# ---- design 1 ----
**Design 1: sequential cells coloured by netlist name**

(1.5 px per um) Other sequential cells in the stronger grey, the rest of the logic in the fainter grey.
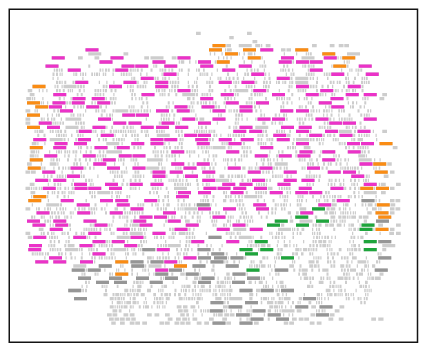

<file path="src/rtl/escalonador_contexto.sv">
// escalonador_contexto: round-robin process scheduler with per-slot saved PC and state table.
// Build with ESCALONADOR_STATS_EN defined to add per-slot saturating dispatch counters.
module escalonador_contexto #(
    parameter int NUM_PROC        = 8,
    parameter int PC_WIDTH        = 32,
    parameter int QUANTUM_WIDTH   = 8,
    parameter int QUANTUM_DEFAULT = 20,
    localparam int PW = $clog2(NUM_PROC)
) (
    input  logic                     clock,
    input  logic                     reset,
    input  logic                     enable,
    input  logic [PC_WIDTH-1:0]      pc_atual,
    input  logic                     proc_create,
    input  logic [PW-1:0]            proc_create_id,
    input  logic [PC_WIDTH-1:0]      proc_create_pc,
    input  logic                     proc_end,
    input  logic                     io_req,
    input  logic                     io_done,
    input  logic [PW-1:0]            io_done_id,
    input  logic                     quantum_load,
    input  logic [QUANTUM_WIDTH-1:0] quantum_value,
    output logic                     troca_contexto,
    output logic [PC_WIDTH-1:0]      pc_destino,
    output logic [PW-1:0]            processo_atual,
    output logic                     ocioso,
    output logic [NUM_PROC-1:0]      slots_ativos,
    output logic                     erro_criacao
`ifdef ESCALONADOR_STATS_EN
    ,
    input  logic [PW-1:0]            stat_sel,
    input  logic                     stat_clear,
    output logic [15:0]              stat_despachos
`endif
);
    typedef enum logic [2:0] {OCIOSO, EXEC, SALVA, ESCOLHE, DESPACHA} fsm_t;
    typedef enum logic [1:0] {LIVRE, PRONTO, BLOQ, EXECUTANDO} slot_t;
    typedef enum logic [1:0] {C_FIM, C_IO, C_QUANTUM} causa_t;
    // Slot ids at or above NUM_PROC do not exist when NUM_PROC is not a power of two
    localparam logic [2**PW-1:0] EXISTE = {(2**PW){1'b1}} >> (2**PW - NUM_PROC);

    fsm_t                     fsm_q;
    slot_t                    st_q [NUM_PROC];
    logic [PC_WIDTH-1:0]      pc_q [NUM_PROC];
    logic [QUANTUM_WIDTH-1:0] quantum_q, cnt_q;
    logic [PW-1:0]            cur_q, prox_d, idx;
    logic [PC_WIDTH-1:0]      pc_destino_q, pc_salvo_q;
    logic                     troca_q, erro_q, achou_d, cria_ok, io_ok;
    causa_t                   causa_q;
    logic [NUM_PROC-1:0]      pronto, ativos;

    always_comb begin
        pronto = '0;
        ativos = '0;
        achou_d = 1'b0;
        prox_d = cur_q;
        idx = '0;
        for (int i = 0; i < NUM_PROC; i++) begin
            pronto[i] = st_q[i] == PRONTO;
            ativos[i] = st_q[i] != LIVRE;
        end
        // Descending scan so the nearest slot after cur_q wins; cur_q itself is tried last
        for (int k = NUM_PROC; k >= 1; k--) begin
            idx = PW'((int'(cur_q) + k) % NUM_PROC);
            if (pronto[idx]) begin
                achou_d = 1'b1;
                prox_d = idx;
            end
        end
        cria_ok = proc_create && EXISTE[proc_create_id] && st_q[proc_create_id] == LIVRE;
        io_ok = io_done && EXISTE[io_done_id] && (st_q[io_done_id] == BLOQ ||
                (fsm_q == SALVA && causa_q == C_IO && cur_q == io_done_id));
    end

    always_ff @(posedge clock or posedge reset) begin
        if (reset) begin
            fsm_q <= OCIOSO;
            for (int i = 0; i < NUM_PROC; i++) begin
                st_q[i] <= LIVRE;
                pc_q[i] <= '0;
            end
            quantum_q <= QUANTUM_WIDTH'(QUANTUM_DEFAULT);
            cnt_q <= '0;
            cur_q <= '0;
            pc_destino_q <= '0;
            pc_salvo_q <= '0;
            troca_q <= 1'b0;
            erro_q <= 1'b0;
            causa_q <= C_QUANTUM;
        end else begin
            troca_q <= 1'b0;
            erro_q <= proc_create && !cria_ok;
            if (quantum_load)
                quantum_q <= (quantum_value == '0) ? QUANTUM_WIDTH'(1) : quantum_value;
            case (fsm_q)
                OCIOSO: if (|pronto) fsm_q <= ESCOLHE;
                EXEC: begin
                    if (enable) cnt_q <= cnt_q - QUANTUM_WIDTH'(1);
                    if (proc_end || io_req || (enable && cnt_q == QUANTUM_WIDTH'(1))) begin
                        fsm_q <= SALVA;
                        causa_q <= proc_end ? C_FIM : io_req ? C_IO : C_QUANTUM;
                        pc_salvo_q <= (io_req && !proc_end) ? pc_atual + PC_WIDTH'(1) : pc_atual;
                    end
                end
                SALVA: begin
                    st_q[cur_q] <= (causa_q == C_FIM) ? LIVRE : (causa_q == C_IO) ? BLOQ : PRONTO;
                    pc_q[cur_q] <= pc_salvo_q;
                    fsm_q <= ESCOLHE;
                end
                ESCOLHE: begin
                    fsm_q <= achou_d ? DESPACHA : OCIOSO;
                    if (achou_d) begin
                        troca_q <= 1'b1;
                        pc_destino_q <= pc_q[prox_d];
                        cur_q <= prox_d;
                    end
                end
                DESPACHA: begin
                    st_q[cur_q] <= EXECUTANDO;
                    cnt_q <= quantum_q;
                    fsm_q <= EXEC;
                end
                default: fsm_q <= OCIOSO;
            endcase
            if (cria_ok) begin
                st_q[proc_create_id] <= PRONTO;
                pc_q[proc_create_id] <= proc_create_pc;
            end
            // Placed after the SALVA write so a same-cycle completion leaves the slot ready
            if (io_ok) st_q[io_done_id] <= PRONTO;
        end
    end

    assign troca_contexto = troca_q;
    assign pc_destino = pc_destino_q;
    assign processo_atual = cur_q;
    assign ocioso = fsm_q == OCIOSO;
    assign slots_ativos = ativos;
    assign erro_criacao = erro_q;

`ifdef ESCALONADOR_STATS_EN
    logic [15:0] desp_q [NUM_PROC];

    always_ff @(posedge clock or posedge reset) begin
        if (reset || stat_clear) begin
            for (int i = 0; i < NUM_PROC; i++) desp_q[i] <= '0;
        end else if (fsm_q == DESPACHA && desp_q[cur_q] != 16'hFFFF) begin
            desp_q[cur_q] <= desp_q[cur_q] + 16'd1;
        end
    end

    assign stat_despachos = desp_q[stat_sel];
`endif
endmodule

</file>
<file path="config.mk">
export PLATFORM = sky130hd
export DESIGN_NAME = escalonador_contexto
export DESIGN_NICKNAME = d
export VERILOG_FILES = /design/src/rtl/escalonador_contexto.sv
export SDC_FILE = /design/constraint.sdc
export NUM_CORES = 1
export LEC_CHECK = 0
export ABC_AREA = 1
export ABC_CLOCK_PERIOD_IN_PS = 40500
export CAP_MARGIN = 10
export CORE_ASPECT_RATIO = 0.8
export CORE_MARGIN = 10
export CORE_UTILIZATION = 40
export DETAILED_ROUTE_END_ITERATION = 6
export SLEW_MARGIN = 15
export SYNTH_ARGS = -nofsm -noshare
export SYNTH_HDL_FRONTEND = slang
export SYNTH_SLANG_ARGS = --single-unit
</file>
<file path="constraint.sdc">
create_clock -name clock -period 40.5 [get_ports clock]
set_input_delay 12.15 -clock clock [delete_from_list [all_inputs] [get_ports clock]]
set_output_delay 12.15 -clock clock [all_outputs]
set_load 0.01 [all_outputs]
</file>
# ---- design 2 ----
### src/rtl/ddr_dqsw_pkg.sv
// Shared types for the DQS write-leveling lane trainer: FSM states, eye-sample
// classes and the EARLY/LATE flag classifier.
package ddr_dqsw_pkg;

  typedef enum logic [3:0] {
    S_IDLE,
    S_LOAD,
    S_CLEAR,
    S_SETTLE,
    S_SAMPLE,
    S_STEP,
    S_BACKOFF,
    S_NEXT_LANE,
    S_FINISH
  } state_e;

  typedef enum logic [1:0] {
    CLS_E,
    CLS_L,
    CLS_X
  } cls_e;

  // Exactly one flag set gives a definite class; both or neither is ambiguous.
  function automatic cls_e classify(input logic early, input logic late);
    case ({early, late})
      2'b10:   classify = CLS_E;
      2'b01:   classify = CLS_L;
      default: classify = CLS_X;
    endcase
  endfunction

endpackage

### src/rtl/ddr_dqsw_lane_mux.sv
// Lane steering: picks the active lane's eye/range flags and one-hot decodes the
// delay-line and flag-clear controls onto the per-lane vectors.
module ddr_dqsw_lane_mux #(
  parameter int unsigned NUM_LANES = 2,
  parameter int unsigned LANE_W    = 1
) (
  input  logic [LANE_W-1:0]    i_sel_lane,
  input  logic [NUM_LANES-1:0] i_early,
  input  logic [NUM_LANES-1:0] i_late,
  input  logic [NUM_LANES-1:0] i_oor,
  output logic                 o_early_c,
  output logic                 o_late_c,
  output logic                 o_oor_c,
  input  logic [LANE_W-1:0]    i_dec_lane,
  input  logic                 i_load,
  input  logic                 i_move,
  input  logic                 i_dir,
  input  logic                 i_clear,
  output logic [NUM_LANES-1:0] o_load_c,
  output logic [NUM_LANES-1:0] o_move_c,
  output logic [NUM_LANES-1:0] o_dir_c,
  output logic [NUM_LANES-1:0] o_clear_c
);

  always_comb begin
    o_early_c = 1'b0;
    o_late_c  = 1'b0;
    o_oor_c   = 1'b0;
    o_load_c  = '0;
    o_move_c  = '0;
    o_dir_c   = '0;
    o_clear_c = '0;
    for (int l = 0; l < NUM_LANES; l++) begin
      if (i_sel_lane == LANE_W'(l)) begin
        o_early_c = i_early[l];
        o_late_c  = i_late[l];
        o_oor_c   = i_oor[l];
      end
      if (i_dec_lane == LANE_W'(l)) begin
        o_load_c[l]  = i_load;
        o_move_c[l]  = i_move;
        // Direction is only meaningful alongside a move pulse.
        o_dir_c[l]   = i_dir & i_move;
        o_clear_c[l] = i_clear;
      end
    end
  end

endmodule

### src/rtl/ddr_dqsw_lane_trainer.sv
// DQS write-leveling trainer: sweeps each lane's delay from tap 0 until the eye
// monitor flips from EARLY to LATE, optionally backs off, and reports pass/tap.
module ddr_dqsw_lane_trainer
  import ddr_dqsw_pkg::*;
#(
  parameter int unsigned NUM_LANES     = 2,
  parameter int unsigned TAP_WIDTH     = 8,
  parameter int unsigned MAX_TAPS      = 255,
  parameter int unsigned SETTLE_CYCLES = 8,
  parameter int unsigned BACKOFF_TAPS  = 0
) (
  input  logic                           FAB_CLK,
  input  logic                           ARST_N,
  input  logic                           START,
  input  logic [NUM_LANES-1:0]           EYE_MONITOR_EARLY,
  input  logic [NUM_LANES-1:0]           EYE_MONITOR_LATE,
  input  logic [NUM_LANES-1:0]           DELAY_LINE_OUT_OF_RANGE,
  output logic [NUM_LANES-1:0]           DELAY_LINE_LOAD,
  output logic [NUM_LANES-1:0]           DELAY_LINE_MOVE,
  output logic [NUM_LANES-1:0]           DELAY_LINE_DIRECTION,
  output logic [NUM_LANES-1:0]           EYE_MONITOR_CLEAR_FLAGS,
  output logic                           BUSY,
  output logic                           DONE,
  output logic [NUM_LANES-1:0]           LANE_PASS,
  output logic [NUM_LANES*TAP_WIDTH-1:0] LANE_TAP
);

  localparam int unsigned LANE_W   = (NUM_LANES > 1) ? $clog2(NUM_LANES) : 1;
  localparam int unsigned SETTLE_W = (SETTLE_CYCLES > 1) ? $clog2(SETTLE_CYCLES) : 1;
  localparam int unsigned BO_CLAMP = (BACKOFF_TAPS > MAX_TAPS) ? MAX_TAPS : BACKOFF_TAPS;

  state_e                         r_state;
  state_e                         w_state_nxt;
  logic [LANE_W-1:0]              r_lane;
  logic [LANE_W-1:0]              w_lane_nxt;
  logic [TAP_WIDTH-1:0]           r_tap;
  logic [TAP_WIDTH-1:0]           w_tap_nxt;
  logic [TAP_WIDTH-1:0]           r_bo_cnt;
  logic [TAP_WIDTH-1:0]           w_bo_cnt_nxt;
  logic [SETTLE_W-1:0]            r_settle;
  logic [SETTLE_W-1:0]            w_settle_nxt;
  cls_e                           r_prev_cls;
  cls_e                           w_prev_cls_nxt;
  cls_e                           w_cur_cls;
  logic                           r_lane_ok;
  logic                           w_lane_ok_nxt;
  logic [NUM_LANES-1:0]           r_pass;
  logic [NUM_LANES-1:0]           w_pass_nxt;
  logic [NUM_LANES*TAP_WIDTH-1:0] r_taps;
  logic [NUM_LANES*TAP_WIDTH-1:0] w_taps_nxt;

  logic                           w_early;
  logic                           w_late;
  logic                           w_oor;
  logic                           w_load_p;
  logic                           w_move_p;
  logic                           w_dir_p;
  logic                           w_clear_p;
  logic [NUM_LANES-1:0]           w_load_vec;
  logic [NUM_LANES-1:0]           w_move_vec;
  logic [NUM_LANES-1:0]           w_dir_vec;
  logic [NUM_LANES-1:0]           w_clear_vec;
  logic [NUM_LANES-1:0]           r_load;
  logic [NUM_LANES-1:0]           r_move;
  logic [NUM_LANES-1:0]           r_dir;
  logic [NUM_LANES-1:0]           r_clear;
  logic                           r_busy;
  logic                           r_done;

  ddr_dqsw_lane_mux #(
    .NUM_LANES (NUM_LANES),
    .LANE_W    (LANE_W)
  ) u_lane_mux (
    .i_sel_lane (r_lane),
    .i_early    (EYE_MONITOR_EARLY),
    .i_late     (EYE_MONITOR_LATE),
    .i_oor      (DELAY_LINE_OUT_OF_RANGE),
    .o_early_c  (w_early),
    .o_late_c   (w_late),
    .o_oor_c    (w_oor),
    .i_dec_lane (w_lane_nxt),
    .i_load     (w_load_p),
    .i_move     (w_move_p),
    .i_dir      (w_dir_p),
    .i_clear    (w_clear_p),
    .o_load_c   (w_load_vec),
    .o_move_c   (w_move_vec),
    .o_dir_c    (w_dir_vec),
    .o_clear_c  (w_clear_vec)
  );

  // Control pulses are decoded from the next state so their registers line up
  // with the cycle the FSM spends in the matching state.
  assign w_load_p  = (w_state_nxt == S_LOAD);
  assign w_clear_p = (w_state_nxt == S_CLEAR);
  assign w_move_p  = (w_state_nxt == S_STEP) || (w_state_nxt == S_BACKOFF);
  assign w_dir_p   = (w_state_nxt == S_STEP);
  assign w_cur_cls = classify(w_early, w_late);

  always_comb begin
    w_state_nxt    = r_state;
    w_lane_nxt     = r_lane;
    w_tap_nxt      = r_tap;
    w_bo_cnt_nxt   = r_bo_cnt;
    w_settle_nxt   = r_settle;
    w_prev_cls_nxt = r_prev_cls;
    w_lane_ok_nxt  = r_lane_ok;
    w_pass_nxt     = r_pass;
    w_taps_nxt     = r_taps;
    case (r_state)
      S_IDLE: begin
        if (START) begin
          w_pass_nxt  = '0;
          w_taps_nxt  = '0;
          w_lane_nxt  = '0;
          w_state_nxt = S_LOAD;
        end
      end
      S_LOAD: begin
        w_tap_nxt      = '0;
        w_prev_cls_nxt = CLS_X;
        w_lane_ok_nxt  = 1'b0;
        w_state_nxt    = S_CLEAR;
      end
      S_CLEAR: begin
        w_settle_nxt = '0;
        w_state_nxt  = S_SETTLE;
      end
      S_SETTLE: begin
        if (r_settle == SETTLE_W'(SETTLE_CYCLES - 1)) begin
          w_state_nxt = S_SAMPLE;
        end else begin
          w_settle_nxt = r_settle + SETTLE_W'(1);
        end
      end
      S_SAMPLE: begin
        if (w_oor) begin
          w_lane_ok_nxt = 1'b0;
          w_state_nxt   = S_NEXT_LANE;
        end else if ((r_prev_cls == CLS_E) && (w_cur_cls == CLS_L)) begin
          w_lane_ok_nxt = 1'b1;
          if (BACKOFF_TAPS == 0) begin
            w_state_nxt = S_NEXT_LANE;
          end else begin
            // Back off min(BACKOFF_TAPS, edge tap); edge tap is always >= 1.
            w_state_nxt  = S_BACKOFF;
            w_bo_cnt_nxt = (r_tap > TAP_WIDTH'(BO_CLAMP)) ?
                           TAP_WIDTH'(BO_CLAMP) - TAP_WIDTH'(1) : r_tap - TAP_WIDTH'(1);
          end
        end else if (r_tap == TAP_WIDTH'(MAX_TAPS)) begin
          w_lane_ok_nxt = 1'b0;
          w_state_nxt   = S_NEXT_LANE;
        end else begin
          w_prev_cls_nxt = w_cur_cls;
          w_state_nxt    = S_STEP;
        end
      end
      S_STEP: begin
        w_tap_nxt   = r_tap + TAP_WIDTH'(1);
        w_state_nxt = S_CLEAR;
      end
      S_BACKOFF: begin
        w_tap_nxt = r_tap - TAP_WIDTH'(1);
        if (r_bo_cnt == '0) begin
          w_state_nxt = S_NEXT_LANE;
        end else begin
          w_bo_cnt_nxt = r_bo_cnt - TAP_WIDTH'(1);
        end
      end
      S_NEXT_LANE: begin
        for (int l = 0; l < NUM_LANES; l++) begin
          if (r_lane == LANE_W'(l)) begin
            w_pass_nxt[l] = r_lane_ok;
            w_taps_nxt[l*TAP_WIDTH +: TAP_WIDTH] = r_lane_ok ? r_tap : '0;
          end
        end
        if (r_lane == LANE_W'(NUM_LANES - 1)) begin
          w_state_nxt = S_FINISH;
        end else begin
          w_lane_nxt  = r_lane + LANE_W'(1);
          w_state_nxt = S_LOAD;
        end
      end
      S_FINISH: begin
        w_state_nxt = S_IDLE;
      end
      default: begin
        w_state_nxt = S_IDLE;
      end
    endcase
  end

  always_ff @(posedge FAB_CLK or negedge ARST_N) begin
    if (!ARST_N) begin
      r_state    <= S_IDLE;
      r_lane     <= '0;
      r_tap      <= '0;
      r_bo_cnt   <= '0;
      r_settle   <= '0;
      r_prev_cls <= CLS_X;
      r_lane_ok  <= 1'b0;
      r_pass     <= '0;
      r_taps     <= '0;
      r_load     <= '0;
      r_move     <= '0;
      r_dir      <= '0;
      r_clear    <= '0;
      r_busy     <= 1'b0;
      r_done     <= 1'b0;
    end else begin
      r_state    <= w_state_nxt;
      r_lane     <= w_lane_nxt;
      r_tap      <= w_tap_nxt;
      r_bo_cnt   <= w_bo_cnt_nxt;
      r_settle   <= w_settle_nxt;
      r_prev_cls <= w_prev_cls_nxt;
      r_lane_ok  <= w_lane_ok_nxt;
      r_pass     <= w_pass_nxt;
      r_taps     <= w_taps_nxt;
      r_load     <= w_load_vec;
      r_move     <= w_move_vec;
      r_dir      <= w_dir_vec;
      r_clear    <= w_clear_vec;
      r_busy     <= (w_state_nxt != S_IDLE) && (w_state_nxt != S_FINISH);
      r_done     <= (w_state_nxt == S_FINISH);
    end
  end

  assign DELAY_LINE_LOAD         = r_load;
  assign DELAY_LINE_MOVE         = r_move;
  assign DELAY_LINE_DIRECTION    = r_dir;
  assign EYE_MONITOR_CLEAR_FLAGS = r_clear;
  assign BUSY                    = r_busy;
  assign DONE                    = r_done;
  assign LANE_PASS               = r_pass;
  assign LANE_TAP                = r_taps;

endmodule

### config.mk
export PLATFORM = sky130hd
export DESIGN_NAME = ddr_dqsw_lane_trainer
export DESIGN_NICKNAME = d
export VERILOG_FILES = /design/src/rtl/ddr_dqsw_pkg.sv /design/src/rtl/ddr_dqsw_lane_mux.sv /design/src/rtl/ddr_dqsw_lane_trainer.sv
export SDC_FILE = /design/constraint.sdc
export NUM_CORES = 1
export LEC_CHECK = 0
export CAP_MARGIN = 20
export CORE_MARGIN = 3
export CORE_UTILIZATION = 45
export CTS_CLUSTER_DIAMETER = 40
export DETAILED_ROUTE_END_ITERATION = 6
export GPL_TIMING_DRIVEN = 0
export PLACE_DENSITY = 0.72
export SLEW_MARGIN = 20
export SYNTH_ARGS = -nofsm -noshare
export SYNTH_HDL_FRONTEND = slang
export SYNTH_SLANG_ARGS = --single-unit
### constraint.sdc
create_clock -name FAB_CLK -period 2.55 [get_ports FAB_CLK]
set_input_delay 0.51 -clock FAB_CLK [delete_from_list [all_inputs] [get_ports FAB_CLK]]
set_output_delay 0.51 -clock FAB_CLK [all_outputs]
set_load 0.05 [all_outputs]

==> notes/layouts.md <==
Pictures saved along the way, in no particular order.

Met1 routing.
Plate I
(3 px per um)
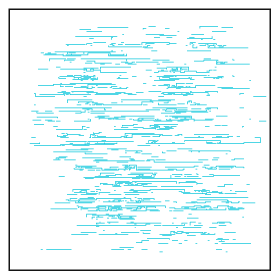
Plate II
(1 px per um)
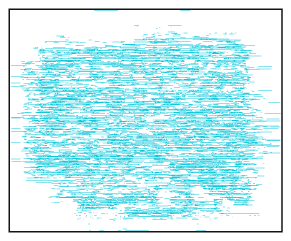
| picture | from |
|---|---|
| Plate II | design 1 |
| Plate I | design 2 |

**Design 2: gate families picked out**

(3 px per um)
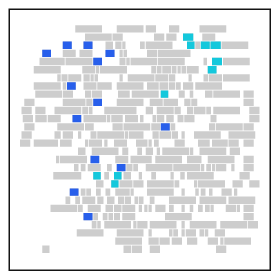
XOR/XNOR gates -> blue  # cells 13
AND-OR and OR-AND gates -> cyan  # cells 10
number of non-filler instances in the completed layout: 388
share of cell area taken by multi-input logic gates: 38.8%
highest-count logic cell in the final layout: sky130_fd_sc_hd__dfrtp_1

**Design 2: sequential cells coloured by netlist name**

(6 px per um) Other sequential cells in the stronger grey, the rest of the logic in the fainter grey.
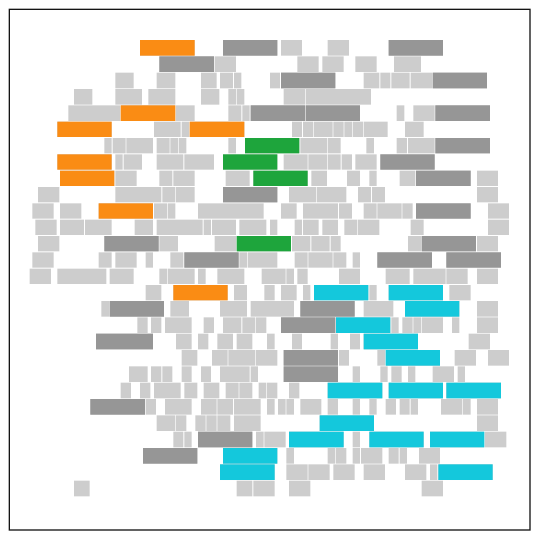
r_state -> green  # flops 4
LANE_TAP -> cyan  # flops 16
r_bo_cnt -> orange  # flops 8, where top left
not coloured = 27
total area of sequential cells: 1380 um^2
final core utilization: 58.0%
sequential fraction of total cell area: 39.0%

==> notes.md, design 2 <==
Quick summary of the implementation run below.

The run finished with clean final reports. The worst setup path is of the flip-flop to flip-flop kind. STA classifies the critical path startpoint as a flip-flop. In this run, post-CTS hold repair placed 0 buffers.

Ranked by total area, the top cell class in this layout is sequential cells. The required time reported for the critical path endpoint came out at 2790 ps. In the layout the commonest cells are 54 x sky130_fd_sc_hd__dfrtp_1, 35 x sky130_fd_sc_hd__clkdlybuf4s50_1, 28 x sky130_fd_sc_hd__nand2_1. The yosys warning tally is 0. Traced cell by cell, the critical path runs through buf_6, and4bb_4, ha_1, a211oi_2, o21ai_0, a31oi_1, mux2i_1, mux2i_1. The post-detailed-routing wire length is 5.55 mm. The area growth from synthesis to layout is 21.1%. Detailed placement ended at an HPWL of 3.99 mm.

The synthesis-stage register bit count is 55. Summing the sequential cell areas from Yosys gives between 40% and 50% of the chip area. The fraction of met3 tracks used by global routing came out at 3.14%.

In the final routed layout, each cell accounts on average for around 14 um.
**Design 1: close-up of the layout**

Window x 191 to 216, y 153 to 178 um. Cells in grey, sequential cells in the stronger grey; small squares are vias.
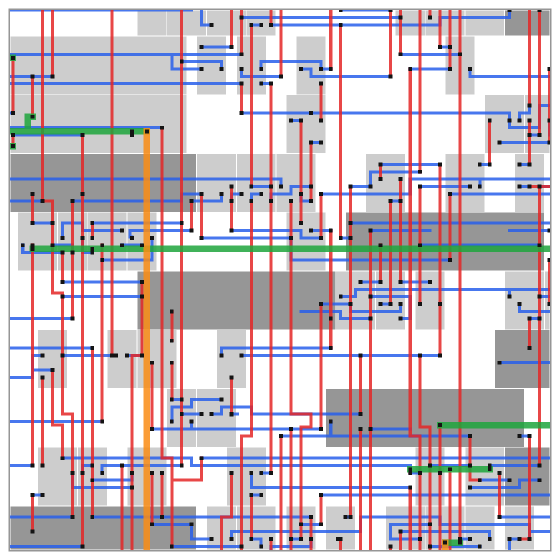
metal 3 -> green
metal 4 -> orange
metal 1 -> blue
metal 2 -> red
sequential cells in the window = 5
netlist names of flops here include = pc_q (5)
cells with their middle in the window = 49
most frequent = nand2_1 (11), nand3_1 (9)

About 'sequential cells coloured by netlist name' of design 1:
st_q -> green  # flops 16
pc_q -> magenta  # flops 256
pc_destino -> orange  # flops 32
final core utilization: 46.4%
sequential fraction of total cell area: 39.2%
total area of sequential cells: 9060 um^2

==> notes.md, design 1 <==
Quick summary of the implementation run below.

Per the final layout report, the fraction of cells sized above drive strength 1 comes to 4.86%. The worst setup path startpoint is proc_create_id[0]. In the layout the commonest cells are 704 x sky130_fd_sc_hd__nand2_1, 380 x sky130_fd_sc_hd__nand3_1, 359 x sky130_fd_sc_hd__dfrtp_1. The total routed wire length on the met1 layer came out at 30.9 mm.

Setup repair after global routing left no endpoint under its margin. Among the non-sequential cells, simple AND/OR/NAND/NOR gates take the most area. The post-cts resize count came out at 0. The final reports fail on design-rule violations. The area enclosed by the die boundary came out at 59900 um^2. pc_q holds more flip-flops than any other register. The startpoint class of the critical path is an input port. The global-route track usage on met1 is 31.2%. The number of nets handed over by synthesis was 2916.

The path with the worst hold slack has its endpoint at quantum_q[2]$_DFFE_PP1P_. The number of flip-flops under the largest register name is 256. The initial antenna violation count came out at 1. The buffer share of cell area is 6.61%.

Recorded from the global router log, the overflow total was 0. Looking at the clock tree report, the H-tree level count equals 2. The flow ran to the end, but the final reports show violations. The capture point of the critical path was reported as st_q[11]$_DFF_PP0_. The DRC violation count after routing came out at 2. The global-route wire length before repair came out at roughly 110 mm.

For reference, simple AND, OR, NAND and NOR cells occupy 30.0% of the area reported after synthesis.

# ---- design 3 ----
**Design 3: gate families picked out**

(4 px per um)
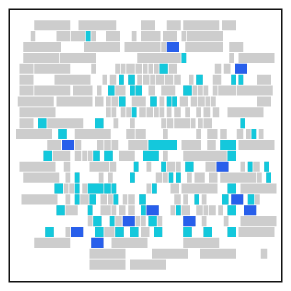

File: config.mk
export PLATFORM = sky130hd
export DESIGN_NAME = artemis_rst_sequencer
export DESIGN_NICKNAME = d
export VERILOG_FILES = /design/src/rtl/artemis_rst_sequencer.sv
export SDC_FILE = /design/constraint.sdc
export NUM_CORES = 1
export LEC_CHECK = 0
export ABC_AREA = 1
export CORE_UTILIZATION = 50
export DETAILED_ROUTE_END_ITERATION = 16
export PLACE_DENSITY = 0.7
export SYNTH_ARGS = -nofsm -noshare
export SYNTH_HDL_FRONTEND = slang
export SYNTH_SLANG_ARGS = --single-unit
export TNS_END_PERCENT = 5
File: constraint.sdc
create_clock -name clk -period 3.7 [get_ports clk]
set_clock_uncertainty 0.15 [all_clocks]
set_input_delay 0.37 -clock clk [delete_from_list [all_inputs] [get_ports clk]]
set_output_delay 0.37 -clock clk [all_outputs]
set_load 0.02 [all_outputs]
File: src/rtl/artemis_rst_sequencer.sv
// Power-up / reset sequencer: source synchronisers, PLL reset/lock, DDR3 reset/calibration, gated user reset.
// Optional status outputs (lock_loss_count, last_cal_cycles) are built when ARTEMIS_RST_SEQ_STATUS_EN is defined.
`timescale 1ns/1ps
module artemis_rst_sequencer #(
    parameter int NUM_RST_SRC         = 2,
    parameter int SYNC_STAGES         = 2,
    parameter int PLL_RST_CYCLES      = 16,
    parameter int LOCK_TIMEOUT_CYCLES = 4096,
    parameter int DDR_RST_CYCLES      = 64,
    parameter int CAL_TIMEOUT_CYCLES  = 1048576,
    parameter int MAX_RETRIES         = 3,
    parameter int CNTR_WIDTH          = 21
) (
    input  logic                   clk,
    input  logic                   rst,
    input  logic [NUM_RST_SRC-1:0] rst_src_n,
    input  logic                   pll_locked,
    input  logic                   calibration_done,
    output logic                   pll_rst,
    output logic                   ddr3_rst_req,
    output logic                   sys_rst,
    output logic                   ready,
    output logic                   cal_fail,
    output logic [2:0]             seq_state,
    output logic [1:0]             retry_count
`ifdef ARTEMIS_RST_SEQ_STATUS_EN
    ,
    output logic [7:0]             lock_loss_count,
    output logic [CNTR_WIDTH-1:0]  last_cal_cycles
`endif
);

    typedef enum logic [2:0] {
        ST_RESET    = 3'd0,
        ST_PLL_RST  = 3'd1,
        ST_PLL_WAIT = 3'd2,
        ST_DDR_RST  = 3'd3,
        ST_CAL_WAIT = 3'd4,
        ST_RUN      = 3'd5,
        ST_FAIL     = 3'd6
    } state_t;

    localparam int SYNC_W = NUM_RST_SRC + 2;

    localparam logic [CNTR_WIDTH-1:0] PLL_RST_LAST  = CNTR_WIDTH'(PLL_RST_CYCLES - 1);
    localparam logic [CNTR_WIDTH-1:0] LOCK_TO_LAST  = CNTR_WIDTH'(LOCK_TIMEOUT_CYCLES - 1);
    localparam logic [CNTR_WIDTH-1:0] DDR_RST_LAST  = CNTR_WIDTH'(DDR_RST_CYCLES - 1);
    localparam logic [CNTR_WIDTH-1:0] CAL_TO_LAST   = CNTR_WIDTH'(CAL_TIMEOUT_CYCLES - 1);
    localparam logic [CNTR_WIDTH-1:0] CNTR_MAX      = '1;
    localparam logic [1:0]            MAX_RETRY_V   = 2'(MAX_RETRIES);

    // Synchroniser chains: sources in the low bits, then lock, then calibration.
    logic [SYNC_W-1:0] r_sync [SYNC_STAGES];
    logic [SYNC_W-1:0] w_sync_out;
    logic              w_src_ok;
    logic              w_lock_s;
    logic              w_cal_s;

    // NOTE: the chain is a handful of flops, not a RAM, so every stage is reset to a known 0.
    always_ff @(posedge clk or negedge rst) begin
        if (!rst) begin
            for (int i = 0; i < SYNC_STAGES; i++) begin
                r_sync[i] <= '0;
            end
        end else begin
            r_sync[0] <= {calibration_done, pll_locked, rst_src_n};
            for (int i = 1; i < SYNC_STAGES; i++) begin
                r_sync[i] <= r_sync[i-1];
            end
        end
    end

    assign w_sync_out = r_sync[SYNC_STAGES-1];
    assign w_src_ok   = &w_sync_out[NUM_RST_SRC-1:0];
    assign w_lock_s   = w_sync_out[NUM_RST_SRC];
    assign w_cal_s    = w_sync_out[NUM_RST_SRC+1];

    state_t                r_state;
    logic [CNTR_WIDTH-1:0] r_counter;
    state_t                w_next_state;
    logic                  w_retry_inc;
    logic                  w_retry_clr;

    // NOTE: every output of this block gets a default first so no path can infer a latch.
    always_comb begin
        w_next_state = r_state;
        w_retry_inc  = 1'b0;
        w_retry_clr  = 1'b0;
        if (!w_src_ok) begin
            w_next_state = ST_RESET;
        end else begin
            case (r_state)
                ST_RESET: begin
                    w_next_state = ST_PLL_RST;
                    w_retry_clr  = 1'b1;
                end
                ST_PLL_RST: begin
                    if (r_counter == PLL_RST_LAST) begin
                        w_next_state = ST_PLL_WAIT;
                    end
                end
                ST_PLL_WAIT: begin
                    if (w_lock_s) begin
                        w_next_state = ST_DDR_RST;
                    end else if (r_counter == LOCK_TO_LAST) begin
                        if (retry_count == MAX_RETRY_V) begin
                            w_next_state = ST_FAIL;
                        end else begin
                            w_next_state = ST_PLL_RST;
                            w_retry_inc  = 1'b1;
                        end
                    end
                end
                ST_DDR_RST: begin
                    if (r_counter == DDR_RST_LAST) begin
                        w_next_state = ST_CAL_WAIT;
                    end
                end
                ST_CAL_WAIT: begin
                    // Losing the clock invalidates any calibration result, so it is checked first.
                    if (!w_lock_s) begin
                        w_next_state = ST_PLL_RST;
                    end else if (w_cal_s) begin
                        w_next_state = ST_RUN;
                    end else if (r_counter == CAL_TO_LAST) begin
                        if (retry_count == MAX_RETRY_V) begin
                            w_next_state = ST_FAIL;
                        end else begin
                            w_next_state = ST_DDR_RST;
                            w_retry_inc  = 1'b1;
                        end
                    end
                end
                ST_RUN: begin
                    if (!w_lock_s) begin
                        w_next_state = ST_PLL_RST;
                    end else if (!w_cal_s) begin
                        w_next_state = ST_DDR_RST;
                    end
                end
                ST_FAIL: begin
                    w_next_state = ST_FAIL;
                end
                default: begin
                    w_next_state = ST_RESET;
                end
            endcase
        end
    end

    // Outputs are decoded from the next state so they change on the entry edge, glitch-free.
    always_ff @(posedge clk or negedge rst) begin
        if (!rst) begin
            r_state      <= ST_RESET;
            r_counter    <= '0;
            retry_count  <= '0;
            pll_rst      <= 1'b1;
            ddr3_rst_req <= 1'b1;
            sys_rst      <= 1'b1;
            ready        <= 1'b0;
            cal_fail     <= 1'b0;
        end else begin
            r_state <= w_next_state;

            if (w_next_state != r_state) begin
                r_counter <= '0;
            end else if (r_counter != CNTR_MAX) begin
                r_counter <= r_counter + 1'b1;
            end

            if (w_retry_clr) begin
                retry_count <= '0;
            end else if (w_retry_inc && (retry_count != 2'b11)) begin
                retry_count <= retry_count + 1'b1;
            end

            pll_rst      <= (w_next_state inside {ST_RESET, ST_PLL_RST, ST_FAIL});
            ddr3_rst_req <= !(w_next_state inside {ST_CAL_WAIT, ST_RUN});
            sys_rst      <= (w_next_state != ST_RUN);
            ready        <= (w_next_state == ST_RUN);
            cal_fail     <= (w_next_state == ST_FAIL);
        end
    end

    assign seq_state = r_state;

`ifdef ARTEMIS_RST_SEQ_STATUS_EN
    logic r_lock_d;
    logic w_lock_fall;

    assign w_lock_fall = r_lock_d && !w_lock_s &&
                         ((r_state == ST_CAL_WAIT) || (r_state == ST_RUN));

    always_ff @(posedge clk or negedge rst) begin
        if (!rst) begin
            r_lock_d        <= 1'b0;
            lock_loss_count <= '0;
            last_cal_cycles <= '0;
        end else begin
            r_lock_d <= w_lock_s;
            if (w_lock_fall && (lock_loss_count != 8'hFF)) begin
                lock_loss_count <= lock_loss_count + 8'd1;
            end
            if ((r_state == ST_CAL_WAIT) && (w_next_state == ST_RUN)) begin
                last_cal_cycles <= r_counter;
            end
        end
    end
`else
    // Status counters are not built in this configuration.
`endif

endmodule
# ---- design 4 ----
==> config.mk <==
export PLATFORM = sky130hd
export DESIGN_NAME = escalonador_round_robin
export DESIGN_NICKNAME = d
export VERILOG_FILES = /design/src/rtl/escalonador_pkg.sv /design/src/rtl/busca_proximo_pronto.sv /design/src/rtl/escalonador_round_robin.sv
export SDC_FILE = /design/constraint.sdc
export NUM_CORES = 1
export LEC_CHECK = 0
export CAP_MARGIN = 0
export CORE_AREA = 8 8 82 84
export DETAILED_ROUTE_END_ITERATION = 12
export DIE_AREA = 0 0 90 92
export DONT_BUFFER_PORTS = 1
export HOLD_SLACK_MARGIN = 0.15
export PLACE_DENSITY = 0.78
export SYNTH_ARGS = -nofsm -noshare
export SYNTH_HDL_FRONTEND = slang
export SYNTH_SLANG_ARGS = --single-unit
==> constraint.sdc <==
create_clock -name clock -period 3.8 [get_ports clock]
set_clock_uncertainty 0.2 [all_clocks]
set_input_delay 0.38 -clock clock [delete_from_list [all_inputs] [get_ports clock]]
set_output_delay 0.38 -clock clock [all_outputs]
set_load 0.02 [all_outputs]
==> src/rtl/escalonador_pkg.sv <==
// Shared encodings for the round-robin process scheduler: process-table entry
// states, scheduler FSM states and default table geometry.
package escalonador_pkg;
  localparam int NUM_PROC_DEF = 8;
  localparam int PID_W_DEF    = 3;

  typedef enum logic [1:0] {
    EMPTY   = 2'd0,
    READY   = 2'd1,
    BLOCKED = 2'd2,
    DONE    = 2'd3
  } ent_e;

  typedef enum logic [2:0] {
    IDLE    = 3'd0,
    RUN     = 3'd1,
    SELECT  = 3'd2,
    REQ     = 3'd3,
    WAIT_IO = 3'd4
  } st_e;
endpackage

==> src/rtl/busca_proximo_pronto.sv <==
// Rotating priority finder: first set bit of ready at or after start, wrapping
// modulo NUM_PROC, so the entry just before start is examined last.
module busca_proximo_pronto #(
  parameter int NUM_PROC = 8,
  parameter int PID_W    = 3
) (
  input  logic [NUM_PROC-1:0] ready,
  input  logic [PID_W-1:0]    start,
  output logic                found,
  output logic [PID_W-1:0]    pid
);
  // Walk from the farthest offset down so the nearest hit overwrites the rest.
  always_comb begin
    found = 1'b0;
    pid   = '0;
    for (int i = NUM_PROC - 1; i >= 0; i--) begin
      if (ready[start + PID_W'(i)]) begin
        found = 1'b1;
        pid   = start + PID_W'(i);
      end
    end
  end
endmodule

==> src/rtl/escalonador_round_robin.sv <==
// Round-robin process scheduler: per-process state table, quantum counter over
// retired instructions, and req/ack context-switch handshake with the CPU.
module escalonador_round_robin
  import escalonador_pkg::*;
#(
  parameter int NUM_PROC = NUM_PROC_DEF,
  parameter int PID_W    = PID_W_DEF,
  parameter int QUANTUM  = 20
) (
  input  logic             clock,
  input  logic             reset,
  input  logic             cfg_valid,
  input  logic [PID_W:0]   cfg_count,
  input  logic             instr_retire,
  input  logic             proc_end,
  input  logic             io_block,
  input  logic             io_done,
  input  logic [PID_W-1:0] io_done_pid,
  input  logic             switch_ack,
  output logic             switch_req,
  output logic [PID_W-1:0] next_pid,
  output logic [PID_W-1:0] cur_pid,
  output logic             waiting_io,
  output logic             all_done,
  output logic             busy
);
  localparam int CW = $clog2(QUANTUM) + 1;

  st_e                  state, state_nxt;
  ent_e                 tbl [NUM_PROC];
  logic [CW-1:0]        cnt;
  logic [NUM_PROC-1:0]  ready_v, blocked_v;
  logic                 found;
  logic [PID_W-1:0]     found_pid;
  logic                 cfg_ok, expire, io_wake;

  always_comb begin
    ready_v   = '0;
    blocked_v = '0;
    for (int i = 0; i < NUM_PROC; i++) begin
      ready_v[i]   = (tbl[i] == READY);
      blocked_v[i] = (tbl[i] == BLOCKED);
    end
  end

  assign cfg_ok  = cfg_valid && (cfg_count != '0) &&
                   (cfg_count <= (PID_W+1)'(NUM_PROC));
  assign expire  = instr_retire && (cnt == CW'(QUANTUM - 1));
  assign io_wake = io_done && (tbl[io_done_pid] == BLOCKED);
  assign busy    = (state != IDLE);

  // Start one past the owner so the current process is only re-picked last.
  busca_proximo_pronto #(.NUM_PROC(NUM_PROC), .PID_W(PID_W)) u_busca (
    .ready (ready_v),
    .start (cur_pid + PID_W'(1)),
    .found (found),
    .pid   (found_pid)
  );

  always_ff @(posedge clock or posedge reset) begin
    if (reset) state <= IDLE;
    else       state <= state_nxt;
  end

  always_comb begin
    state_nxt = state;
    case (state)
      IDLE:    if (cfg_ok) state_nxt = RUN;
      RUN:     if (proc_end || io_block || expire) state_nxt = SELECT;
      SELECT: begin
        if (found)           state_nxt = (found_pid == cur_pid) ? RUN : REQ;
        else if (|blocked_v) state_nxt = WAIT_IO;
        else                 state_nxt = IDLE;
      end
      REQ:     if (switch_ack) state_nxt = RUN;
      // A wake that raced with the SELECT edge leaves a READY entry behind;
      // re-select on it too so WAIT_IO cannot stall on an already-woken process.
      WAIT_IO: if (io_wake || (|ready_v)) state_nxt = SELECT;
      default: state_nxt = IDLE;
    endcase
  end

  always_ff @(posedge clock or posedge reset) begin
    if (reset) begin
      for (int i = 0; i < NUM_PROC; i++) tbl[i] <= EMPTY;
      cnt        <= '0;
      cur_pid    <= '0;
      next_pid   <= '0;
      switch_req <= 1'b0;
      waiting_io <= 1'b0;
      all_done   <= 1'b0;
    end else begin
      // Wake first so a same-cycle io_block on the same entry overrides it.
      if (io_wake) tbl[io_done_pid] <= READY;
      case (state)
        IDLE: begin
          if (cfg_ok) begin
            for (int i = 0; i < NUM_PROC; i++)
              tbl[i] <= (i < int'(cfg_count)) ? READY : EMPTY;
            cur_pid  <= '0;
            cnt      <= '0;
            all_done <= 1'b0;
          end
        end
        RUN: begin
          if (proc_end)          tbl[cur_pid] <= DONE;
          else if (io_block)     tbl[cur_pid] <= BLOCKED;
          else if (instr_retire) cnt <= expire ? '0 : cnt + CW'(1);
        end
        SELECT: begin
          if (found) begin
            if (found_pid == cur_pid) begin
              cnt <= '0;
            end else begin
              next_pid   <= found_pid;
              switch_req <= 1'b1;
            end
          end else if (|blocked_v) begin
            waiting_io <= 1'b1;
          end else begin
            all_done <= 1'b1;
          end
        end
        REQ: begin
          if (switch_ack) begin
            cur_pid    <= next_pid;
            switch_req <= 1'b0;
            cnt        <= '0;
          end
        end
        WAIT_IO: if (io_wake || (|ready_v)) waiting_io <= 1'b0;
        default: ;
      endcase
    end
  end
endmodule

**Design 4: track usage over the die**

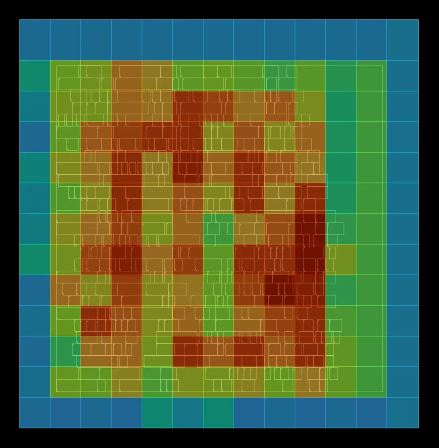
busiest layer in global routing: met2
final core utilization: 62.7%

==> notes.md, design 4 <==
Quick summary of the implementation run below.

The final net count came out at between 400 and 500. The number of nets at floorplan came out at 386. The adder and majority gate portion of the synthesized area is 1.24%. The met3 routed wirelength came out at approximately 730 um. Grouping non-sequential cells by family puts the most area in simple AND/OR/NAND/NOR gates. The total routed wire length on the met1 layer is between 3 and 4 mm. The post-CTS repair timing setup buffer count came out at 0. The depth of the most critical reg-to-reg path came out at 13. The post-detailed-placement cell area is ~3200 um^2. Clock-pin slew was measured on the worst setup and hold paths at ~80 ps. The most common cell in the synthesized netlist is sky130_fd_sc_hd__nand2_1. The number of different library cells in the post-synthesis netlist is 70. The CTS tree is built.

The synthesis-stage register bit count came out at 34. Setup total negative slack on the finished layout was measured at 0 ps. The run finished with clean final reports.
**Design 3: track usage over the die**

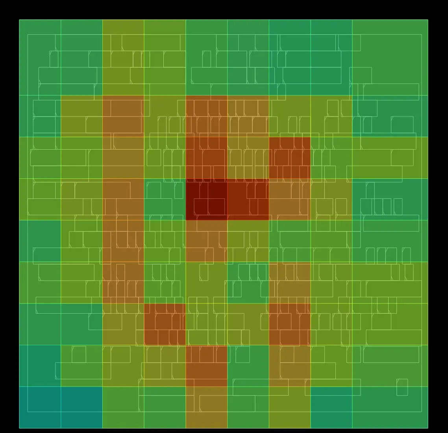
met2 track utilization from global routing: 29.5%
busiest layer in global routing: met2

About 'gate families picked out' of design 3:
NOR gates -> cyan  # cells 69
XOR/XNOR gates -> blue  # cells 11, where all over the die
highest-count logic cell in the final layout: sky130_fd_sc_hd__nand2_1
share of cell area taken by multi-input logic gates: 42.0%
number of non-filler instances in the completed layout: 333

==> notes.md, design 3 <==
Quick summary of the implementation run below.

The run finished with clean final reports. The number of vias after detailed routing came out at 1693. The number of cell instances after yosys synthesis came out at 262. The buffer share of cell area came out at 5.85%.

The maximum cell stage delay along the critical path is 470 ps. Between the synthesized netlist and the finished layout, the area growth was recorded as 14.9%. TritonCTS built the clock tree. The number of global-route vias before repair is 1487. The multi-input combinational cell area is 1040 um^2.

The clock tree has to reach 39 sinks. For reference, XOR and XNOR gates occupy 4.46% of the area reported after synthesis. The detail-routed via count per cell came out at about 5.

For the worst reg-to-reg path, the startpoint reported by OpenROAD is r_counter[16]$_DFFE_PN0P_. The final setup TNS is 0 ps. In this run the critical register-to-register path is captured at r_counter[20]$_DFFE_PN0P_. The share of cell area taken by flip-flops and latches is 39.5%. The required time reported for the critical path endpoint is 3710 ps. The largest net degree at the start of global routing is ~40. More flip-flops sit in one register than any other, and that register is r_counter. The tally of buffers added on design ports is 15. The post-synthesis average cell area is 8.25 um^2.

==> gallery <==
Met1 routing.
panel A
(4 px per um)
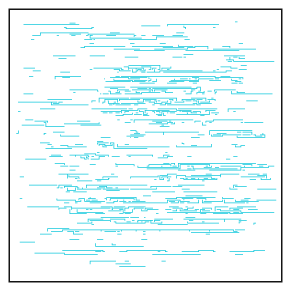
panel B
(3 px per um)
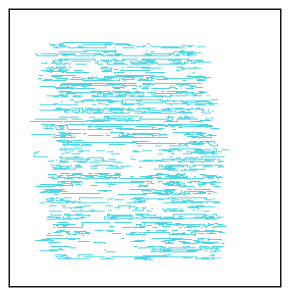
- largest die: panel B
panel A: design 3
panel B: design 4


# ---- design 5 ----
**Design 5: track usage over the die**

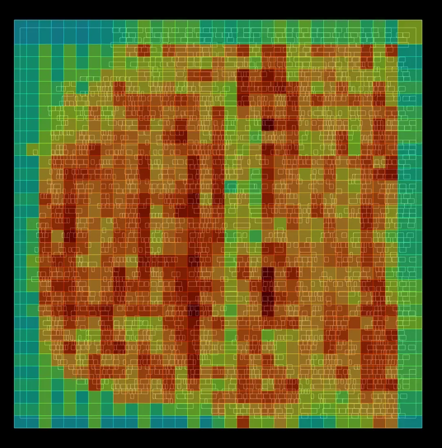

### config.mk
export PLATFORM = sky130hd
export DESIGN_NAME = execute_cycle
export DESIGN_NICKNAME = d
export VERILOG_FILES = /design/src/rtl/riscv_pkg.sv /design/src/rtl/alu.sv /design/src/rtl/execute_cycle.sv
export SDC_FILE = /design/constraint.sdc
export NUM_CORES = 1
export LEC_CHECK = 0
export CAP_MARGIN = 10
export CORE_MARGIN = 3
export CORE_UTILIZATION = 37
export DETAILED_ROUTE_END_ITERATION = 7
export HOLD_SLACK_MARGIN = 0.03
export PLACE_DENSITY = 0.71
export RECOVER_POWER = 50
export SLEW_MARGIN = 10
export SYNTH_ARGS = -nofsm -noshare
export SYNTH_HDL_FRONTEND = slang
export SYNTH_SLANG_ARGS = --single-unit
### constraint.sdc
create_clock -name clk -period 7.8 [get_ports clk]
set_clock_uncertainty 0.1 [all_clocks]
set_input_delay 0.78 -clock clk [delete_from_list [all_inputs] [get_ports clk]]
set_output_delay 0.78 -clock clk [all_outputs]
set_load 0.03 [all_outputs]
### src/rtl/riscv_pkg.sv
// Shared RV32I constants: ALU operation codes, opcodes used by execute,
// forwarding selects and writeback selects.
package riscv_pkg;

    localparam logic [3:0] ALU_ADD  = 4'd0;
    localparam logic [3:0] ALU_SUB  = 4'd1;
    localparam logic [3:0] ALU_AND  = 4'd2;
    localparam logic [3:0] ALU_OR   = 4'd3;
    localparam logic [3:0] ALU_XOR  = 4'd4;
    localparam logic [3:0] ALU_SLL  = 4'd5;
    localparam logic [3:0] ALU_SRL  = 4'd6;
    localparam logic [3:0] ALU_SRA  = 4'd7;
    localparam logic [3:0] ALU_SLT  = 4'd8;
    localparam logic [3:0] ALU_SLTU = 4'd9;

    localparam logic [6:0] OP_LUI   = 7'b0110111;
    localparam logic [6:0] OP_AUIPC = 7'b0010111;
    localparam logic [6:0] OP_JAL   = 7'b1101111;
    localparam logic [6:0] OP_JALR  = 7'b1100111;

    localparam logic [1:0] FWD_REG = 2'b00;
    localparam logic [1:0] FWD_WB  = 2'b01;
    localparam logic [1:0] FWD_MEM = 2'b10;

    localparam logic [1:0] WB_ALU = 2'b00;
    localparam logic [1:0] WB_MEM = 2'b01;
    localparam logic [1:0] WB_PC4 = 2'b10;

    localparam logic [2:0] F3_BEQ  = 3'b000;
    localparam logic [2:0] F3_BNE  = 3'b001;
    localparam logic [2:0] F3_BLT  = 3'b100;
    localparam logic [2:0] F3_BGE  = 3'b101;
    localparam logic [2:0] F3_BLTU = 3'b110;
    localparam logic [2:0] F3_BGEU = 3'b111;

endpackage

### src/rtl/alu.sv
// Combinational RV32I integer ALU; undefined operation codes yield zero.
module alu
    import riscv_pkg::*;
#(
    parameter int XLEN = 32
) (
    input  logic [XLEN-1:0] A,
    input  logic [XLEN-1:0] B,
    input  logic [3:0]      ALU_Control,
    output logic [XLEN-1:0] Result
);

    logic [4:0] shamt;

    assign shamt = B[4:0];

    always_comb begin
        Result = '0;
        case (ALU_Control)
            ALU_ADD:  Result = A + B;
            ALU_SUB:  Result = A - B;
            ALU_AND:  Result = A & B;
            ALU_OR:   Result = A | B;
            ALU_XOR:  Result = A ^ B;
            ALU_SLL:  Result = A << shamt;
            ALU_SRL:  Result = A >> shamt;
            ALU_SRA:  Result = $signed(A) >>> shamt;
            ALU_SLT:  Result = {{(XLEN-1){1'b0}}, ($signed(A) < $signed(B))};
            ALU_SLTU: Result = {{(XLEN-1){1'b0}}, (A < B)};
            default:  Result = '0;
        endcase
    end

endmodule

### src/rtl/execute_cycle.sv
// RV32I execute stage: operand forwarding, ALU, branch/jump resolution with a
// combinational fetch redirect, and the EX/MEM pipeline register.
module execute_cycle
    import riscv_pkg::*;
#(
    parameter int XLEN          = 32,
    parameter bit RESET_PC_ZERO = 1'b1
) (
    input  logic            clk,
    input  logic            rst,
    input  logic            RegWriteE,
    input  logic [1:0]      Mem_to_RegE,
    input  logic            MemReadE,
    input  logic            MemWriteE,
    input  logic            BranchE,
    input  logic            JumpE,
    input  logic            ALUSrcE,
    input  logic [2:0]      funct3E,
    input  logic [3:0]      ALU_ControlE,
    input  logic [6:0]      opE,
    input  logic [XLEN-1:0] RD1E,
    input  logic [XLEN-1:0] RD2E,
    input  logic [XLEN-1:0] PCE,
    input  logic [XLEN-1:0] PCPlus4E,
    input  logic [XLEN-1:0] Imm_Ext_E,
    input  logic [4:0]      RDE,
    input  logic [1:0]      ForwardAE,
    input  logic [1:0]      ForwardBE,
    input  logic [XLEN-1:0] ResultW,
    output logic            PCSrcE,
    output logic [XLEN-1:0] PCTargetE,
    output logic            RegWriteM,
    output logic            MemReadM,
    output logic            MemWriteM,
    output logic [1:0]      Mem_to_RegM,
    output logic [2:0]      funct3M,
    output logic [4:0]      RDM,
    output logic [XLEN-1:0] ALUResultM,
    output logic [XLEN-1:0] WriteDataM,
    output logic [XLEN-1:0] PCPlus4M
);

    // Only the zero vector exists today; the parameter reserves the hook.
    localparam logic [XLEN-1:0] DATA_RST = RESET_PC_ZERO ? '0 : '0;

    logic [XLEN-1:0] src_a_fwd;
    logic [XLEN-1:0] src_b_fwd;
    logic [XLEN-1:0] alu_a;
    logic [XLEN-1:0] alu_b;
    logic [XLEN-1:0] alu_result;
    logic [XLEN-1:0] jalr_sum;
    logic            taken;

    always_comb begin
        case (ForwardAE)
            FWD_WB:  src_a_fwd = ResultW;
            FWD_MEM: src_a_fwd = ALUResultM;
            default: src_a_fwd = RD1E;
        endcase
        case (ForwardBE)
            FWD_WB:  src_b_fwd = ResultW;
            FWD_MEM: src_b_fwd = ALUResultM;
            default: src_b_fwd = RD2E;
        endcase
    end

    always_comb begin
        if (opE == OP_AUIPC)
            alu_a = PCE;
        else if (opE == OP_LUI)
            alu_a = '0;
        else
            alu_a = src_a_fwd;
    end

    assign alu_b = ALUSrcE ? Imm_Ext_E : src_b_fwd;

    alu #(.XLEN(XLEN)) u_alu (
        .A           (alu_a),
        .B           (alu_b),
        .ALU_Control (ALU_ControlE),
        .Result      (alu_result)
    );

    // Branches compare register operands, never the immediate.
    always_comb begin
        case (funct3E)
            F3_BEQ:  taken = (src_a_fwd == src_b_fwd);
            F3_BNE:  taken = (src_a_fwd != src_b_fwd);
            F3_BLT:  taken = ($signed(src_a_fwd) <  $signed(src_b_fwd));
            F3_BGE:  taken = ($signed(src_a_fwd) >= $signed(src_b_fwd));
            F3_BLTU: taken = (src_a_fwd <  src_b_fwd);
            F3_BGEU: taken = (src_a_fwd >= src_b_fwd);
            default: taken = 1'b0;
        endcase
    end

    assign PCSrcE    = JumpE | (BranchE & taken);
    assign jalr_sum  = src_a_fwd + Imm_Ext_E;
    assign PCTargetE = (opE == OP_JALR) ? {jalr_sum[XLEN-1:1], 1'b0} : (PCE + Imm_Ext_E);

    always_ff @(posedge clk or posedge rst) begin
        if (rst) begin
            RegWriteM   <= 1'b0;
            MemReadM    <= 1'b0;
            MemWriteM   <= 1'b0;
            Mem_to_RegM <= '0;
            funct3M     <= '0;
            RDM         <= '0;
            ALUResultM  <= DATA_RST;
            WriteDataM  <= DATA_RST;
            PCPlus4M    <= DATA_RST;
        end else begin
            RegWriteM   <= RegWriteE;
            MemReadM    <= MemReadE;
            MemWriteM   <= MemWriteE;
            Mem_to_RegM <= Mem_to_RegE;
            funct3M     <= funct3E;
            RDM         <= RDE;
            ALUResultM  <= alu_result;
            WriteDataM  <= src_b_fwd;
            PCPlus4M    <= PCPlus4E;
        end
    end

endmodule

# ---- design 6 ----
### config.mk
export PLATFORM = sky130hd
export DESIGN_NAME = core_step_controller_flat
export DESIGN_NICKNAME = d
export VERILOG_FILES = /design/src/rtl/core_step_controller_if.sv /design/src/rtl/core_step_controller.sv /design/src/flat_wrapper.sv
export SDC_FILE = /design/constraint.sdc
export NUM_CORES = 1
export LEC_CHECK = 0
export CAP_MARGIN = 20
export CORE_ASPECT_RATIO = 2
export CORE_MARGIN = 4
export CORE_UTILIZATION = 50
export DETAILED_ROUTE_END_ITERATION = 7
export PLACE_DENSITY = 0.83
export SKIP_CTS_REPAIR_TIMING = 1
export SLEW_MARGIN = 30
export SYNTH_ARGS = -nofsm -noshare
export SYNTH_HDL_FRONTEND = slang
export SYNTH_SLANG_ARGS = --single-unit
### constraint.sdc
create_clock -name clk -period 2.3 [get_ports clk]
set_input_delay 0.46 -clock clk [delete_from_list [all_inputs] [get_ports clk]]
set_output_delay 0.46 -clock clk [all_outputs]
set_load 0.01 [all_outputs]
### src/rtl/core_step_controller_if.sv
// Sequencer <-> datapath bundle: master is the step controller, slave the datapath side.
// Retire counter width is carried here so both ends agree on it.
interface core_step_controller_if #(
  parameter int RETIRE_WIDTH = 32
);
  logic                    i_rb_ready;
  logic                    i_mem_r;
  logic                    i_mem_w;
  logic                    i_mem_ready;
  logic                    i_reg_w;
  logic                    i_pc_end;
  logic                    i_halt_req;
  logic                    i_resume;
  logic                    i_step_mode;
  logic                    o_instr_latch;
  logic                    o_mem_req;
  logic                    o_reg_w_en;
  logic                    o_pc_enable;
  logic                    o_halted;
  logic                    o_fault;
  logic [2:0]              o_state;
  logic [RETIRE_WIDTH-1:0] o_retire_count;

  modport master (
    input  i_rb_ready, i_mem_r, i_mem_w, i_mem_ready, i_reg_w,
           i_pc_end, i_halt_req, i_resume, i_step_mode,
    output o_instr_latch, o_mem_req, o_reg_w_en, o_pc_enable,
           o_halted, o_fault, o_state, o_retire_count
  );

  modport slave (
    output i_rb_ready, i_mem_r, i_mem_w, i_mem_ready, i_reg_w,
           i_pc_end, i_halt_req, i_resume, i_step_mode,
    input  o_instr_latch, o_mem_req, o_reg_w_en, o_pc_enable,
           o_halted, o_fault, o_state, o_retire_count
  );
endinterface

### src/rtl/core_step_controller.sv
// RV32I multi-cycle sequencer: 4 cycles per ALU instr, 5+N with N bus wait states.
// MEM stalls on i_mem_ready and faults (sticky) after MEM_TIMEOUT cycles; debug halt/resume/step.
module core_step_controller #(
  parameter int MEM_TIMEOUT  = 16,
  parameter int RETIRE_WIDTH = 32
) (
  input  logic                  clk,
  input  logic                  rst,
  core_step_controller_if.master bus
);
  localparam int            CW       = $clog2(MEM_TIMEOUT);
  localparam logic [CW-1:0] CNT_LAST = CW'(MEM_TIMEOUT - 1);

  typedef enum logic [2:0] {
    S_RESET_WAIT = 3'd0,
    S_FETCH      = 3'd1,
    S_DECODE     = 3'd2,
    S_EXECUTE    = 3'd3,
    S_MEM        = 3'd4,
    S_WRITEBACK  = 3'd5,
    S_HALT       = 3'd6,
    S_FAULT      = 3'd7
  } state_t;

  state_t                  r_state;
  logic [CW-1:0]           r_mem_cnt;
  logic [RETIRE_WIDTH-1:0] r_retire;
  logic                    r_in_fetch;
  logic                    r_in_mem;
  logic                    r_in_wb;
  logic                    r_halted;
  logic                    r_fault;
  state_t                  w_next;

  // Losing rb_ready mid-instruction abandons it; HALT and FAULT ignore rb_ready.
  function automatic state_t f_next(
    input state_t        s,
    input logic [CW-1:0] cnt,
    input logic          rb, mr, mw, mrdy, pce, hr, res, sm
  );
    state_t n;
    n = s;
    case (s)
      S_RESET_WAIT: if (rb) n = S_FETCH;
      S_FETCH: begin
        if (!rb)            n = S_RESET_WAIT;
        else if (hr || pce) n = S_HALT;
        else                n = S_DECODE;
      end
      S_DECODE:  n = rb ? S_EXECUTE : S_RESET_WAIT;
      S_EXECUTE: begin
        if (!rb)           n = S_RESET_WAIT;
        else if (mr || mw) n = S_MEM;
        else               n = S_WRITEBACK;
      end
      S_MEM: begin
        if (!rb)                 n = S_RESET_WAIT;
        else if (mrdy)           n = S_WRITEBACK;
        else if (cnt == CNT_LAST) n = S_FAULT;
      end
      S_WRITEBACK: begin
        if (!rb)                n = S_RESET_WAIT;
        else if (hr || pce || sm) n = S_HALT;
        else                    n = S_FETCH;
      end
      S_HALT:  if (res && !pce) n = S_FETCH;
      default: n = S_FAULT;
    endcase
    return n;
  endfunction

  assign w_next = f_next(r_state, r_mem_cnt, bus.i_rb_ready, bus.i_mem_r, bus.i_mem_w,
                         bus.i_mem_ready, bus.i_pc_end, bus.i_halt_req, bus.i_resume,
                         bus.i_step_mode);

  always_ff @(posedge clk) begin
    if (rst) begin
      r_state    <= S_RESET_WAIT;
      r_mem_cnt  <= '0;
      r_retire   <= '0;
      r_in_fetch <= 1'b0;
      r_in_mem   <= 1'b0;
      r_in_wb    <= 1'b0;
      r_halted   <= 1'b0;
      r_fault    <= 1'b0;
    end else begin
      r_state    <= w_next;
      r_in_fetch <= (w_next == S_FETCH);
      r_in_mem   <= (w_next == S_MEM);
      r_in_wb    <= (w_next == S_WRITEBACK);
      r_halted   <= (w_next == S_HALT);
      r_fault    <= (w_next == S_FAULT);
      if (r_state == S_EXECUTE)
        r_mem_cnt <= '0;
      else if (r_state == S_MEM)
        r_mem_cnt <= r_mem_cnt + 1'b1;
      if (r_state == S_WRITEBACK && bus.i_rb_ready)
        r_retire <= r_retire + 1'b1;
    end
  end

  // An aborted writeback must neither advance the PC nor write rd.
  assign bus.o_instr_latch  = r_in_fetch & ~(bus.i_halt_req | bus.i_pc_end);
  assign bus.o_mem_req      = r_in_mem;
  assign bus.o_pc_enable    = r_in_wb & bus.i_rb_ready;
  assign bus.o_reg_w_en     = r_in_wb & bus.i_rb_ready & bus.i_reg_w & ~bus.i_mem_w;
  assign bus.o_halted       = r_halted;
  assign bus.o_fault        = r_fault;
  assign bus.o_state        = r_state;
  assign bus.o_retire_count = r_retire;
endmodule

### src/flat_wrapper.sv
// flat-port wrapper written by rule: the top's interface ports become plain ports
module core_step_controller_flat 
#(
  parameter int MEM_TIMEOUT  = 16,
  parameter int RETIRE_WIDTH = 32
)
  (clk, rst, bus_i_rb_ready, bus_i_mem_r, bus_i_mem_w, bus_i_mem_ready, bus_i_reg_w, bus_i_pc_end, bus_i_halt_req, bus_i_resume, bus_i_step_mode, bus_o_instr_latch, bus_o_mem_req, bus_o_reg_w_en, bus_o_pc_enable, bus_o_halted, bus_o_fault, bus_o_state, bus_o_retire_count);
  core_step_controller_if #(.RETIRE_WIDTH(RETIRE_WIDTH)) bus_i ();
  input  logic clk;
  input  logic rst;
  input wire logic [$bits(bus_i.i_rb_ready)-1:0] bus_i_rb_ready;
  input wire logic [$bits(bus_i.i_mem_r)-1:0] bus_i_mem_r;
  input wire logic [$bits(bus_i.i_mem_w)-1:0] bus_i_mem_w;
  input wire logic [$bits(bus_i.i_mem_ready)-1:0] bus_i_mem_ready;
  input wire logic [$bits(bus_i.i_reg_w)-1:0] bus_i_reg_w;
  input wire logic [$bits(bus_i.i_pc_end)-1:0] bus_i_pc_end;
  input wire logic [$bits(bus_i.i_halt_req)-1:0] bus_i_halt_req;
  input wire logic [$bits(bus_i.i_resume)-1:0] bus_i_resume;
  input wire logic [$bits(bus_i.i_step_mode)-1:0] bus_i_step_mode;
  output wire logic [$bits(bus_i.o_instr_latch)-1:0] bus_o_instr_latch;
  output wire logic [$bits(bus_i.o_mem_req)-1:0] bus_o_mem_req;
  output wire logic [$bits(bus_i.o_reg_w_en)-1:0] bus_o_reg_w_en;
  output wire logic [$bits(bus_i.o_pc_enable)-1:0] bus_o_pc_enable;
  output wire logic [$bits(bus_i.o_halted)-1:0] bus_o_halted;
  output wire logic [$bits(bus_i.o_fault)-1:0] bus_o_fault;
  output wire logic [$bits(bus_i.o_state)-1:0] bus_o_state;
  output wire logic [$bits(bus_i.o_retire_count)-1:0] bus_o_retire_count;
  assign bus_i.i_rb_ready = bus_i_rb_ready;
  assign bus_i.i_mem_r = bus_i_mem_r;
  assign bus_i.i_mem_w = bus_i_mem_w;
  assign bus_i.i_mem_ready = bus_i_mem_ready;
  assign bus_i.i_reg_w = bus_i_reg_w;
  assign bus_i.i_pc_end = bus_i_pc_end;
  assign bus_i.i_halt_req = bus_i_halt_req;
  assign bus_i.i_resume = bus_i_resume;
  assign bus_i.i_step_mode = bus_i_step_mode;
  assign bus_o_instr_latch = bus_i.o_instr_latch;
  assign bus_o_mem_req = bus_i.o_mem_req;
  assign bus_o_reg_w_en = bus_i.o_reg_w_en;
  assign bus_o_pc_enable = bus_i.o_pc_enable;
  assign bus_o_halted = bus_i.o_halted;
  assign bus_o_fault = bus_i.o_fault;
  assign bus_o_state = bus_i.o_state;
  assign bus_o_retire_count = bus_i.o_retire_count;
  core_step_controller #(.MEM_TIMEOUT(MEM_TIMEOUT), .RETIRE_WIDTH(RETIRE_WIDTH)) u_core (.clk(clk), .rst(rst), .bus(bus_i));
endmodule

==> gallery <==
Close-up of the layout.
image #1
Window x 29 to 54, y 64 to 89 um. Cells in grey, sequential cells in the stronger grey; small squares are vias.
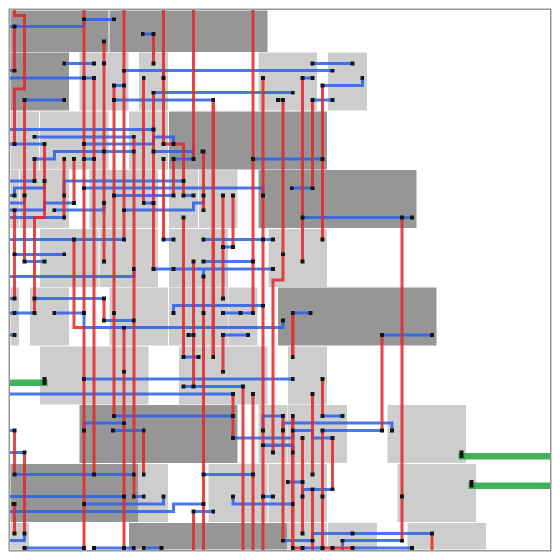
image #2
Window x 158 to 183, y 158 to 183 um. Cells in grey, sequential cells in the stronger grey; small squares are vias.
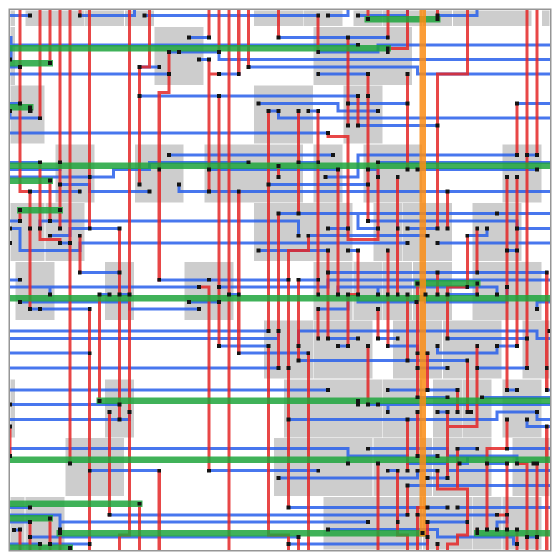
| picture | from |
|---|---|
| image #2 | design 5 |
| image #1 | design 6 |

**Design 5: met1 routing**

(1 px per um)
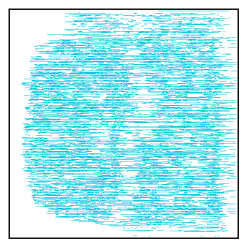
share of all routed wire = 41%
wire length on this layer = 40.0 mm
main direction = horizontal
final routed wirelength across all metal layers: 97.9 mm
Vias: 22700

**Design 5: sequential cells coloured by netlist name**

(2 px per um) Other sequential cells in the stronger grey, the rest of the logic in the fainter grey.
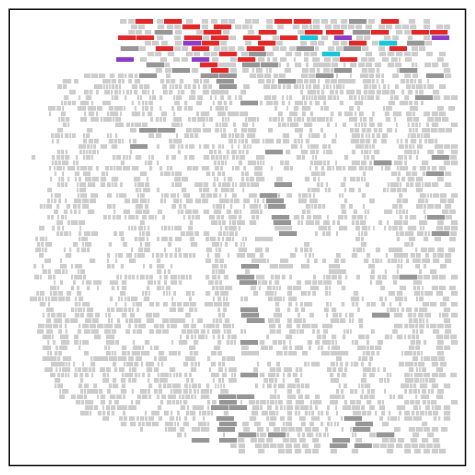
PCPlus4M -> red  # flops 32
funct3M -> cyan  # flops 3
RDM -> purple  # flops 5
not coloured = 69
total area of sequential cells: 2730 um^2
final core utilization: 47.3%
Seq. pwr: 0.762 mW

About 'track usage over the die' of design 5:
overall global routing resource usage: 35.8%
Routed WL per cell: 28.8 um
met2 track utilization from global routing: 53.7%
met3 capacity usage during global routing: 7.80%
M1 GR Usage: 49.6%

==> notes.md, design 5 <==
Quick summary of the implementation run below.

The run finished, with violations left. The final reports fail on max-capacitance violations, max-slew violations. Once the clock tree was built, the setup fixing pass inserted 0 buffers. The script extracted a net switching power of roughly 2.3 mW.

The launch point of the worst register-to-register path is recorded as ALUResultM[5]$_DFF_PP0_. The inverter tally of the final layout excluding the clock network came out at approximately 180. The CTS tree is built.

The count of final max-slew check failures is 58. The worst setup path startpoint is ForwardAE[1]. The area figure in the yosys stat output is 18100 um^2.

The yosys warning tally came out at 0. The count of maximum capacitance violations came out at 1. The internal power contribution is 1.97 mW.

The detail-routed via count per cell came out at 6.67. The timing report gives the worst reg2reg path a setup slack of 2640 ps. The post-cts resize count is 0. According to the timing report, the arrival time at the worst endpoint equals 6550 ps. The routability-driven placement congestion ratio came out at 1.06. The reg-to-reg endpoint is ALUResultM[26]$_DFF_PP0_.

The maximum cell stage delay along the critical path is 780 ps. The final critical path takes up 95.2% of the cycle. By area, the class that comes first in the final layout consists of logic gates.

The highest layer touched by signal routing is met4. The achievable clock frequency is 135 MHz. The adder and majority gate portion of the synthesized area came out at 13.9%. Per the TritonCTS log, the buffer count is 9. Among the stages of the critical path, the cell type that occurs most often is sky130_fd_sc_hd__a211oi_1. The headroom to the max-slew limit came out at -78.9%. In this run, the combinational gates consume about 70% of the power. The number of flip-flops and latches is 109.
**Design 6: met1 routing**

(4 px per um)
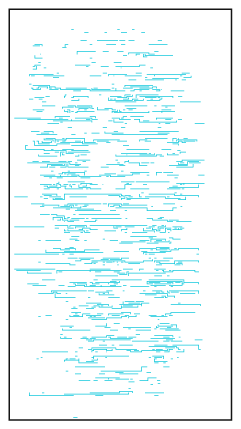
longest straight run = 16.1 um
wire length on this layer = 2130 um
M1 GR Usage: 24.5%
Vias: 2193
final routed wirelength across all metal layers: 5.37 mm

==> notes.md, design 6 <==
Quick summary of the implementation run below.

The flow ran to the end, and the final reports show no timing, DRC or antenna violations. Per the post-route antenna check, the number of violating nets is 0. Signal routing reaches up to met4.

The final setup TNS is 0 ps. The register with the most flip-flops in the layout has 32 of them. The post-detailed-placement half-perimeter wirelength came out at roughly 3.9 mm. The number of top-level pins came out at 52. The top cell family by delay on the critical path is buffers and inverters. In this run the cell area of the synthesized design comes to roughly 2200 um^2. The post-synthesis cell type with the largest combined area is sky130_fd_sc_hd__dfxtp_1.

The worst setup path startpoint is bus_i_pc_end. After global routing, the most crowded layer is met2. The total routed wire length on the met1 layer is 2.13 mm. The length of routed met2 wiring is a little under 3 mm. The detail-routed via count per cell is 5.93. The post-synthesis average cell area came out at 8.52 um^2.

The register-to-register setup slack came out at roughly 220 ps. The finished layout reports a core utilization of 68.4%. The total overflow left after global routing is 0. The clock-net power came out at 0.587 mW. Per the post-CTS timing run, clock transition at the registers of the reported paths is 80 ps. The number of different library cells in the post-synthesis netlist came out at 47. The multi-input gate share of total cell area came out at 41.7%. The highest-power group is registers.

# ---- design 7 ----
**Design 7: met1 routing**

(2 px per um)
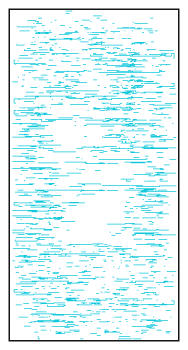

==> src/rtl/pipe_stage_buffer_if.sv <==
// Handshake and payload bundle between two pipeline stages.
// master: upstream producer / downstream consumer side (the environment).
// slave:  the stage buffer itself.
interface pipe_stage_buffer_if #(
    parameter int unsigned DATA_W   = 16,
    parameter int unsigned CTRL_W   = 32,
    parameter int unsigned NUM_DATA = 3
);
    logic                         in_valid;
    logic                         in_ready;
    logic [DATA_W-1:0]            in_pc;
    logic [DATA_W-1:0]            in_inst;
    logic [CTRL_W-1:0]            in_ctrl;
    logic [NUM_DATA*DATA_W-1:0]   in_data;
    logic                         out_valid;
    logic                         out_ready;
    logic [DATA_W-1:0]            out_pc;
    logic [DATA_W-1:0]            out_inst;
    logic [CTRL_W-1:0]            out_ctrl;
    logic [NUM_DATA*DATA_W-1:0]   out_data;

    modport master (
        output in_valid, in_pc, in_inst, in_ctrl, in_data, out_ready,
        input  in_ready, out_valid, out_pc, out_inst, out_ctrl, out_data
    );

    modport slave (
        input  in_valid, in_pc, in_inst, in_ctrl, in_data, out_ready,
        output in_ready, out_valid, out_pc, out_inst, out_ctrl, out_data
    );
endinterface

==> src/rtl/pipe_stage_buffer.sv <==
// Inter-stage pipeline register for the LC-3b pipelined datapath.
// Holds PC, instruction, control word and NUM_DATA data words with valid/ready
// on both sides, a flush for branch squash and a saturating stall counter.
// Build option: define PIPE_SKID_EN for a 2-entry skid buffer (registered
// in_ready); otherwise a single entry with combinational in_ready.
module pipe_stage_buffer #(
    parameter int unsigned DATA_W   = 16,
    parameter int unsigned CTRL_W   = 32,
    parameter int unsigned NUM_DATA = 3,
    parameter int unsigned CNT_W    = 16
) (
    input  logic                  clk,
    input  logic                  rst_n,
    input  logic                  flush,
    pipe_stage_buffer_if.slave    bus,
    output logic [CNT_W-1:0]      stall_cnt
);

    typedef struct packed {
        logic [DATA_W-1:0]          pc;
        logic [DATA_W-1:0]          inst;
        logic [CTRL_W-1:0]          ctrl;
        logic [NUM_DATA*DATA_W-1:0] data;
    } payload_t;

    payload_t         in_pay;
    payload_t         m_q;
    logic             m_valid_q;
    logic             in_fire;
    logic             out_fire;
    logic [CNT_W-1:0] stall_cnt_q;

    // Gather the upstream fields into one payload word.
    always_comb begin
        in_pay.pc   = bus.in_pc;
        in_pay.inst = bus.in_inst;
        in_pay.ctrl = bus.in_ctrl;
        in_pay.data = bus.in_data;
    end

    assign in_fire  = bus.in_valid & bus.in_ready;
    assign out_fire = m_valid_q & bus.out_ready;

`ifdef PIPE_SKID_EN
    payload_t s_q;
    logic     s_valid_q;

    // Registered ready: no combinational path from out_ready.
    assign bus.in_ready = ~s_valid_q;

    // Main/skid entries; S only fills while M is stalled, and refills M first.
    always_ff @(posedge clk or negedge rst_n) begin
        if (!rst_n) begin
            m_valid_q <= 1'b0;
            s_valid_q <= 1'b0;
            m_q       <= '0;
            s_q       <= '0;
        end else if (flush) begin
            m_valid_q <= 1'b0;
            s_valid_q <= 1'b0;
        end else if (!m_valid_q) begin
            if (in_fire) begin
                m_q       <= in_pay;
                m_valid_q <= 1'b1;
            end
        end else if (out_fire) begin
            if (s_valid_q) begin
                m_q       <= s_q;
                s_valid_q <= 1'b0;
            end else if (in_fire) begin
                m_q <= in_pay;
            end else begin
                m_valid_q <= 1'b0;
            end
        end else if (in_fire) begin
            s_q       <= in_pay;
            s_valid_q <= 1'b1;
        end
    end
`else
    // Single entry: accept when empty or when draining this cycle.
    assign bus.in_ready = ~m_valid_q | bus.out_ready;

    // Main entry load/drain; a simultaneous in/out transfer replaces M.
    always_ff @(posedge clk or negedge rst_n) begin
        if (!rst_n) begin
            m_valid_q <= 1'b0;
            m_q       <= '0;
        end else if (flush) begin
            m_valid_q <= 1'b0;
        end else if (in_fire) begin
            m_q       <= in_pay;
            m_valid_q <= 1'b1;
        end else if (out_fire) begin
            m_valid_q <= 1'b0;
        end
    end
`endif

    // Saturating count of downstream back-pressure cycles.
    always_ff @(posedge clk or negedge rst_n) begin
        if (!rst_n) begin
            stall_cnt_q <= '0;
        end else if (m_valid_q && !bus.out_ready && !flush && (stall_cnt_q != {CNT_W{1'b1}})) begin
            stall_cnt_q <= stall_cnt_q + {{(CNT_W-1){1'b0}}, 1'b1};
        end
    end

    assign stall_cnt     = stall_cnt_q;
    assign bus.out_valid = m_valid_q;
    assign bus.out_pc    = m_q.pc;
    assign bus.out_inst  = m_q.inst;
    assign bus.out_data  = m_q.data;
    // Stale payload stays in M after flush; masking ctrl makes it a NOP.
    assign bus.out_ctrl  = m_valid_q ? m_q.ctrl : '0;

endmodule
==> src/flat_wrapper.sv <==
// flat-port wrapper written by rule: the top's interface ports become plain ports
module pipe_stage_buffer_flat 
#(
    parameter int unsigned DATA_W   = 16,
    parameter int unsigned CTRL_W   = 32,
    parameter int unsigned NUM_DATA = 3,
    parameter int unsigned CNT_W    = 16
)
  (clk, rst_n, flush, stall_cnt, bus_in_valid, bus_in_pc, bus_in_inst, bus_in_ctrl, bus_in_data, bus_out_ready, bus_in_ready, bus_out_valid, bus_out_pc, bus_out_inst, bus_out_ctrl, bus_out_data);
  pipe_stage_buffer_if #(.DATA_W(DATA_W), .CTRL_W(CTRL_W), .NUM_DATA(NUM_DATA)) bus_i ();
  input  logic clk;
  input  logic rst_n;
  input  logic flush;
  output logic [CNT_W-1:0] stall_cnt;
  input wire logic [$bits(bus_i.in_valid)-1:0] bus_in_valid;
  input wire logic [$bits(bus_i.in_pc)-1:0] bus_in_pc;
  input wire logic [$bits(bus_i.in_inst)-1:0] bus_in_inst;
  input wire logic [$bits(bus_i.in_ctrl)-1:0] bus_in_ctrl;
  input wire logic [$bits(bus_i.in_data)-1:0] bus_in_data;
  input wire logic [$bits(bus_i.out_ready)-1:0] bus_out_ready;
  output wire logic [$bits(bus_i.in_ready)-1:0] bus_in_ready;
  output wire logic [$bits(bus_i.out_valid)-1:0] bus_out_valid;
  output wire logic [$bits(bus_i.out_pc)-1:0] bus_out_pc;
  output wire logic [$bits(bus_i.out_inst)-1:0] bus_out_inst;
  output wire logic [$bits(bus_i.out_ctrl)-1:0] bus_out_ctrl;
  output wire logic [$bits(bus_i.out_data)-1:0] bus_out_data;
  assign bus_i.in_valid = bus_in_valid;
  assign bus_i.in_pc = bus_in_pc;
  assign bus_i.in_inst = bus_in_inst;
  assign bus_i.in_ctrl = bus_in_ctrl;
  assign bus_i.in_data = bus_in_data;
  assign bus_i.out_ready = bus_out_ready;
  assign bus_in_ready = bus_i.in_ready;
  assign bus_out_valid = bus_i.out_valid;
  assign bus_out_pc = bus_i.out_pc;
  assign bus_out_inst = bus_i.out_inst;
  assign bus_out_ctrl = bus_i.out_ctrl;
  assign bus_out_data = bus_i.out_data;
  pipe_stage_buffer #(.DATA_W(DATA_W), .CTRL_W(CTRL_W), .NUM_DATA(NUM_DATA), .CNT_W(CNT_W)) u_core (.clk(clk), .rst_n(rst_n), .flush(flush), .bus(bus_i), .stall_cnt(stall_cnt));
endmodule
==> config.mk <==
export PLATFORM = sky130hd
export DESIGN_NAME = pipe_stage_buffer_flat
export DESIGN_NICKNAME = d
export VERILOG_FILES = /design/src/rtl/pipe_stage_buffer_if.sv /design/src/rtl/pipe_stage_buffer.sv /design/src/flat_wrapper.sv
export SDC_FILE = /design/constraint.sdc
export NUM_CORES = 1
export LEC_CHECK = 0
export CAP_MARGIN = 30
export CORE_AREA = 2 2 82 163
export CTS_BUF_LIST = sky130_fd_sc_hd__clkbuf_4
export DETAILED_ROUTE_END_ITERATION = 12
export DIE_AREA = 0 0 84 165
export GPL_ROUTABILITY_DRIVEN = 0
export PLACE_DENSITY_LB_ADDON = 0.3
export RECOVER_POWER = 100
export SETUP_SLACK_MARGIN = 0.2
export SYNTH_ARGS = -nofsm -noshare
export SYNTH_HDL_FRONTEND = slang
export SYNTH_SLANG_ARGS = --single-unit
export TNS_END_PERCENT = 10
==> constraint.sdc <==
create_clock -name clk -period 4.5 [get_ports clk]
set_clock_uncertainty 0.05 [all_clocks]
set_input_delay 1.35 -clock clk [delete_from_list [all_inputs] [get_ports clk]]
set_output_delay 1.35 -clock clk [all_outputs]
set_load 0.02 [all_outputs]
# ---- design 8 ----
--- src/rtl/phase_bus_reader_pkg.sv ---
// rtl/phase_bus_reader_pkg.sv - shared types and helpers for the phase-duration bus reader
// Purpose: FSM state encoding, phase-index width helper and the default
//          substitute duration used when ZERO_DUR_SUBST_EN is defined.
// Ports:   none (package).
package phase_bus_reader_pkg;

  typedef enum logic [1:0] {
    IDLE = 2'd0,
    REQ  = 2'd1,
    CAP  = 2'd2,
    RUN  = 2'd3
  } state_t;

  localparam int DEFAULT_DUR_DEF = 8;

  // Width of a slot / phase index; never narrower than one bit.
  function automatic int idx_width(input int n);
    return (n > 1) ? $clog2(n) : 1;
  endfunction

endpackage

--- src/rtl/phase_bus_reader_if.sv ---
// rtl/phase_bus_reader_if.sv - slot bus and phase outputs of the reader as one bundle
// Purpose: groups the control pulses, the shared slot bus and the phase
//          status outputs of phase_bus_reader.
// Ports (master = reader side):
//   start, reload   in   one-cycle control pulses
//   bus_data        in   shared duration bus driven by the selected slot
//   slot_rd         out  one-hot slot read request
//   loading         out  high while slots are being read
//   phase_active    out  high while phases are sequencing
//   phase_idx       out  current phase number
//   phase_end       out  pulse in the last cycle of each phase
interface phase_bus_reader_if
  import phase_bus_reader_pkg::*;
#(
  parameter int NUM_PHASES = 4,
  parameter int DATA_W     = 8
);
  localparam int IW = idx_width(NUM_PHASES);

  logic                  start;
  logic                  reload;
  logic [DATA_W-1:0]     bus_data;
  logic [NUM_PHASES-1:0] slot_rd;
  logic                  loading;
  logic                  phase_active;
  logic [IW-1:0]         phase_idx;
  logic                  phase_end;

  modport master (
    input  start, reload, bus_data,
    output slot_rd, loading, phase_active, phase_idx, phase_end
  );

  modport slave (
    output start, reload, bus_data,
    input  slot_rd, loading, phase_active, phase_idx, phase_end
  );

endinterface

--- src/rtl/phase_bus_reader_timer.sv ---
// rtl/phase_bus_reader_timer.sv - loadable down-counter timing one traffic phase
// Purpose: counts a phase down from (duration-1); zero is a registered flag
//          that is high exactly in the cycle the count is 0.
// Ports:
//   clk, rst_n  clock and asynchronous active-low reset
//   clr         synchronous clear (count 0, flag low) while not sequencing
//   load        load strobe, load_val is the new count
//   zero        registered count-is-zero flag
module phase_timer #(
  parameter int DATA_W = 8
) (
  input  logic              clk,
  input  logic              rst_n,
  input  logic              clr,
  input  logic              load,
  input  logic [DATA_W-1:0] load_val,
  output logic              zero
);

  logic [DATA_W-1:0] cnt;

  // zero tracks the count value it will hold next, so it is a flop rather
  // than a decode of cnt.
  always_ff @(posedge clk or negedge rst_n) begin
    if (!rst_n) begin
      cnt  <= '0;
      zero <= 1'b0;
    end else if (clr) begin
      cnt  <= '0;
      zero <= 1'b0;
    end else if (load) begin
      cnt  <= load_val;
      zero <= (load_val == '0);
    end else begin
      if (cnt != '0) cnt <= cnt - 1'b1;
      zero <= (cnt == DATA_W'(1));
    end
  end

endmodule

--- src/rtl/phase_bus_reader.sv ---
// rtl/phase_bus_reader.sv - reads phase durations from register slots, then sequences phases
// Purpose: on start, polls each slot (REQ then CAP per slot) into a duration
//          table, then runs phases back to back, each for its captured
//          duration. reload re-reads the slots after the current phase cycle.
//          Optional macro ZERO_DUR_SUBST_EN: a captured 0 lasts DEFAULT_DUR
//          cycles instead of 1.
// Ports:
//   Clk      system clock, rising edge
//   Clear_n  asynchronous active-low reset
//   bus      phase_bus_reader_if.master (start, reload, bus_data, slot_rd,
//            loading, phase_active, phase_idx, phase_end)
module phase_bus_reader
  import phase_bus_reader_pkg::*;
#(
  parameter int NUM_PHASES  = 4,
  parameter int DATA_W      = 8,
  parameter int DEFAULT_DUR = DEFAULT_DUR_DEF
) (
  input  logic                 Clk,
  input  logic                 Clear_n,
  phase_bus_reader_if.master   bus
);

  localparam int                    IW       = idx_width(NUM_PHASES);
  localparam logic [IW-1:0]         LAST     = IW'(NUM_PHASES - 1);
  localparam logic [NUM_PHASES-1:0] ONE      = NUM_PHASES'(1);
  localparam logic [DATA_W-1:0]     SUBST_M1 = DATA_W'(DEFAULT_DUR - 1);
`ifdef ZERO_DUR_SUBST_EN
  localparam bit SUBST_EN = 1'b1;
`else
  localparam bit SUBST_EN = 1'b0;
`endif

  state_t                state;
  logic [IW-1:0]         slot_idx;
  logic [IW-1:0]         phase_idx;
  logic [IW-1:0]         next_phase;
  logic [NUM_PHASES-1:0] slot_rd;
  logic                  loading;
  logic                  phase_active;
  logic                  reload_pend;
  logic [DATA_W-1:0]     dur [NUM_PHASES];

  logic                  tmr_clr;
  logic                  tmr_load;
  logic [DATA_W-1:0]     tmr_val;
  logic                  tmr_zero;

  // Timer start value for a phase: effective duration minus one.
  function automatic logic [DATA_W-1:0] eff_m1(input logic [DATA_W-1:0] d);
    if (d != '0) return d - 1'b1;
    return SUBST_EN ? SUBST_M1 : '0;
  endfunction

  assign next_phase = phase_idx + 1'b1;

  // Timer is loaded on the edge that enters a phase, so the load decision
  // mirrors the FSM transitions below.
  always_comb begin
    tmr_clr  = 1'b0;
    tmr_load = 1'b0;
    tmr_val  = '0;
    case (state)
      CAP: begin
        if (slot_idx == LAST) begin
          tmr_load = 1'b1;
          tmr_val  = eff_m1(dur[0]);
        end else begin
          tmr_clr = 1'b1;
        end
      end
      RUN: begin
        if (tmr_zero) begin
          if (phase_idx != LAST) begin
            tmr_load = 1'b1;
            tmr_val  = eff_m1(dur[next_phase]);
          end else if (reload_pend) begin
            tmr_clr = 1'b1;
          end else begin
            tmr_load = 1'b1;
            tmr_val  = eff_m1(dur[0]);
          end
        end
      end
      default: tmr_clr = 1'b1;
    endcase
  end

  always_ff @(posedge Clk or negedge Clear_n) begin
    if (!Clear_n) begin
      state        <= IDLE;
      slot_idx     <= '0;
      phase_idx    <= '0;
      slot_rd      <= '0;
      loading      <= 1'b0;
      phase_active <= 1'b0;
      reload_pend  <= 1'b0;
      for (int i = 0; i < NUM_PHASES; i++) dur[i] <= '0;
    end else begin
      if (bus.reload && state != IDLE) reload_pend <= 1'b1;
      case (state)
        IDLE: begin
          if (bus.start) begin
            state    <= REQ;
            slot_idx <= '0;
            slot_rd  <= ONE;
            loading  <= 1'b1;
          end
        end
        REQ: begin
          slot_rd <= '0;
          state   <= CAP;
        end
        CAP: begin
          dur[slot_idx] <= bus.bus_data;
          if (slot_idx != LAST) begin
            slot_idx <= slot_idx + 1'b1;
            slot_rd  <= ONE << (slot_idx + 1'b1);
            state    <= REQ;
          end else begin
            state        <= RUN;
            loading      <= 1'b0;
            phase_active <= 1'b1;
            phase_idx    <= '0;
          end
        end
        RUN: begin
          if (tmr_zero) begin
            if (phase_idx != LAST) begin
              phase_idx <= next_phase;
            end else if (reload_pend) begin
              // Overrides any reload arriving on this same edge.
              reload_pend  <= 1'b0;
              state        <= REQ;
              phase_active <= 1'b0;
              phase_idx    <= '0;
              slot_idx     <= '0;
              slot_rd      <= ONE;
              loading      <= 1'b1;
            end else begin
              phase_idx <= '0;
            end
          end
        end
        default: state <= IDLE;
      endcase
    end
  end

  phase_timer #(.DATA_W(DATA_W)) u_timer (
    .clk      (Clk),
    .rst_n    (Clear_n),
    .clr      (tmr_clr),
    .load     (tmr_load),
    .load_val (tmr_val),
    .zero     (tmr_zero)
  );

  assign bus.slot_rd      = slot_rd;
  assign bus.loading      = loading;
  assign bus.phase_active = phase_active;
  assign bus.phase_idx    = phase_idx;
  assign bus.phase_end    = tmr_zero;

endmodule
--- src/flat_wrapper.sv ---
// flat-port wrapper written by rule: the top's interface ports become plain ports
module phase_bus_reader_flat import phase_bus_reader_pkg::*;
#(
  parameter int NUM_PHASES  = 4,
  parameter int DATA_W      = 8,
  parameter int DEFAULT_DUR = DEFAULT_DUR_DEF
)
  (Clk, Clear_n, bus_start, bus_reload, bus_bus_data, bus_slot_rd, bus_loading, bus_phase_active, bus_phase_idx, bus_phase_end);
  phase_bus_reader_if #(.NUM_PHASES(NUM_PHASES), .DATA_W(DATA_W)) bus_i ();
  input  logic Clk;
  input  logic Clear_n;
  input wire logic [$bits(bus_i.start)-1:0] bus_start;
  input wire logic [$bits(bus_i.reload)-1:0] bus_reload;
  input wire logic [$bits(bus_i.bus_data)-1:0] bus_bus_data;
  output wire logic [$bits(bus_i.slot_rd)-1:0] bus_slot_rd;
  output wire logic [$bits(bus_i.loading)-1:0] bus_loading;
  output wire logic [$bits(bus_i.phase_active)-1:0] bus_phase_active;
  output wire logic [$bits(bus_i.phase_idx)-1:0] bus_phase_idx;
  output wire logic [$bits(bus_i.phase_end)-1:0] bus_phase_end;
  assign bus_i.start = bus_start;
  assign bus_i.reload = bus_reload;
  assign bus_i.bus_data = bus_bus_data;
  assign bus_slot_rd = bus_i.slot_rd;
  assign bus_loading = bus_i.loading;
  assign bus_phase_active = bus_i.phase_active;
  assign bus_phase_idx = bus_i.phase_idx;
  assign bus_phase_end = bus_i.phase_end;
  phase_bus_reader #(.NUM_PHASES(NUM_PHASES), .DATA_W(DATA_W), .DEFAULT_DUR(DEFAULT_DUR)) u_core (.Clk(Clk), .Clear_n(Clear_n), .bus(bus_i));
endmodule
--- config.mk ---
export PLATFORM = sky130hd
export DESIGN_NAME = phase_bus_reader_flat
export DESIGN_NICKNAME = d
export VERILOG_FILES = /design/src/rtl/phase_bus_reader_pkg.sv /design/src/rtl/phase_bus_reader_if.sv /design/src/rtl/phase_bus_reader_timer.sv /design/src/rtl/phase_bus_reader.sv /design/src/flat_wrapper.sv
export SDC_FILE = /design/constraint.sdc
export NUM_CORES = 1
export LEC_CHECK = 0
export CAP_MARGIN = 0
export CORE_MARGIN = 2
export CORE_UTILIZATION = 40
export CTS_CLUSTER_DIAMETER = 120
export DETAILED_ROUTE_END_ITERATION = 8
export HOLD_SLACK_MARGIN = 0.03
export PLACE_DENSITY_LB_ADDON = 0.2
export SYNTH_ARGS = -nofsm -noshare
export SYNTH_HDL_FRONTEND = slang
export SYNTH_SLANG_ARGS = --single-unit
--- constraint.sdc ---
create_clock -name Clk -period 5.7 [get_ports Clk]
set_input_delay 1.14 -clock Clk [delete_from_list [all_inputs] [get_ports Clk]]
set_output_delay 1.14 -clock Clk [all_outputs]
set_load 0.02 [all_outputs]
# ---- design 9 ----
**src/rtl/dmi_jtag_old.sv**
```systemverilog
// RISC-V Debug Transport Module for JTAG.
// Holds an IEEE 1149.1 TAP controller, a 5-bit IR and the IDCODE, DTMCS, DMI and BYPASS data
// registers, and turns DMI scans into valid/ready requests toward the Debug Module.
// All state lives in the tck_i domain; td_o/tdo_oe_o are launched on the falling edge.
//
// Ports:
//   tck_i, trst_i          JTAG clock, asynchronous active-high reset
//   tms_i, td_i, td_o      TAP mode select, TDI (LSB first), TDO
//   tdo_oe_o               TDO enable, high only while shifting IR or DR
//   dmi_clear_o            one-cycle DMI hard-reset pulse
//   dmi_req_o/_valid_o     request {addr, op, data}, held until dmi_req_ready_i
//   dmi_resp_i/_valid_i    response {data, resp}, accepted while dmi_resp_ready_o
module dmi_jtag_old #(
  parameter logic [31:0] IdcodeValue = 32'h0000_0001,
  parameter int unsigned AbitsWidth  = 7
) (
  input  logic                     tck_i,
  input  logic                     trst_i,
  input  logic                     tms_i,
  input  logic                     td_i,
  output logic                     td_o,
  output logic                     tdo_oe_o,
  output logic                     dmi_clear_o,
  output logic [AbitsWidth+33:0]   dmi_req_o,
  output logic                     dmi_req_valid_o,
  input  logic                     dmi_req_ready_i,
  input  logic [33:0]              dmi_resp_i,
  input  logic                     dmi_resp_valid_i,
  output logic                     dmi_resp_ready_o
);

  localparam int unsigned DmiWidth   = AbitsWidth + 34;
  localparam logic [5:0]  AbitsField = 6'(AbitsWidth);

  localparam logic [4:0] IrIdcode = 5'h01;
  localparam logic [4:0] IrDtmcs  = 5'h10;
  localparam logic [4:0] IrDmi    = 5'h11;

  typedef enum logic [3:0] {
    TestLogicReset, RunTestIdle,
    SelectDrScan, CaptureDr, ShiftDr, Exit1Dr, PauseDr, Exit2Dr, UpdateDr,
    SelectIrScan, CaptureIr, ShiftIr, Exit1Ir, PauseIr, Exit2Ir, UpdateIr
  } tap_state_e;

  typedef enum logic [2:0] {
    DmiIdle, DmiRead, DmiWaitRead, DmiWrite, DmiWaitWrite
  } dmi_state_e;

  tap_state_e tap_q, tap_d;
  dmi_state_e dmi_state_q, dmi_state_d;

  logic [4:0]            ir_shift_q, ir_shift_d;
  logic [4:0]            ir_q, ir_d;
  logic [DmiWidth-1:0]   dr_q, dr_d;
  logic [AbitsWidth-1:0] addr_q, addr_d;
  logic [1:0]            op_q, op_d;
  logic [31:0]           data_q, data_d;
  logic [31:0]           last_data_q, last_data_d;
  logic [1:0]            error_q, error_d;
  logic                  clear_q, clear_d;

  // ---------------------------------------------------------------------------
  // TAP controller
  // ---------------------------------------------------------------------------
  always_comb begin
    tap_d = tap_q;
    unique case (tap_q)
      TestLogicReset: tap_d = tms_i ? TestLogicReset : RunTestIdle;
      RunTestIdle:    tap_d = tms_i ? SelectDrScan   : RunTestIdle;
      SelectDrScan:   tap_d = tms_i ? SelectIrScan   : CaptureDr;
      CaptureDr:      tap_d = tms_i ? Exit1Dr        : ShiftDr;
      ShiftDr:        tap_d = tms_i ? Exit1Dr        : ShiftDr;
      Exit1Dr:        tap_d = tms_i ? UpdateDr       : PauseDr;
      PauseDr:        tap_d = tms_i ? Exit2Dr        : PauseDr;
      Exit2Dr:        tap_d = tms_i ? UpdateDr       : ShiftDr;
      UpdateDr:       tap_d = tms_i ? SelectDrScan   : RunTestIdle;
      SelectIrScan:   tap_d = tms_i ? TestLogicReset : CaptureIr;
      CaptureIr:      tap_d = tms_i ? Exit1Ir        : ShiftIr;
      ShiftIr:        tap_d = tms_i ? Exit1Ir        : ShiftIr;
      Exit1Ir:        tap_d = tms_i ? UpdateIr       : PauseIr;
      PauseIr:        tap_d = tms_i ? Exit2Ir        : PauseIr;
      Exit2Ir:        tap_d = tms_i ? UpdateIr       : ShiftIr;
      UpdateIr:       tap_d = tms_i ? SelectDrScan   : RunTestIdle;
      default:        tap_d = TestLogicReset;
    endcase
  end

  // ---------------------------------------------------------------------------
  // Instruction register
  // ---------------------------------------------------------------------------
  always_comb begin
    ir_shift_d = ir_shift_q;
    ir_d       = ir_q;
    unique case (tap_q)
      TestLogicReset: ir_d       = IrIdcode;
      CaptureIr:      ir_shift_d = 5'b00001;
      ShiftIr:        ir_shift_d = {td_i, ir_shift_q[4:1]};
      UpdateIr:       ir_d       = ir_shift_q;
      default: ;
    endcase
  end

  logic sel_idcode, sel_dtmcs, sel_dmi;
  assign sel_idcode = (ir_q == IrIdcode);
  assign sel_dtmcs  = (ir_q == IrDtmcs);
  assign sel_dmi    = (ir_q == IrDmi);

  logic dmi_busy;
  assign dmi_busy = (dmi_state_q != DmiIdle);

  logic [31:0] dtmcs_value;
  assign dtmcs_value = {14'b0, 1'b0, 1'b0, 1'b0, 3'd1, error_q, AbitsField, 4'd1};

  // ---------------------------------------------------------------------------
  // Shared data register: the selected DR occupies the low bits; 32-bit and
  // 1-bit registers take td_i at their own MSB so their length is exact.
  // ---------------------------------------------------------------------------
  always_comb begin
    dr_d = dr_q;
    if (tap_q == CaptureDr) begin
      if (sel_idcode) begin
        dr_d = {{(DmiWidth-32){1'b0}}, IdcodeValue};
      end else if (sel_dtmcs) begin
        dr_d = {{(DmiWidth-32){1'b0}}, dtmcs_value};
      end else if (sel_dmi) begin
        // A capture while a transaction is in flight reports busy in the op field.
        dr_d = {addr_q, last_data_q, (dmi_busy ? 2'b11 : error_q)};
      end else begin
        dr_d = '0;
      end
    end else if (tap_q == ShiftDr) begin
      if (sel_dmi) begin
        dr_d = {td_i, dr_q[DmiWidth-1:1]};
      end else if (sel_idcode || sel_dtmcs) begin
        dr_d[31:0] = {td_i, dr_q[31:1]};
      end else begin
        dr_d[0] = td_i;
      end
    end
  end

  // ---------------------------------------------------------------------------
  // DMI request/response FSM
  // ---------------------------------------------------------------------------
  logic                  update_dmi, update_dtmcs;
  logic [1:0]            dr_op;
  logic [31:0]           dr_data;
  logic [AbitsWidth-1:0] dr_addr;

  assign update_dmi   = (tap_q == UpdateDr) && sel_dmi;
  assign update_dtmcs = (tap_q == UpdateDr) && sel_dtmcs;
  assign dr_op        = dr_q[1:0];
  assign dr_data      = dr_q[33:2];
  assign dr_addr      = dr_q[DmiWidth-1:34];

  always_comb begin
    dmi_state_d = dmi_state_q;
    addr_d      = addr_q;
    op_d        = op_q;
    data_d      = data_q;
    last_data_d = last_data_q;
    error_d     = error_q;
    clear_d     = 1'b0;

    unique case (dmi_state_q)
      DmiRead:  if (dmi_req_ready_i) dmi_state_d = DmiWaitRead;
      DmiWrite: if (dmi_req_ready_i) dmi_state_d = DmiWaitWrite;
      DmiWaitRead: begin
        if (dmi_resp_valid_i) begin
          last_data_d = dmi_resp_i[33:2];
          if (dmi_resp_i[1]) error_d = 2'd2;
          dmi_state_d = DmiIdle;
        end
      end
      DmiWaitWrite: begin
        if (dmi_resp_valid_i) begin
          if (dmi_resp_i[1]) error_d = 2'd2;
          dmi_state_d = DmiIdle;
        end
      end
      default: ;
    endcase

    if ((tap_q == CaptureDr) && sel_dmi && dmi_busy) error_d = 2'd3;

    if (update_dmi) begin
      if (dmi_busy) begin
        error_d = 2'd3;
      end else if (error_q == 2'd0) begin
        if (dr_op == 2'd1) begin
          addr_d      = dr_addr;
          op_d        = 2'd1;
          dmi_state_d = DmiRead;
        end else if (dr_op == 2'd2) begin
          addr_d      = dr_addr;
          data_d      = dr_data;
          op_d        = 2'd2;
          dmi_state_d = DmiWrite;
        end
      end
    end

    if (update_dtmcs) begin
      if (dr_q[16]) error_d = 2'd0;
      if (dr_q[17]) begin
        error_d     = 2'd0;
        dmi_state_d = DmiIdle;
        clear_d     = 1'b1;
      end
    end
  end

  always_ff @(posedge tck_i or posedge trst_i) begin
    if (trst_i) begin
      tap_q       <= TestLogicReset;
      ir_shift_q  <= 5'b0;
      ir_q        <= IrIdcode;
      dr_q        <= '0;
      dmi_state_q <= DmiIdle;
      addr_q      <= '0;
      op_q        <= 2'b0;
      data_q      <= 32'b0;
      last_data_q <= 32'b0;
      error_q     <= 2'b0;
      clear_q     <= 1'b0;
    end else begin
      tap_q       <= tap_d;
      ir_shift_q  <= ir_shift_d;
      ir_q        <= ir_d;
      dr_q        <= dr_d;
      dmi_state_q <= dmi_state_d;
      addr_q      <= addr_d;
      op_q        <= op_d;
      data_q      <= data_d;
      last_data_q <= last_data_d;
      error_q     <= error_d;
      clear_q     <= clear_d;
    end
  end

  // TDO launched on the falling edge so the host can sample it on the next rising edge.
  logic tdo_next;
  always_comb begin
    tdo_next = 1'b0;
    if (tap_q == ShiftIr)      tdo_next = ir_shift_q[0];
    else if (tap_q == ShiftDr) tdo_next = dr_q[0];
  end

  always_ff @(negedge tck_i or posedge trst_i) begin
    if (trst_i) begin
      td_o     <= 1'b0;
      tdo_oe_o <= 1'b0;
    end else begin
      td_o     <= tdo_next;
      tdo_oe_o <= (tap_q == ShiftIr) || (tap_q == ShiftDr);
    end
  end

  assign dmi_req_o        = {addr_q, op_q, data_q};
  assign dmi_req_valid_o  = (dmi_state_q == DmiRead) || (dmi_state_q == DmiWrite);
  assign dmi_resp_ready_o = (dmi_state_q == DmiWaitRead) || (dmi_state_q == DmiWaitWrite);
  assign dmi_clear_o      = clear_q;

endmodule

```
**config.mk**
```make
export PLATFORM = sky130hd
export DESIGN_NAME = dmi_jtag_old
export DESIGN_NICKNAME = d
export VERILOG_FILES = /design/src/rtl/dmi_jtag_old.sv
export SDC_FILE = /design/constraint.sdc
export NUM_CORES = 1
export LEC_CHECK = 0
export CAP_MARGIN = 20
export CORE_MARGIN = 5
export CORE_UTILIZATION = 49
export DETAILED_ROUTE_END_ITERATION = 6
export MAX_ROUTING_LAYER = met4
export PLACE_DENSITY = 0.81
export SLEW_MARGIN = 20
export SYNTH_ARGS = -nofsm -noshare
export SYNTH_HDL_FRONTEND = slang
export SYNTH_SLANG_ARGS = --single-unit
```
**constraint.sdc**
```tcl
create_clock -name tck_i -period 4.4 [get_ports tck_i]
set_input_delay 0.66 -clock tck_i [delete_from_list [all_inputs] [get_ports tck_i]]
set_output_delay 0.66 -clock tck_i [all_outputs]
set_load 0.05 [all_outputs]
```
# ---- design 10 ----
**src/rtl/microprogram_sequencer.sv**
```systemverilog
// Microprogram sequencer: decodes the microword branch field into the next-address
// mux select, supplies candidate addresses and owns CAR plus a one-deep return register.
module microprogram_sequencer #(
   parameter int unsigned    AW         = 16,
   parameter logic [AW-1:0]  RESET_ADDR = 16'h0000,
   parameter logic [AW-1:0]  MAP_BASE   = 16'h0040,
   parameter int unsigned    MAP_SHIFT  = 2
) (
   input  logic          clk,
   input  logic          rst_n,
   input  logic          start,
   input  logic          stall,
   input  logic [7:0]    opcode,
   input  logic [2:0]    br_type,
   input  logic [AW-1:0] jump_field,
   input  logic          flag_z,
   input  logic [AW-1:0] car_next,
   output logic [1:0]    mux_sel,
   output logic [AW-1:0] inc_addr,
   output logic [AW-1:0] jump_addr,
   output logic [AW-1:0] map_addr,
   output logic [AW-1:0] car,
   output logic          busy,
   output logic          done
);

   typedef enum logic [1:0] {
      IDLE = 2'd0,
      RUN  = 2'd1,
      DONE = 2'd2
   } state_t;

   typedef enum logic [2:0] {
      BR_NEXT = 3'b000,
      BR_JUMP = 3'b001,
      BR_JZ   = 3'b010,
      BR_JNZ  = 3'b011,
      BR_MAP  = 3'b100,
      BR_CALL = 3'b101,
      BR_RET  = 3'b110,
      BR_END  = 3'b111
   } br_t;

   state_t        state, state_nx;
   logic [AW-1:0] ret_reg;
   logic [AW-1:0] op_ext;
   logic          car_load;
   logic          ret_load;
   br_t           br;

   assign br       = br_t'(br_type);
   assign op_ext   = AW'(opcode);
   assign inc_addr = car + 1'b1;
   assign map_addr = MAP_BASE + (op_ext << MAP_SHIFT);
   assign jump_addr = (br == BR_RET) ? ret_reg : jump_field;
   assign busy     = (state == RUN) || (state == DONE);
   assign done     = (state == DONE);

   always_comb begin
      state_nx = state;
      mux_sel  = 2'd0;
      car_load = 1'b0;
      ret_load = 1'b0;
      unique case (state)
         IDLE: begin
            if (start) state_nx = RUN;
         end
         RUN: begin
            unique case (br)
               BR_NEXT: mux_sel = 2'd0;
               BR_JUMP: mux_sel = 2'd1;
               BR_JZ:   mux_sel = flag_z ? 2'd1 : 2'd0;
               BR_JNZ:  mux_sel = flag_z ? 2'd0 : 2'd1;
               BR_MAP:  mux_sel = 2'd2;
               BR_CALL: mux_sel = 2'd1;
               BR_RET:  mux_sel = 2'd1;
               BR_END:  mux_sel = 2'd0;
               default: mux_sel = 2'd0;
            endcase
            // Stall freezes everything, including the END-to-DONE transition.
            if (!stall) begin
               if (br == BR_END) begin
                  state_nx = DONE;
               end else begin
                  car_load = 1'b1;
                  ret_load = (br == BR_CALL);
               end
            end
         end
         DONE: state_nx = IDLE;
         default: state_nx = IDLE;
      endcase
   end

   always_ff @(posedge clk or negedge rst_n) begin
      if (!rst_n) begin
         state   <= IDLE;
         car     <= '0;
         ret_reg <= '0;
      end else begin
         state <= state_nx;
         if (state == IDLE && start) car <= RESET_ADDR;
         else if (car_load)          car <= car_next;
         if (ret_load) ret_reg <= inc_addr;
      end
   end

endmodule

```
**config.mk**
```make
export PLATFORM = sky130hd
export DESIGN_NAME = microprogram_sequencer
export DESIGN_NICKNAME = d
export VERILOG_FILES = /design/src/rtl/microprogram_sequencer.sv
export SDC_FILE = /design/constraint.sdc
export NUM_CORES = 1
export LEC_CHECK = 0
export ABC_CLOCK_PERIOD_IN_PS = 2610
export CORE_ASPECT_RATIO = 0.8
export CORE_MARGIN = 4
export CORE_UTILIZATION = 30
export CTS_BUF_LIST = sky130_fd_sc_hd__clkbuf_16
export CTS_CLUSTER_SIZE = 8
export DETAILED_ROUTE_END_ITERATION = 12
export PLACE_DENSITY = 0.66
export SYNTH_ARGS = -nofsm -noshare
export SYNTH_HDL_FRONTEND = slang
export SYNTH_SLANG_ARGS = --single-unit
```
**constraint.sdc**
```tcl
create_clock -name clk -period 2.61 [get_ports clk]
set_clock_uncertainty 0.2 [all_clocks]
set_input_delay 0.3915 -clock clk [delete_from_list [all_inputs] [get_ports clk]]
set_output_delay 0.3915 -clock clk [all_outputs]
set_load 0.005 [all_outputs]
```
**Design 9: sequential cells coloured by netlist name**

(4 px per um) Other sequential cells in the stronger grey, the rest of the logic in the fainter grey.
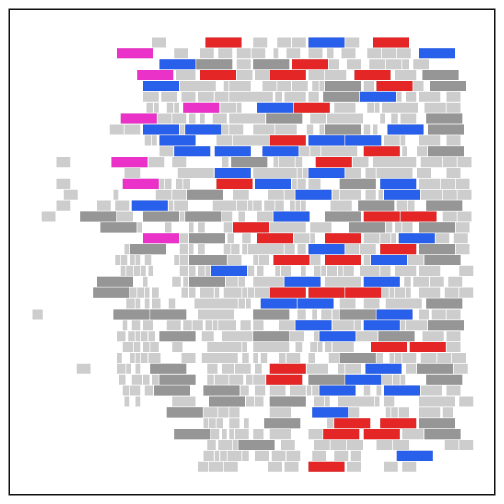
dr_q -> blue  # flops 41
addr_q -> magenta  # flops 7, where top left
last_data_q -> red  # flops 32
not coloured = 56
final core utilization: 63.3%
Seq. pwr: 1.87 mW
sequential fraction of total cell area: 44.6%
total area of sequential cells: 3400 um^2

**Design 9: close-up of the layout**

Window x 78 to 103, y 78 to 103 um. Cells in grey, sequential cells in the stronger grey; small squares are vias.
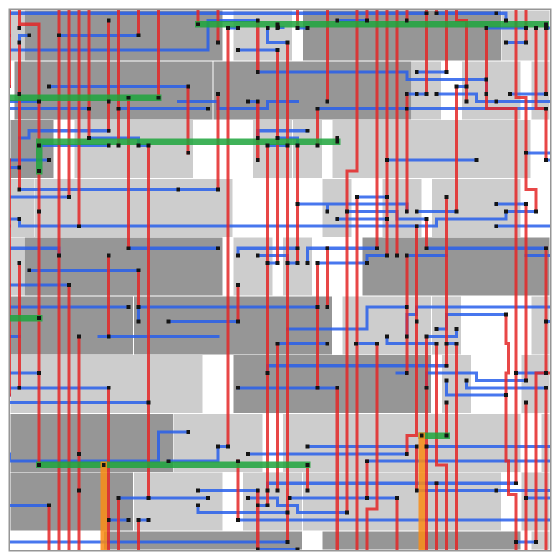
metal 3 -> green
metal 4 -> orange
metal 2 -> red
metal 1 -> blue
netlist names of flops here include = dr_q (5), data_q (3), last_data_q (3)
most frequent = dfrtp_1 (11), nor2_1 (6)
cells with their middle in the window = 34
sequential cells in the window = 11

==> notes.md, design 9 <==
Quick summary of the implementation run below.

The count of maximum capacitance violations came out at 0. According to the timing report, the critical path is captured at tdo_oe_o. The highest metal layer carrying signal wires in the routed design is met4.

The level count of the clock H-tree came out at 4. The number of buffers inserted by hold repair at cts is 0. After global routing, the most crowded layer is met2.

The top cell family by delay on the critical path is flip-flops. According to the cell report, the number of logic gates is 328. The headroom to the max-slew limit is about 28%. The area growth from synthesis to layout is 26.4%. The routed wirelength normalized by instance count is 18.0 um. The number of flip-flops under the largest register name came out at 41. Looking at the gate-level netlist, the highest instance count belongs to sky130_fd_sc_hd__dfrtp_1. STA reports the tightest min-delay check as being of type flip-flop to flip-flop. Multi-input logic gates represent a cell area share of about 32%. The required time reported for the critical path endpoint came out at 3740 ps. The flow ran to the end, and the final reports show no timing, DRC or antenna violations.
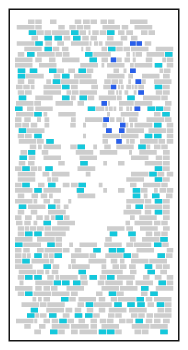
**Above:** design 7 (gate families picked out).
(2 px per um)
multiplexers -> cyan  # cells 114, where all over the die
XOR/XNOR gates -> blue  # cells 14
share of cell area taken by multi-input logic gates: 23.3%
number of non-filler instances in the completed layout: 764

## Picture notes: 'met1 routing' of design 7
share of all routed wire = 32%
nets with wire on the layer = 599
wire length on this layer = 4370 um
main direction = horizontal
M1 GR Usage: 19.8%
final routed wirelength across all metal layers: 13.7 mm
Vias: 3786

==> notes.md, design 7 <==
Quick summary of the implementation run below.

Registers are responsible for roughly 47% of the overall power. The die height came out at 165 um. The flow ran to the end, but the final reports show violations. The transition at the pin with the smallest max-transition slack is around 1800 ps. The launch point of the critical path was reported as bus_out_ready. The post-cts resize count came out at 0.

The tree is rooted in a sky130_fd_sc_hd__clkbuf_4. The tally of buffers added on design ports came out at 246. The final reports fail on max-capacitance violations, max-slew violations. The final net count came out at 719.

Entering global routing, the biggest net connects 72 pins. The combinational logic power is 0.881 mW. The share of cell area taken by flip-flops and latches is between 40 and 50%. At the later pin of the worst-skew pair, clock insertion delay measures 510 ps. The total routed wire length on the met1 layer came out at 4.37 mm. The global-route wire length before repair is 22.0 mm. The met3 routed wirelength came out at 904 um. The floorplan die width is 84 um. The count of final max-slew check failures is 138.

The count of maximum capacitance violations is 2.
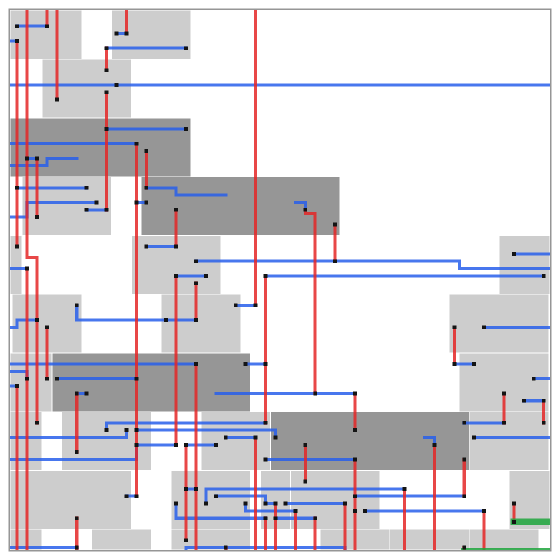
**Above:** design 10 (close-up of the layout).
Window x 62 to 87, y 48 to 73 um. Cells in grey, sequential cells in the stronger grey; small squares are vias.
metal 2 -> red
metal 1 -> blue
metal 3 -> green
sequential cells in the window = 4
netlist names of flops here include = ret_reg (4)
most frequent = mux2_2 (7), clkdlybuf4s50_1 (4), dfrtp_1 (4)
cells with their middle in the window = 23

**Design 10: track usage over the die**

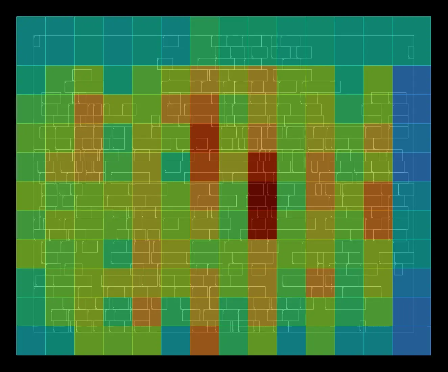
met2 track utilization from global routing: 23.5%
Routed WL per cell: 15.6 um

==> notes.md, design 10 <==
Quick summary of the implementation run below.

The flow ran to the end, and the final reports show no timing, DRC or antenna violations. The global-route usage over all layers came out at 14.6%. Ranking logic cells in the layout by count gives the top entries 80 x sky130_fd_sc_hd__clkdlybuf4s50_1, 32 x sky130_fd_sc_hd__mux2_2, 26 x sky130_fd_sc_hd__dfrtp_1, 26 x sky130_fd_sc_hd__buf_4, 17 x sky130_fd_sc_hd__dlymetal6s2s_1. The sink count of the clock tree is 34.

The depth of the most critical reg-to-reg path is 6. The antenna diode count is 0. The required time reported for the critical path endpoint came out at 2020 ps. Pins over their slew limit in the final report were tallied at 0. Per Yosys stat, the portion of area used by sequential elements is 43.0%.

Synthesis produced 170 cells. The post-route clock period utilization came out at 99.8%. Post-synth the commonest register cell is sky130_fd_sc_hd__dfrtp_1. Summing all placed instances gives a cell area of 3130 um^2. The multi-input gate share of total cell area came out at 32.5%. The total instance count after detailed placement came out at 361. The headroom to the max-slew limit came out at 45.5%. CTS reports a maximum clock tree buffer depth of 2.

The proportion of power drawn by combinational gates is 49.2%. The area enclosed by the die boundary came out at 7970 um^2. The most instantiated logic cell after routing is sky130_fd_sc_hd__clkdlybuf4s50_1. OpenSTA lists the critical path startpoint as car[11]$_DFFE_PN0P_. The violation count after the first detailed-route iteration is 42.
**Design 8: sequential cells coloured by netlist name**

(4 px per um) Other sequential cells in the stronger grey, the rest of the logic in the fainter grey.
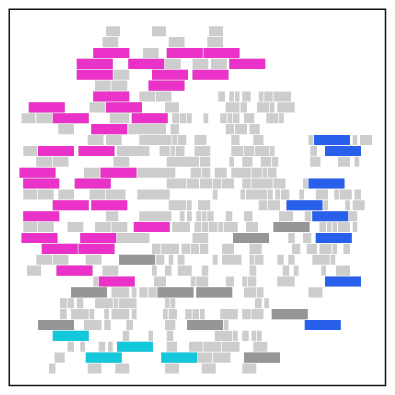
u_core.bus.slot_rd -> cyan  # flops 4
u_core.dur -> magenta  # flops 32
u_core.u_timer.cnt -> blue  # flops 8, where right middle
not coloured = 10
final core utilization: 46.1%
Seq. pwr: 0.402 mW
sequential fraction of total cell area: 37.7%
total area of sequential cells: 1350 um^2

==> notes.md, design 8 <==
Quick summary of the implementation run below.

After routing the design area is 3580 um^2. The clock-net power came out at 0.236 mW. The biggest combinational cell group after synthesis is multiplexers. The worst IR drop on VDD is about 0.00014 V. In the final layout, the fill cell count is about 730. The number of flip-flops and latches is 54. The final setup TNS is 0 ps.

The inverter tally of the final layout excluding the clock network came out at 16. The number of flip-flops under the largest register name is 32. The logic depth of the worst path, buffers included came out at 9.

The buffer share of cell area is 5.66%. After synthesis the cells add up to between 3000 and 4000 um^2. The number of top-level pins came out at 21. u_core.dur holds more flip-flops than any other register. The share of the synthesized area in the top cell type is between 40% and 50%.

The combinational logic power is 0.0508 mW. Wire segments on met2 add up to approximately 3.1 mm in the final route. The CTS tree is built.

The worst clock skew is 10.5 ps. The internal power contribution came out at 0.507 mW. The clock latency at the later pin of the worst-skew pair came out at 320 ps. Sorting the Yosys area breakdown by cell type puts at the top sky130_fd_sc_hd__dfrtp_1. The area taken by multi-input combinational cells is reported as 1750 um^2. The routing usage on met2 came out at 24.1%.

The flow ran to the end, and the final reports show no timing, DRC or antenna violations. The worst setup path is of the flip-flop to flip-flop kind.

==> layout pictures side by side <==
Met1 routing.
shot_01.png
(3 px per um)
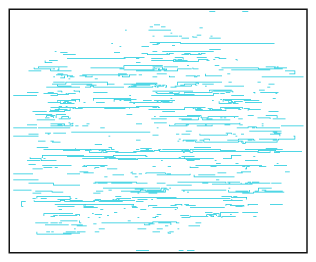
shot_02.png
(2 px per um)
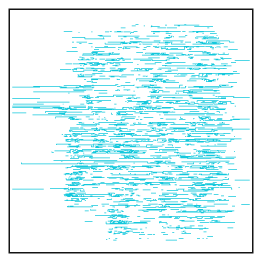
shot_03.png
(3 px per um)
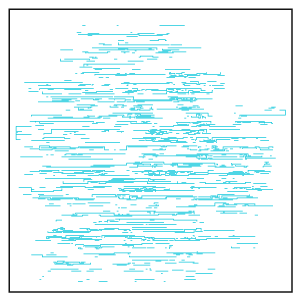
Of these, largest die: shot_02.png
shot_01.png -> design 10
shot_03.png -> design 8
shot_02.png -> design 9



==> gallery <==
Close-up of the layout.
picture 1
Window x 55 to 80, y 56 to 81 um. Cells in grey, sequential cells in the stronger grey; small squares are vias.
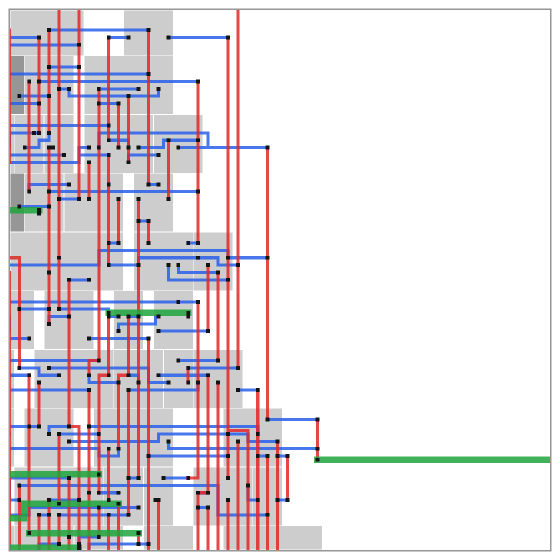
picture 2
Window x 52 to 77, y 52 to 77 um. Cells in grey, sequential cells in the stronger grey; small squares are vias.
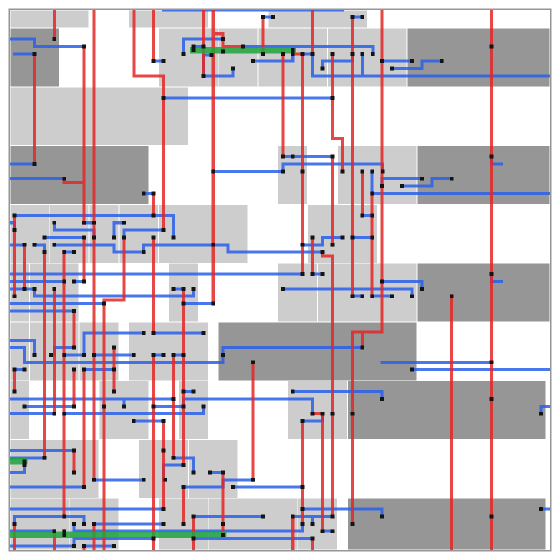
picture 3
Window x 50 to 75, y 111 to 136 um. Cells in grey, sequential cells in the stronger grey; small squares are vias.
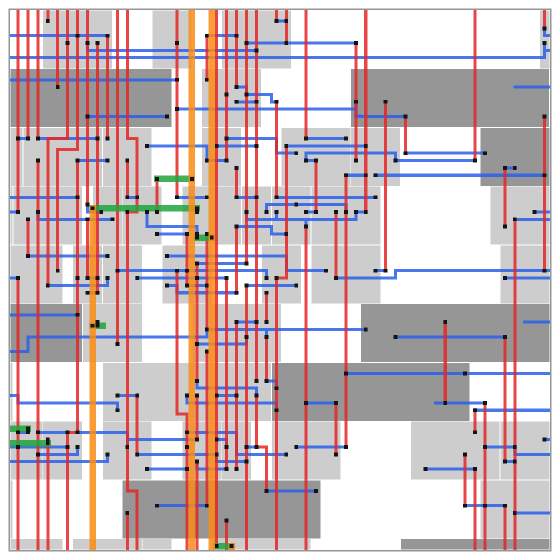
picture 4
Window x 38 to 63, y 38 to 63 um. Cells in grey, sequential cells in the stronger grey; small squares are vias.
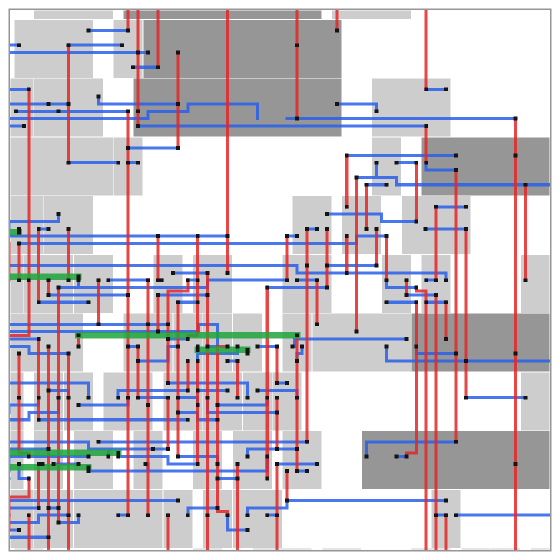
picture 5
Window x 58 to 83, y 58 to 83 um. Cells in grey, sequential cells in the stronger grey; small squares are vias.
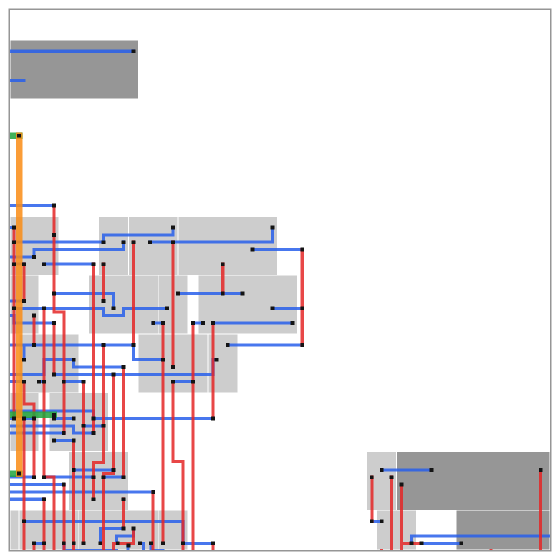
picture 5 -> design 8
picture 1 -> design 4
picture 2 -> design 2
picture 4 -> design 3
picture 3 -> design 7

Key to picture 4:
metal 3 -> green
metal 2 -> red
metal 1 -> blue
cells with their middle in the window = 51
sequential cells in the window = 5
most frequent = nand2_1 (10), inv_1 (6), nor2_1 (6)
netlist names of flops here include = retry_count (2)


## Gallery

Track usage over the die.
(a)
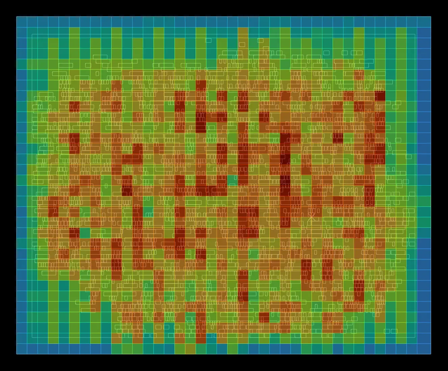
(b)
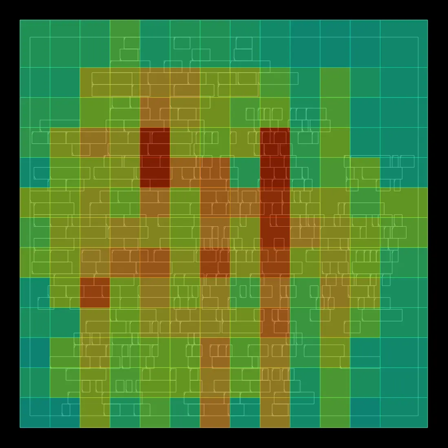
(c)
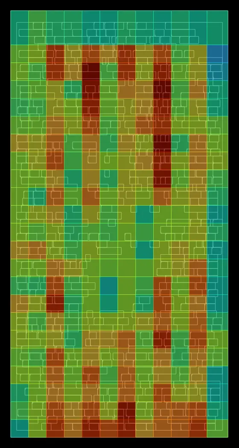
(d)
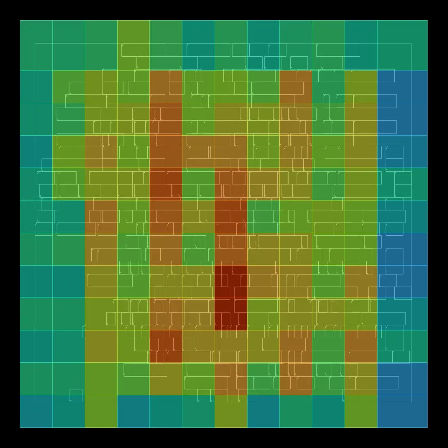
(e)
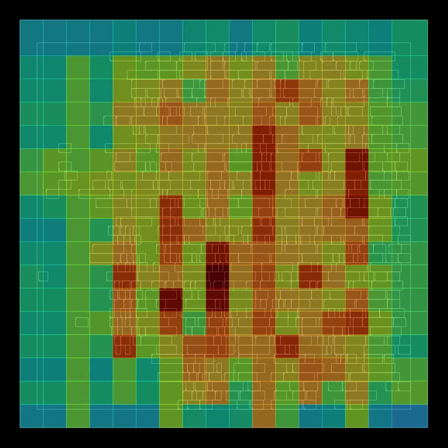
(f)
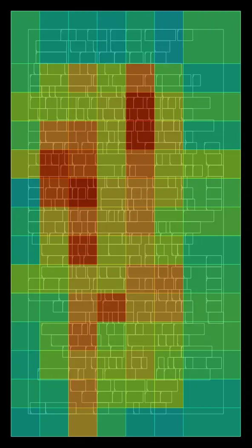
design 8 -> (b)
design 9 -> (e)
design 2 -> (d)
design 1 -> (a)
design 7 -> (c)
design 6 -> (f)

Power figures rest on the tool's default switching activity, not on a simulated workload.
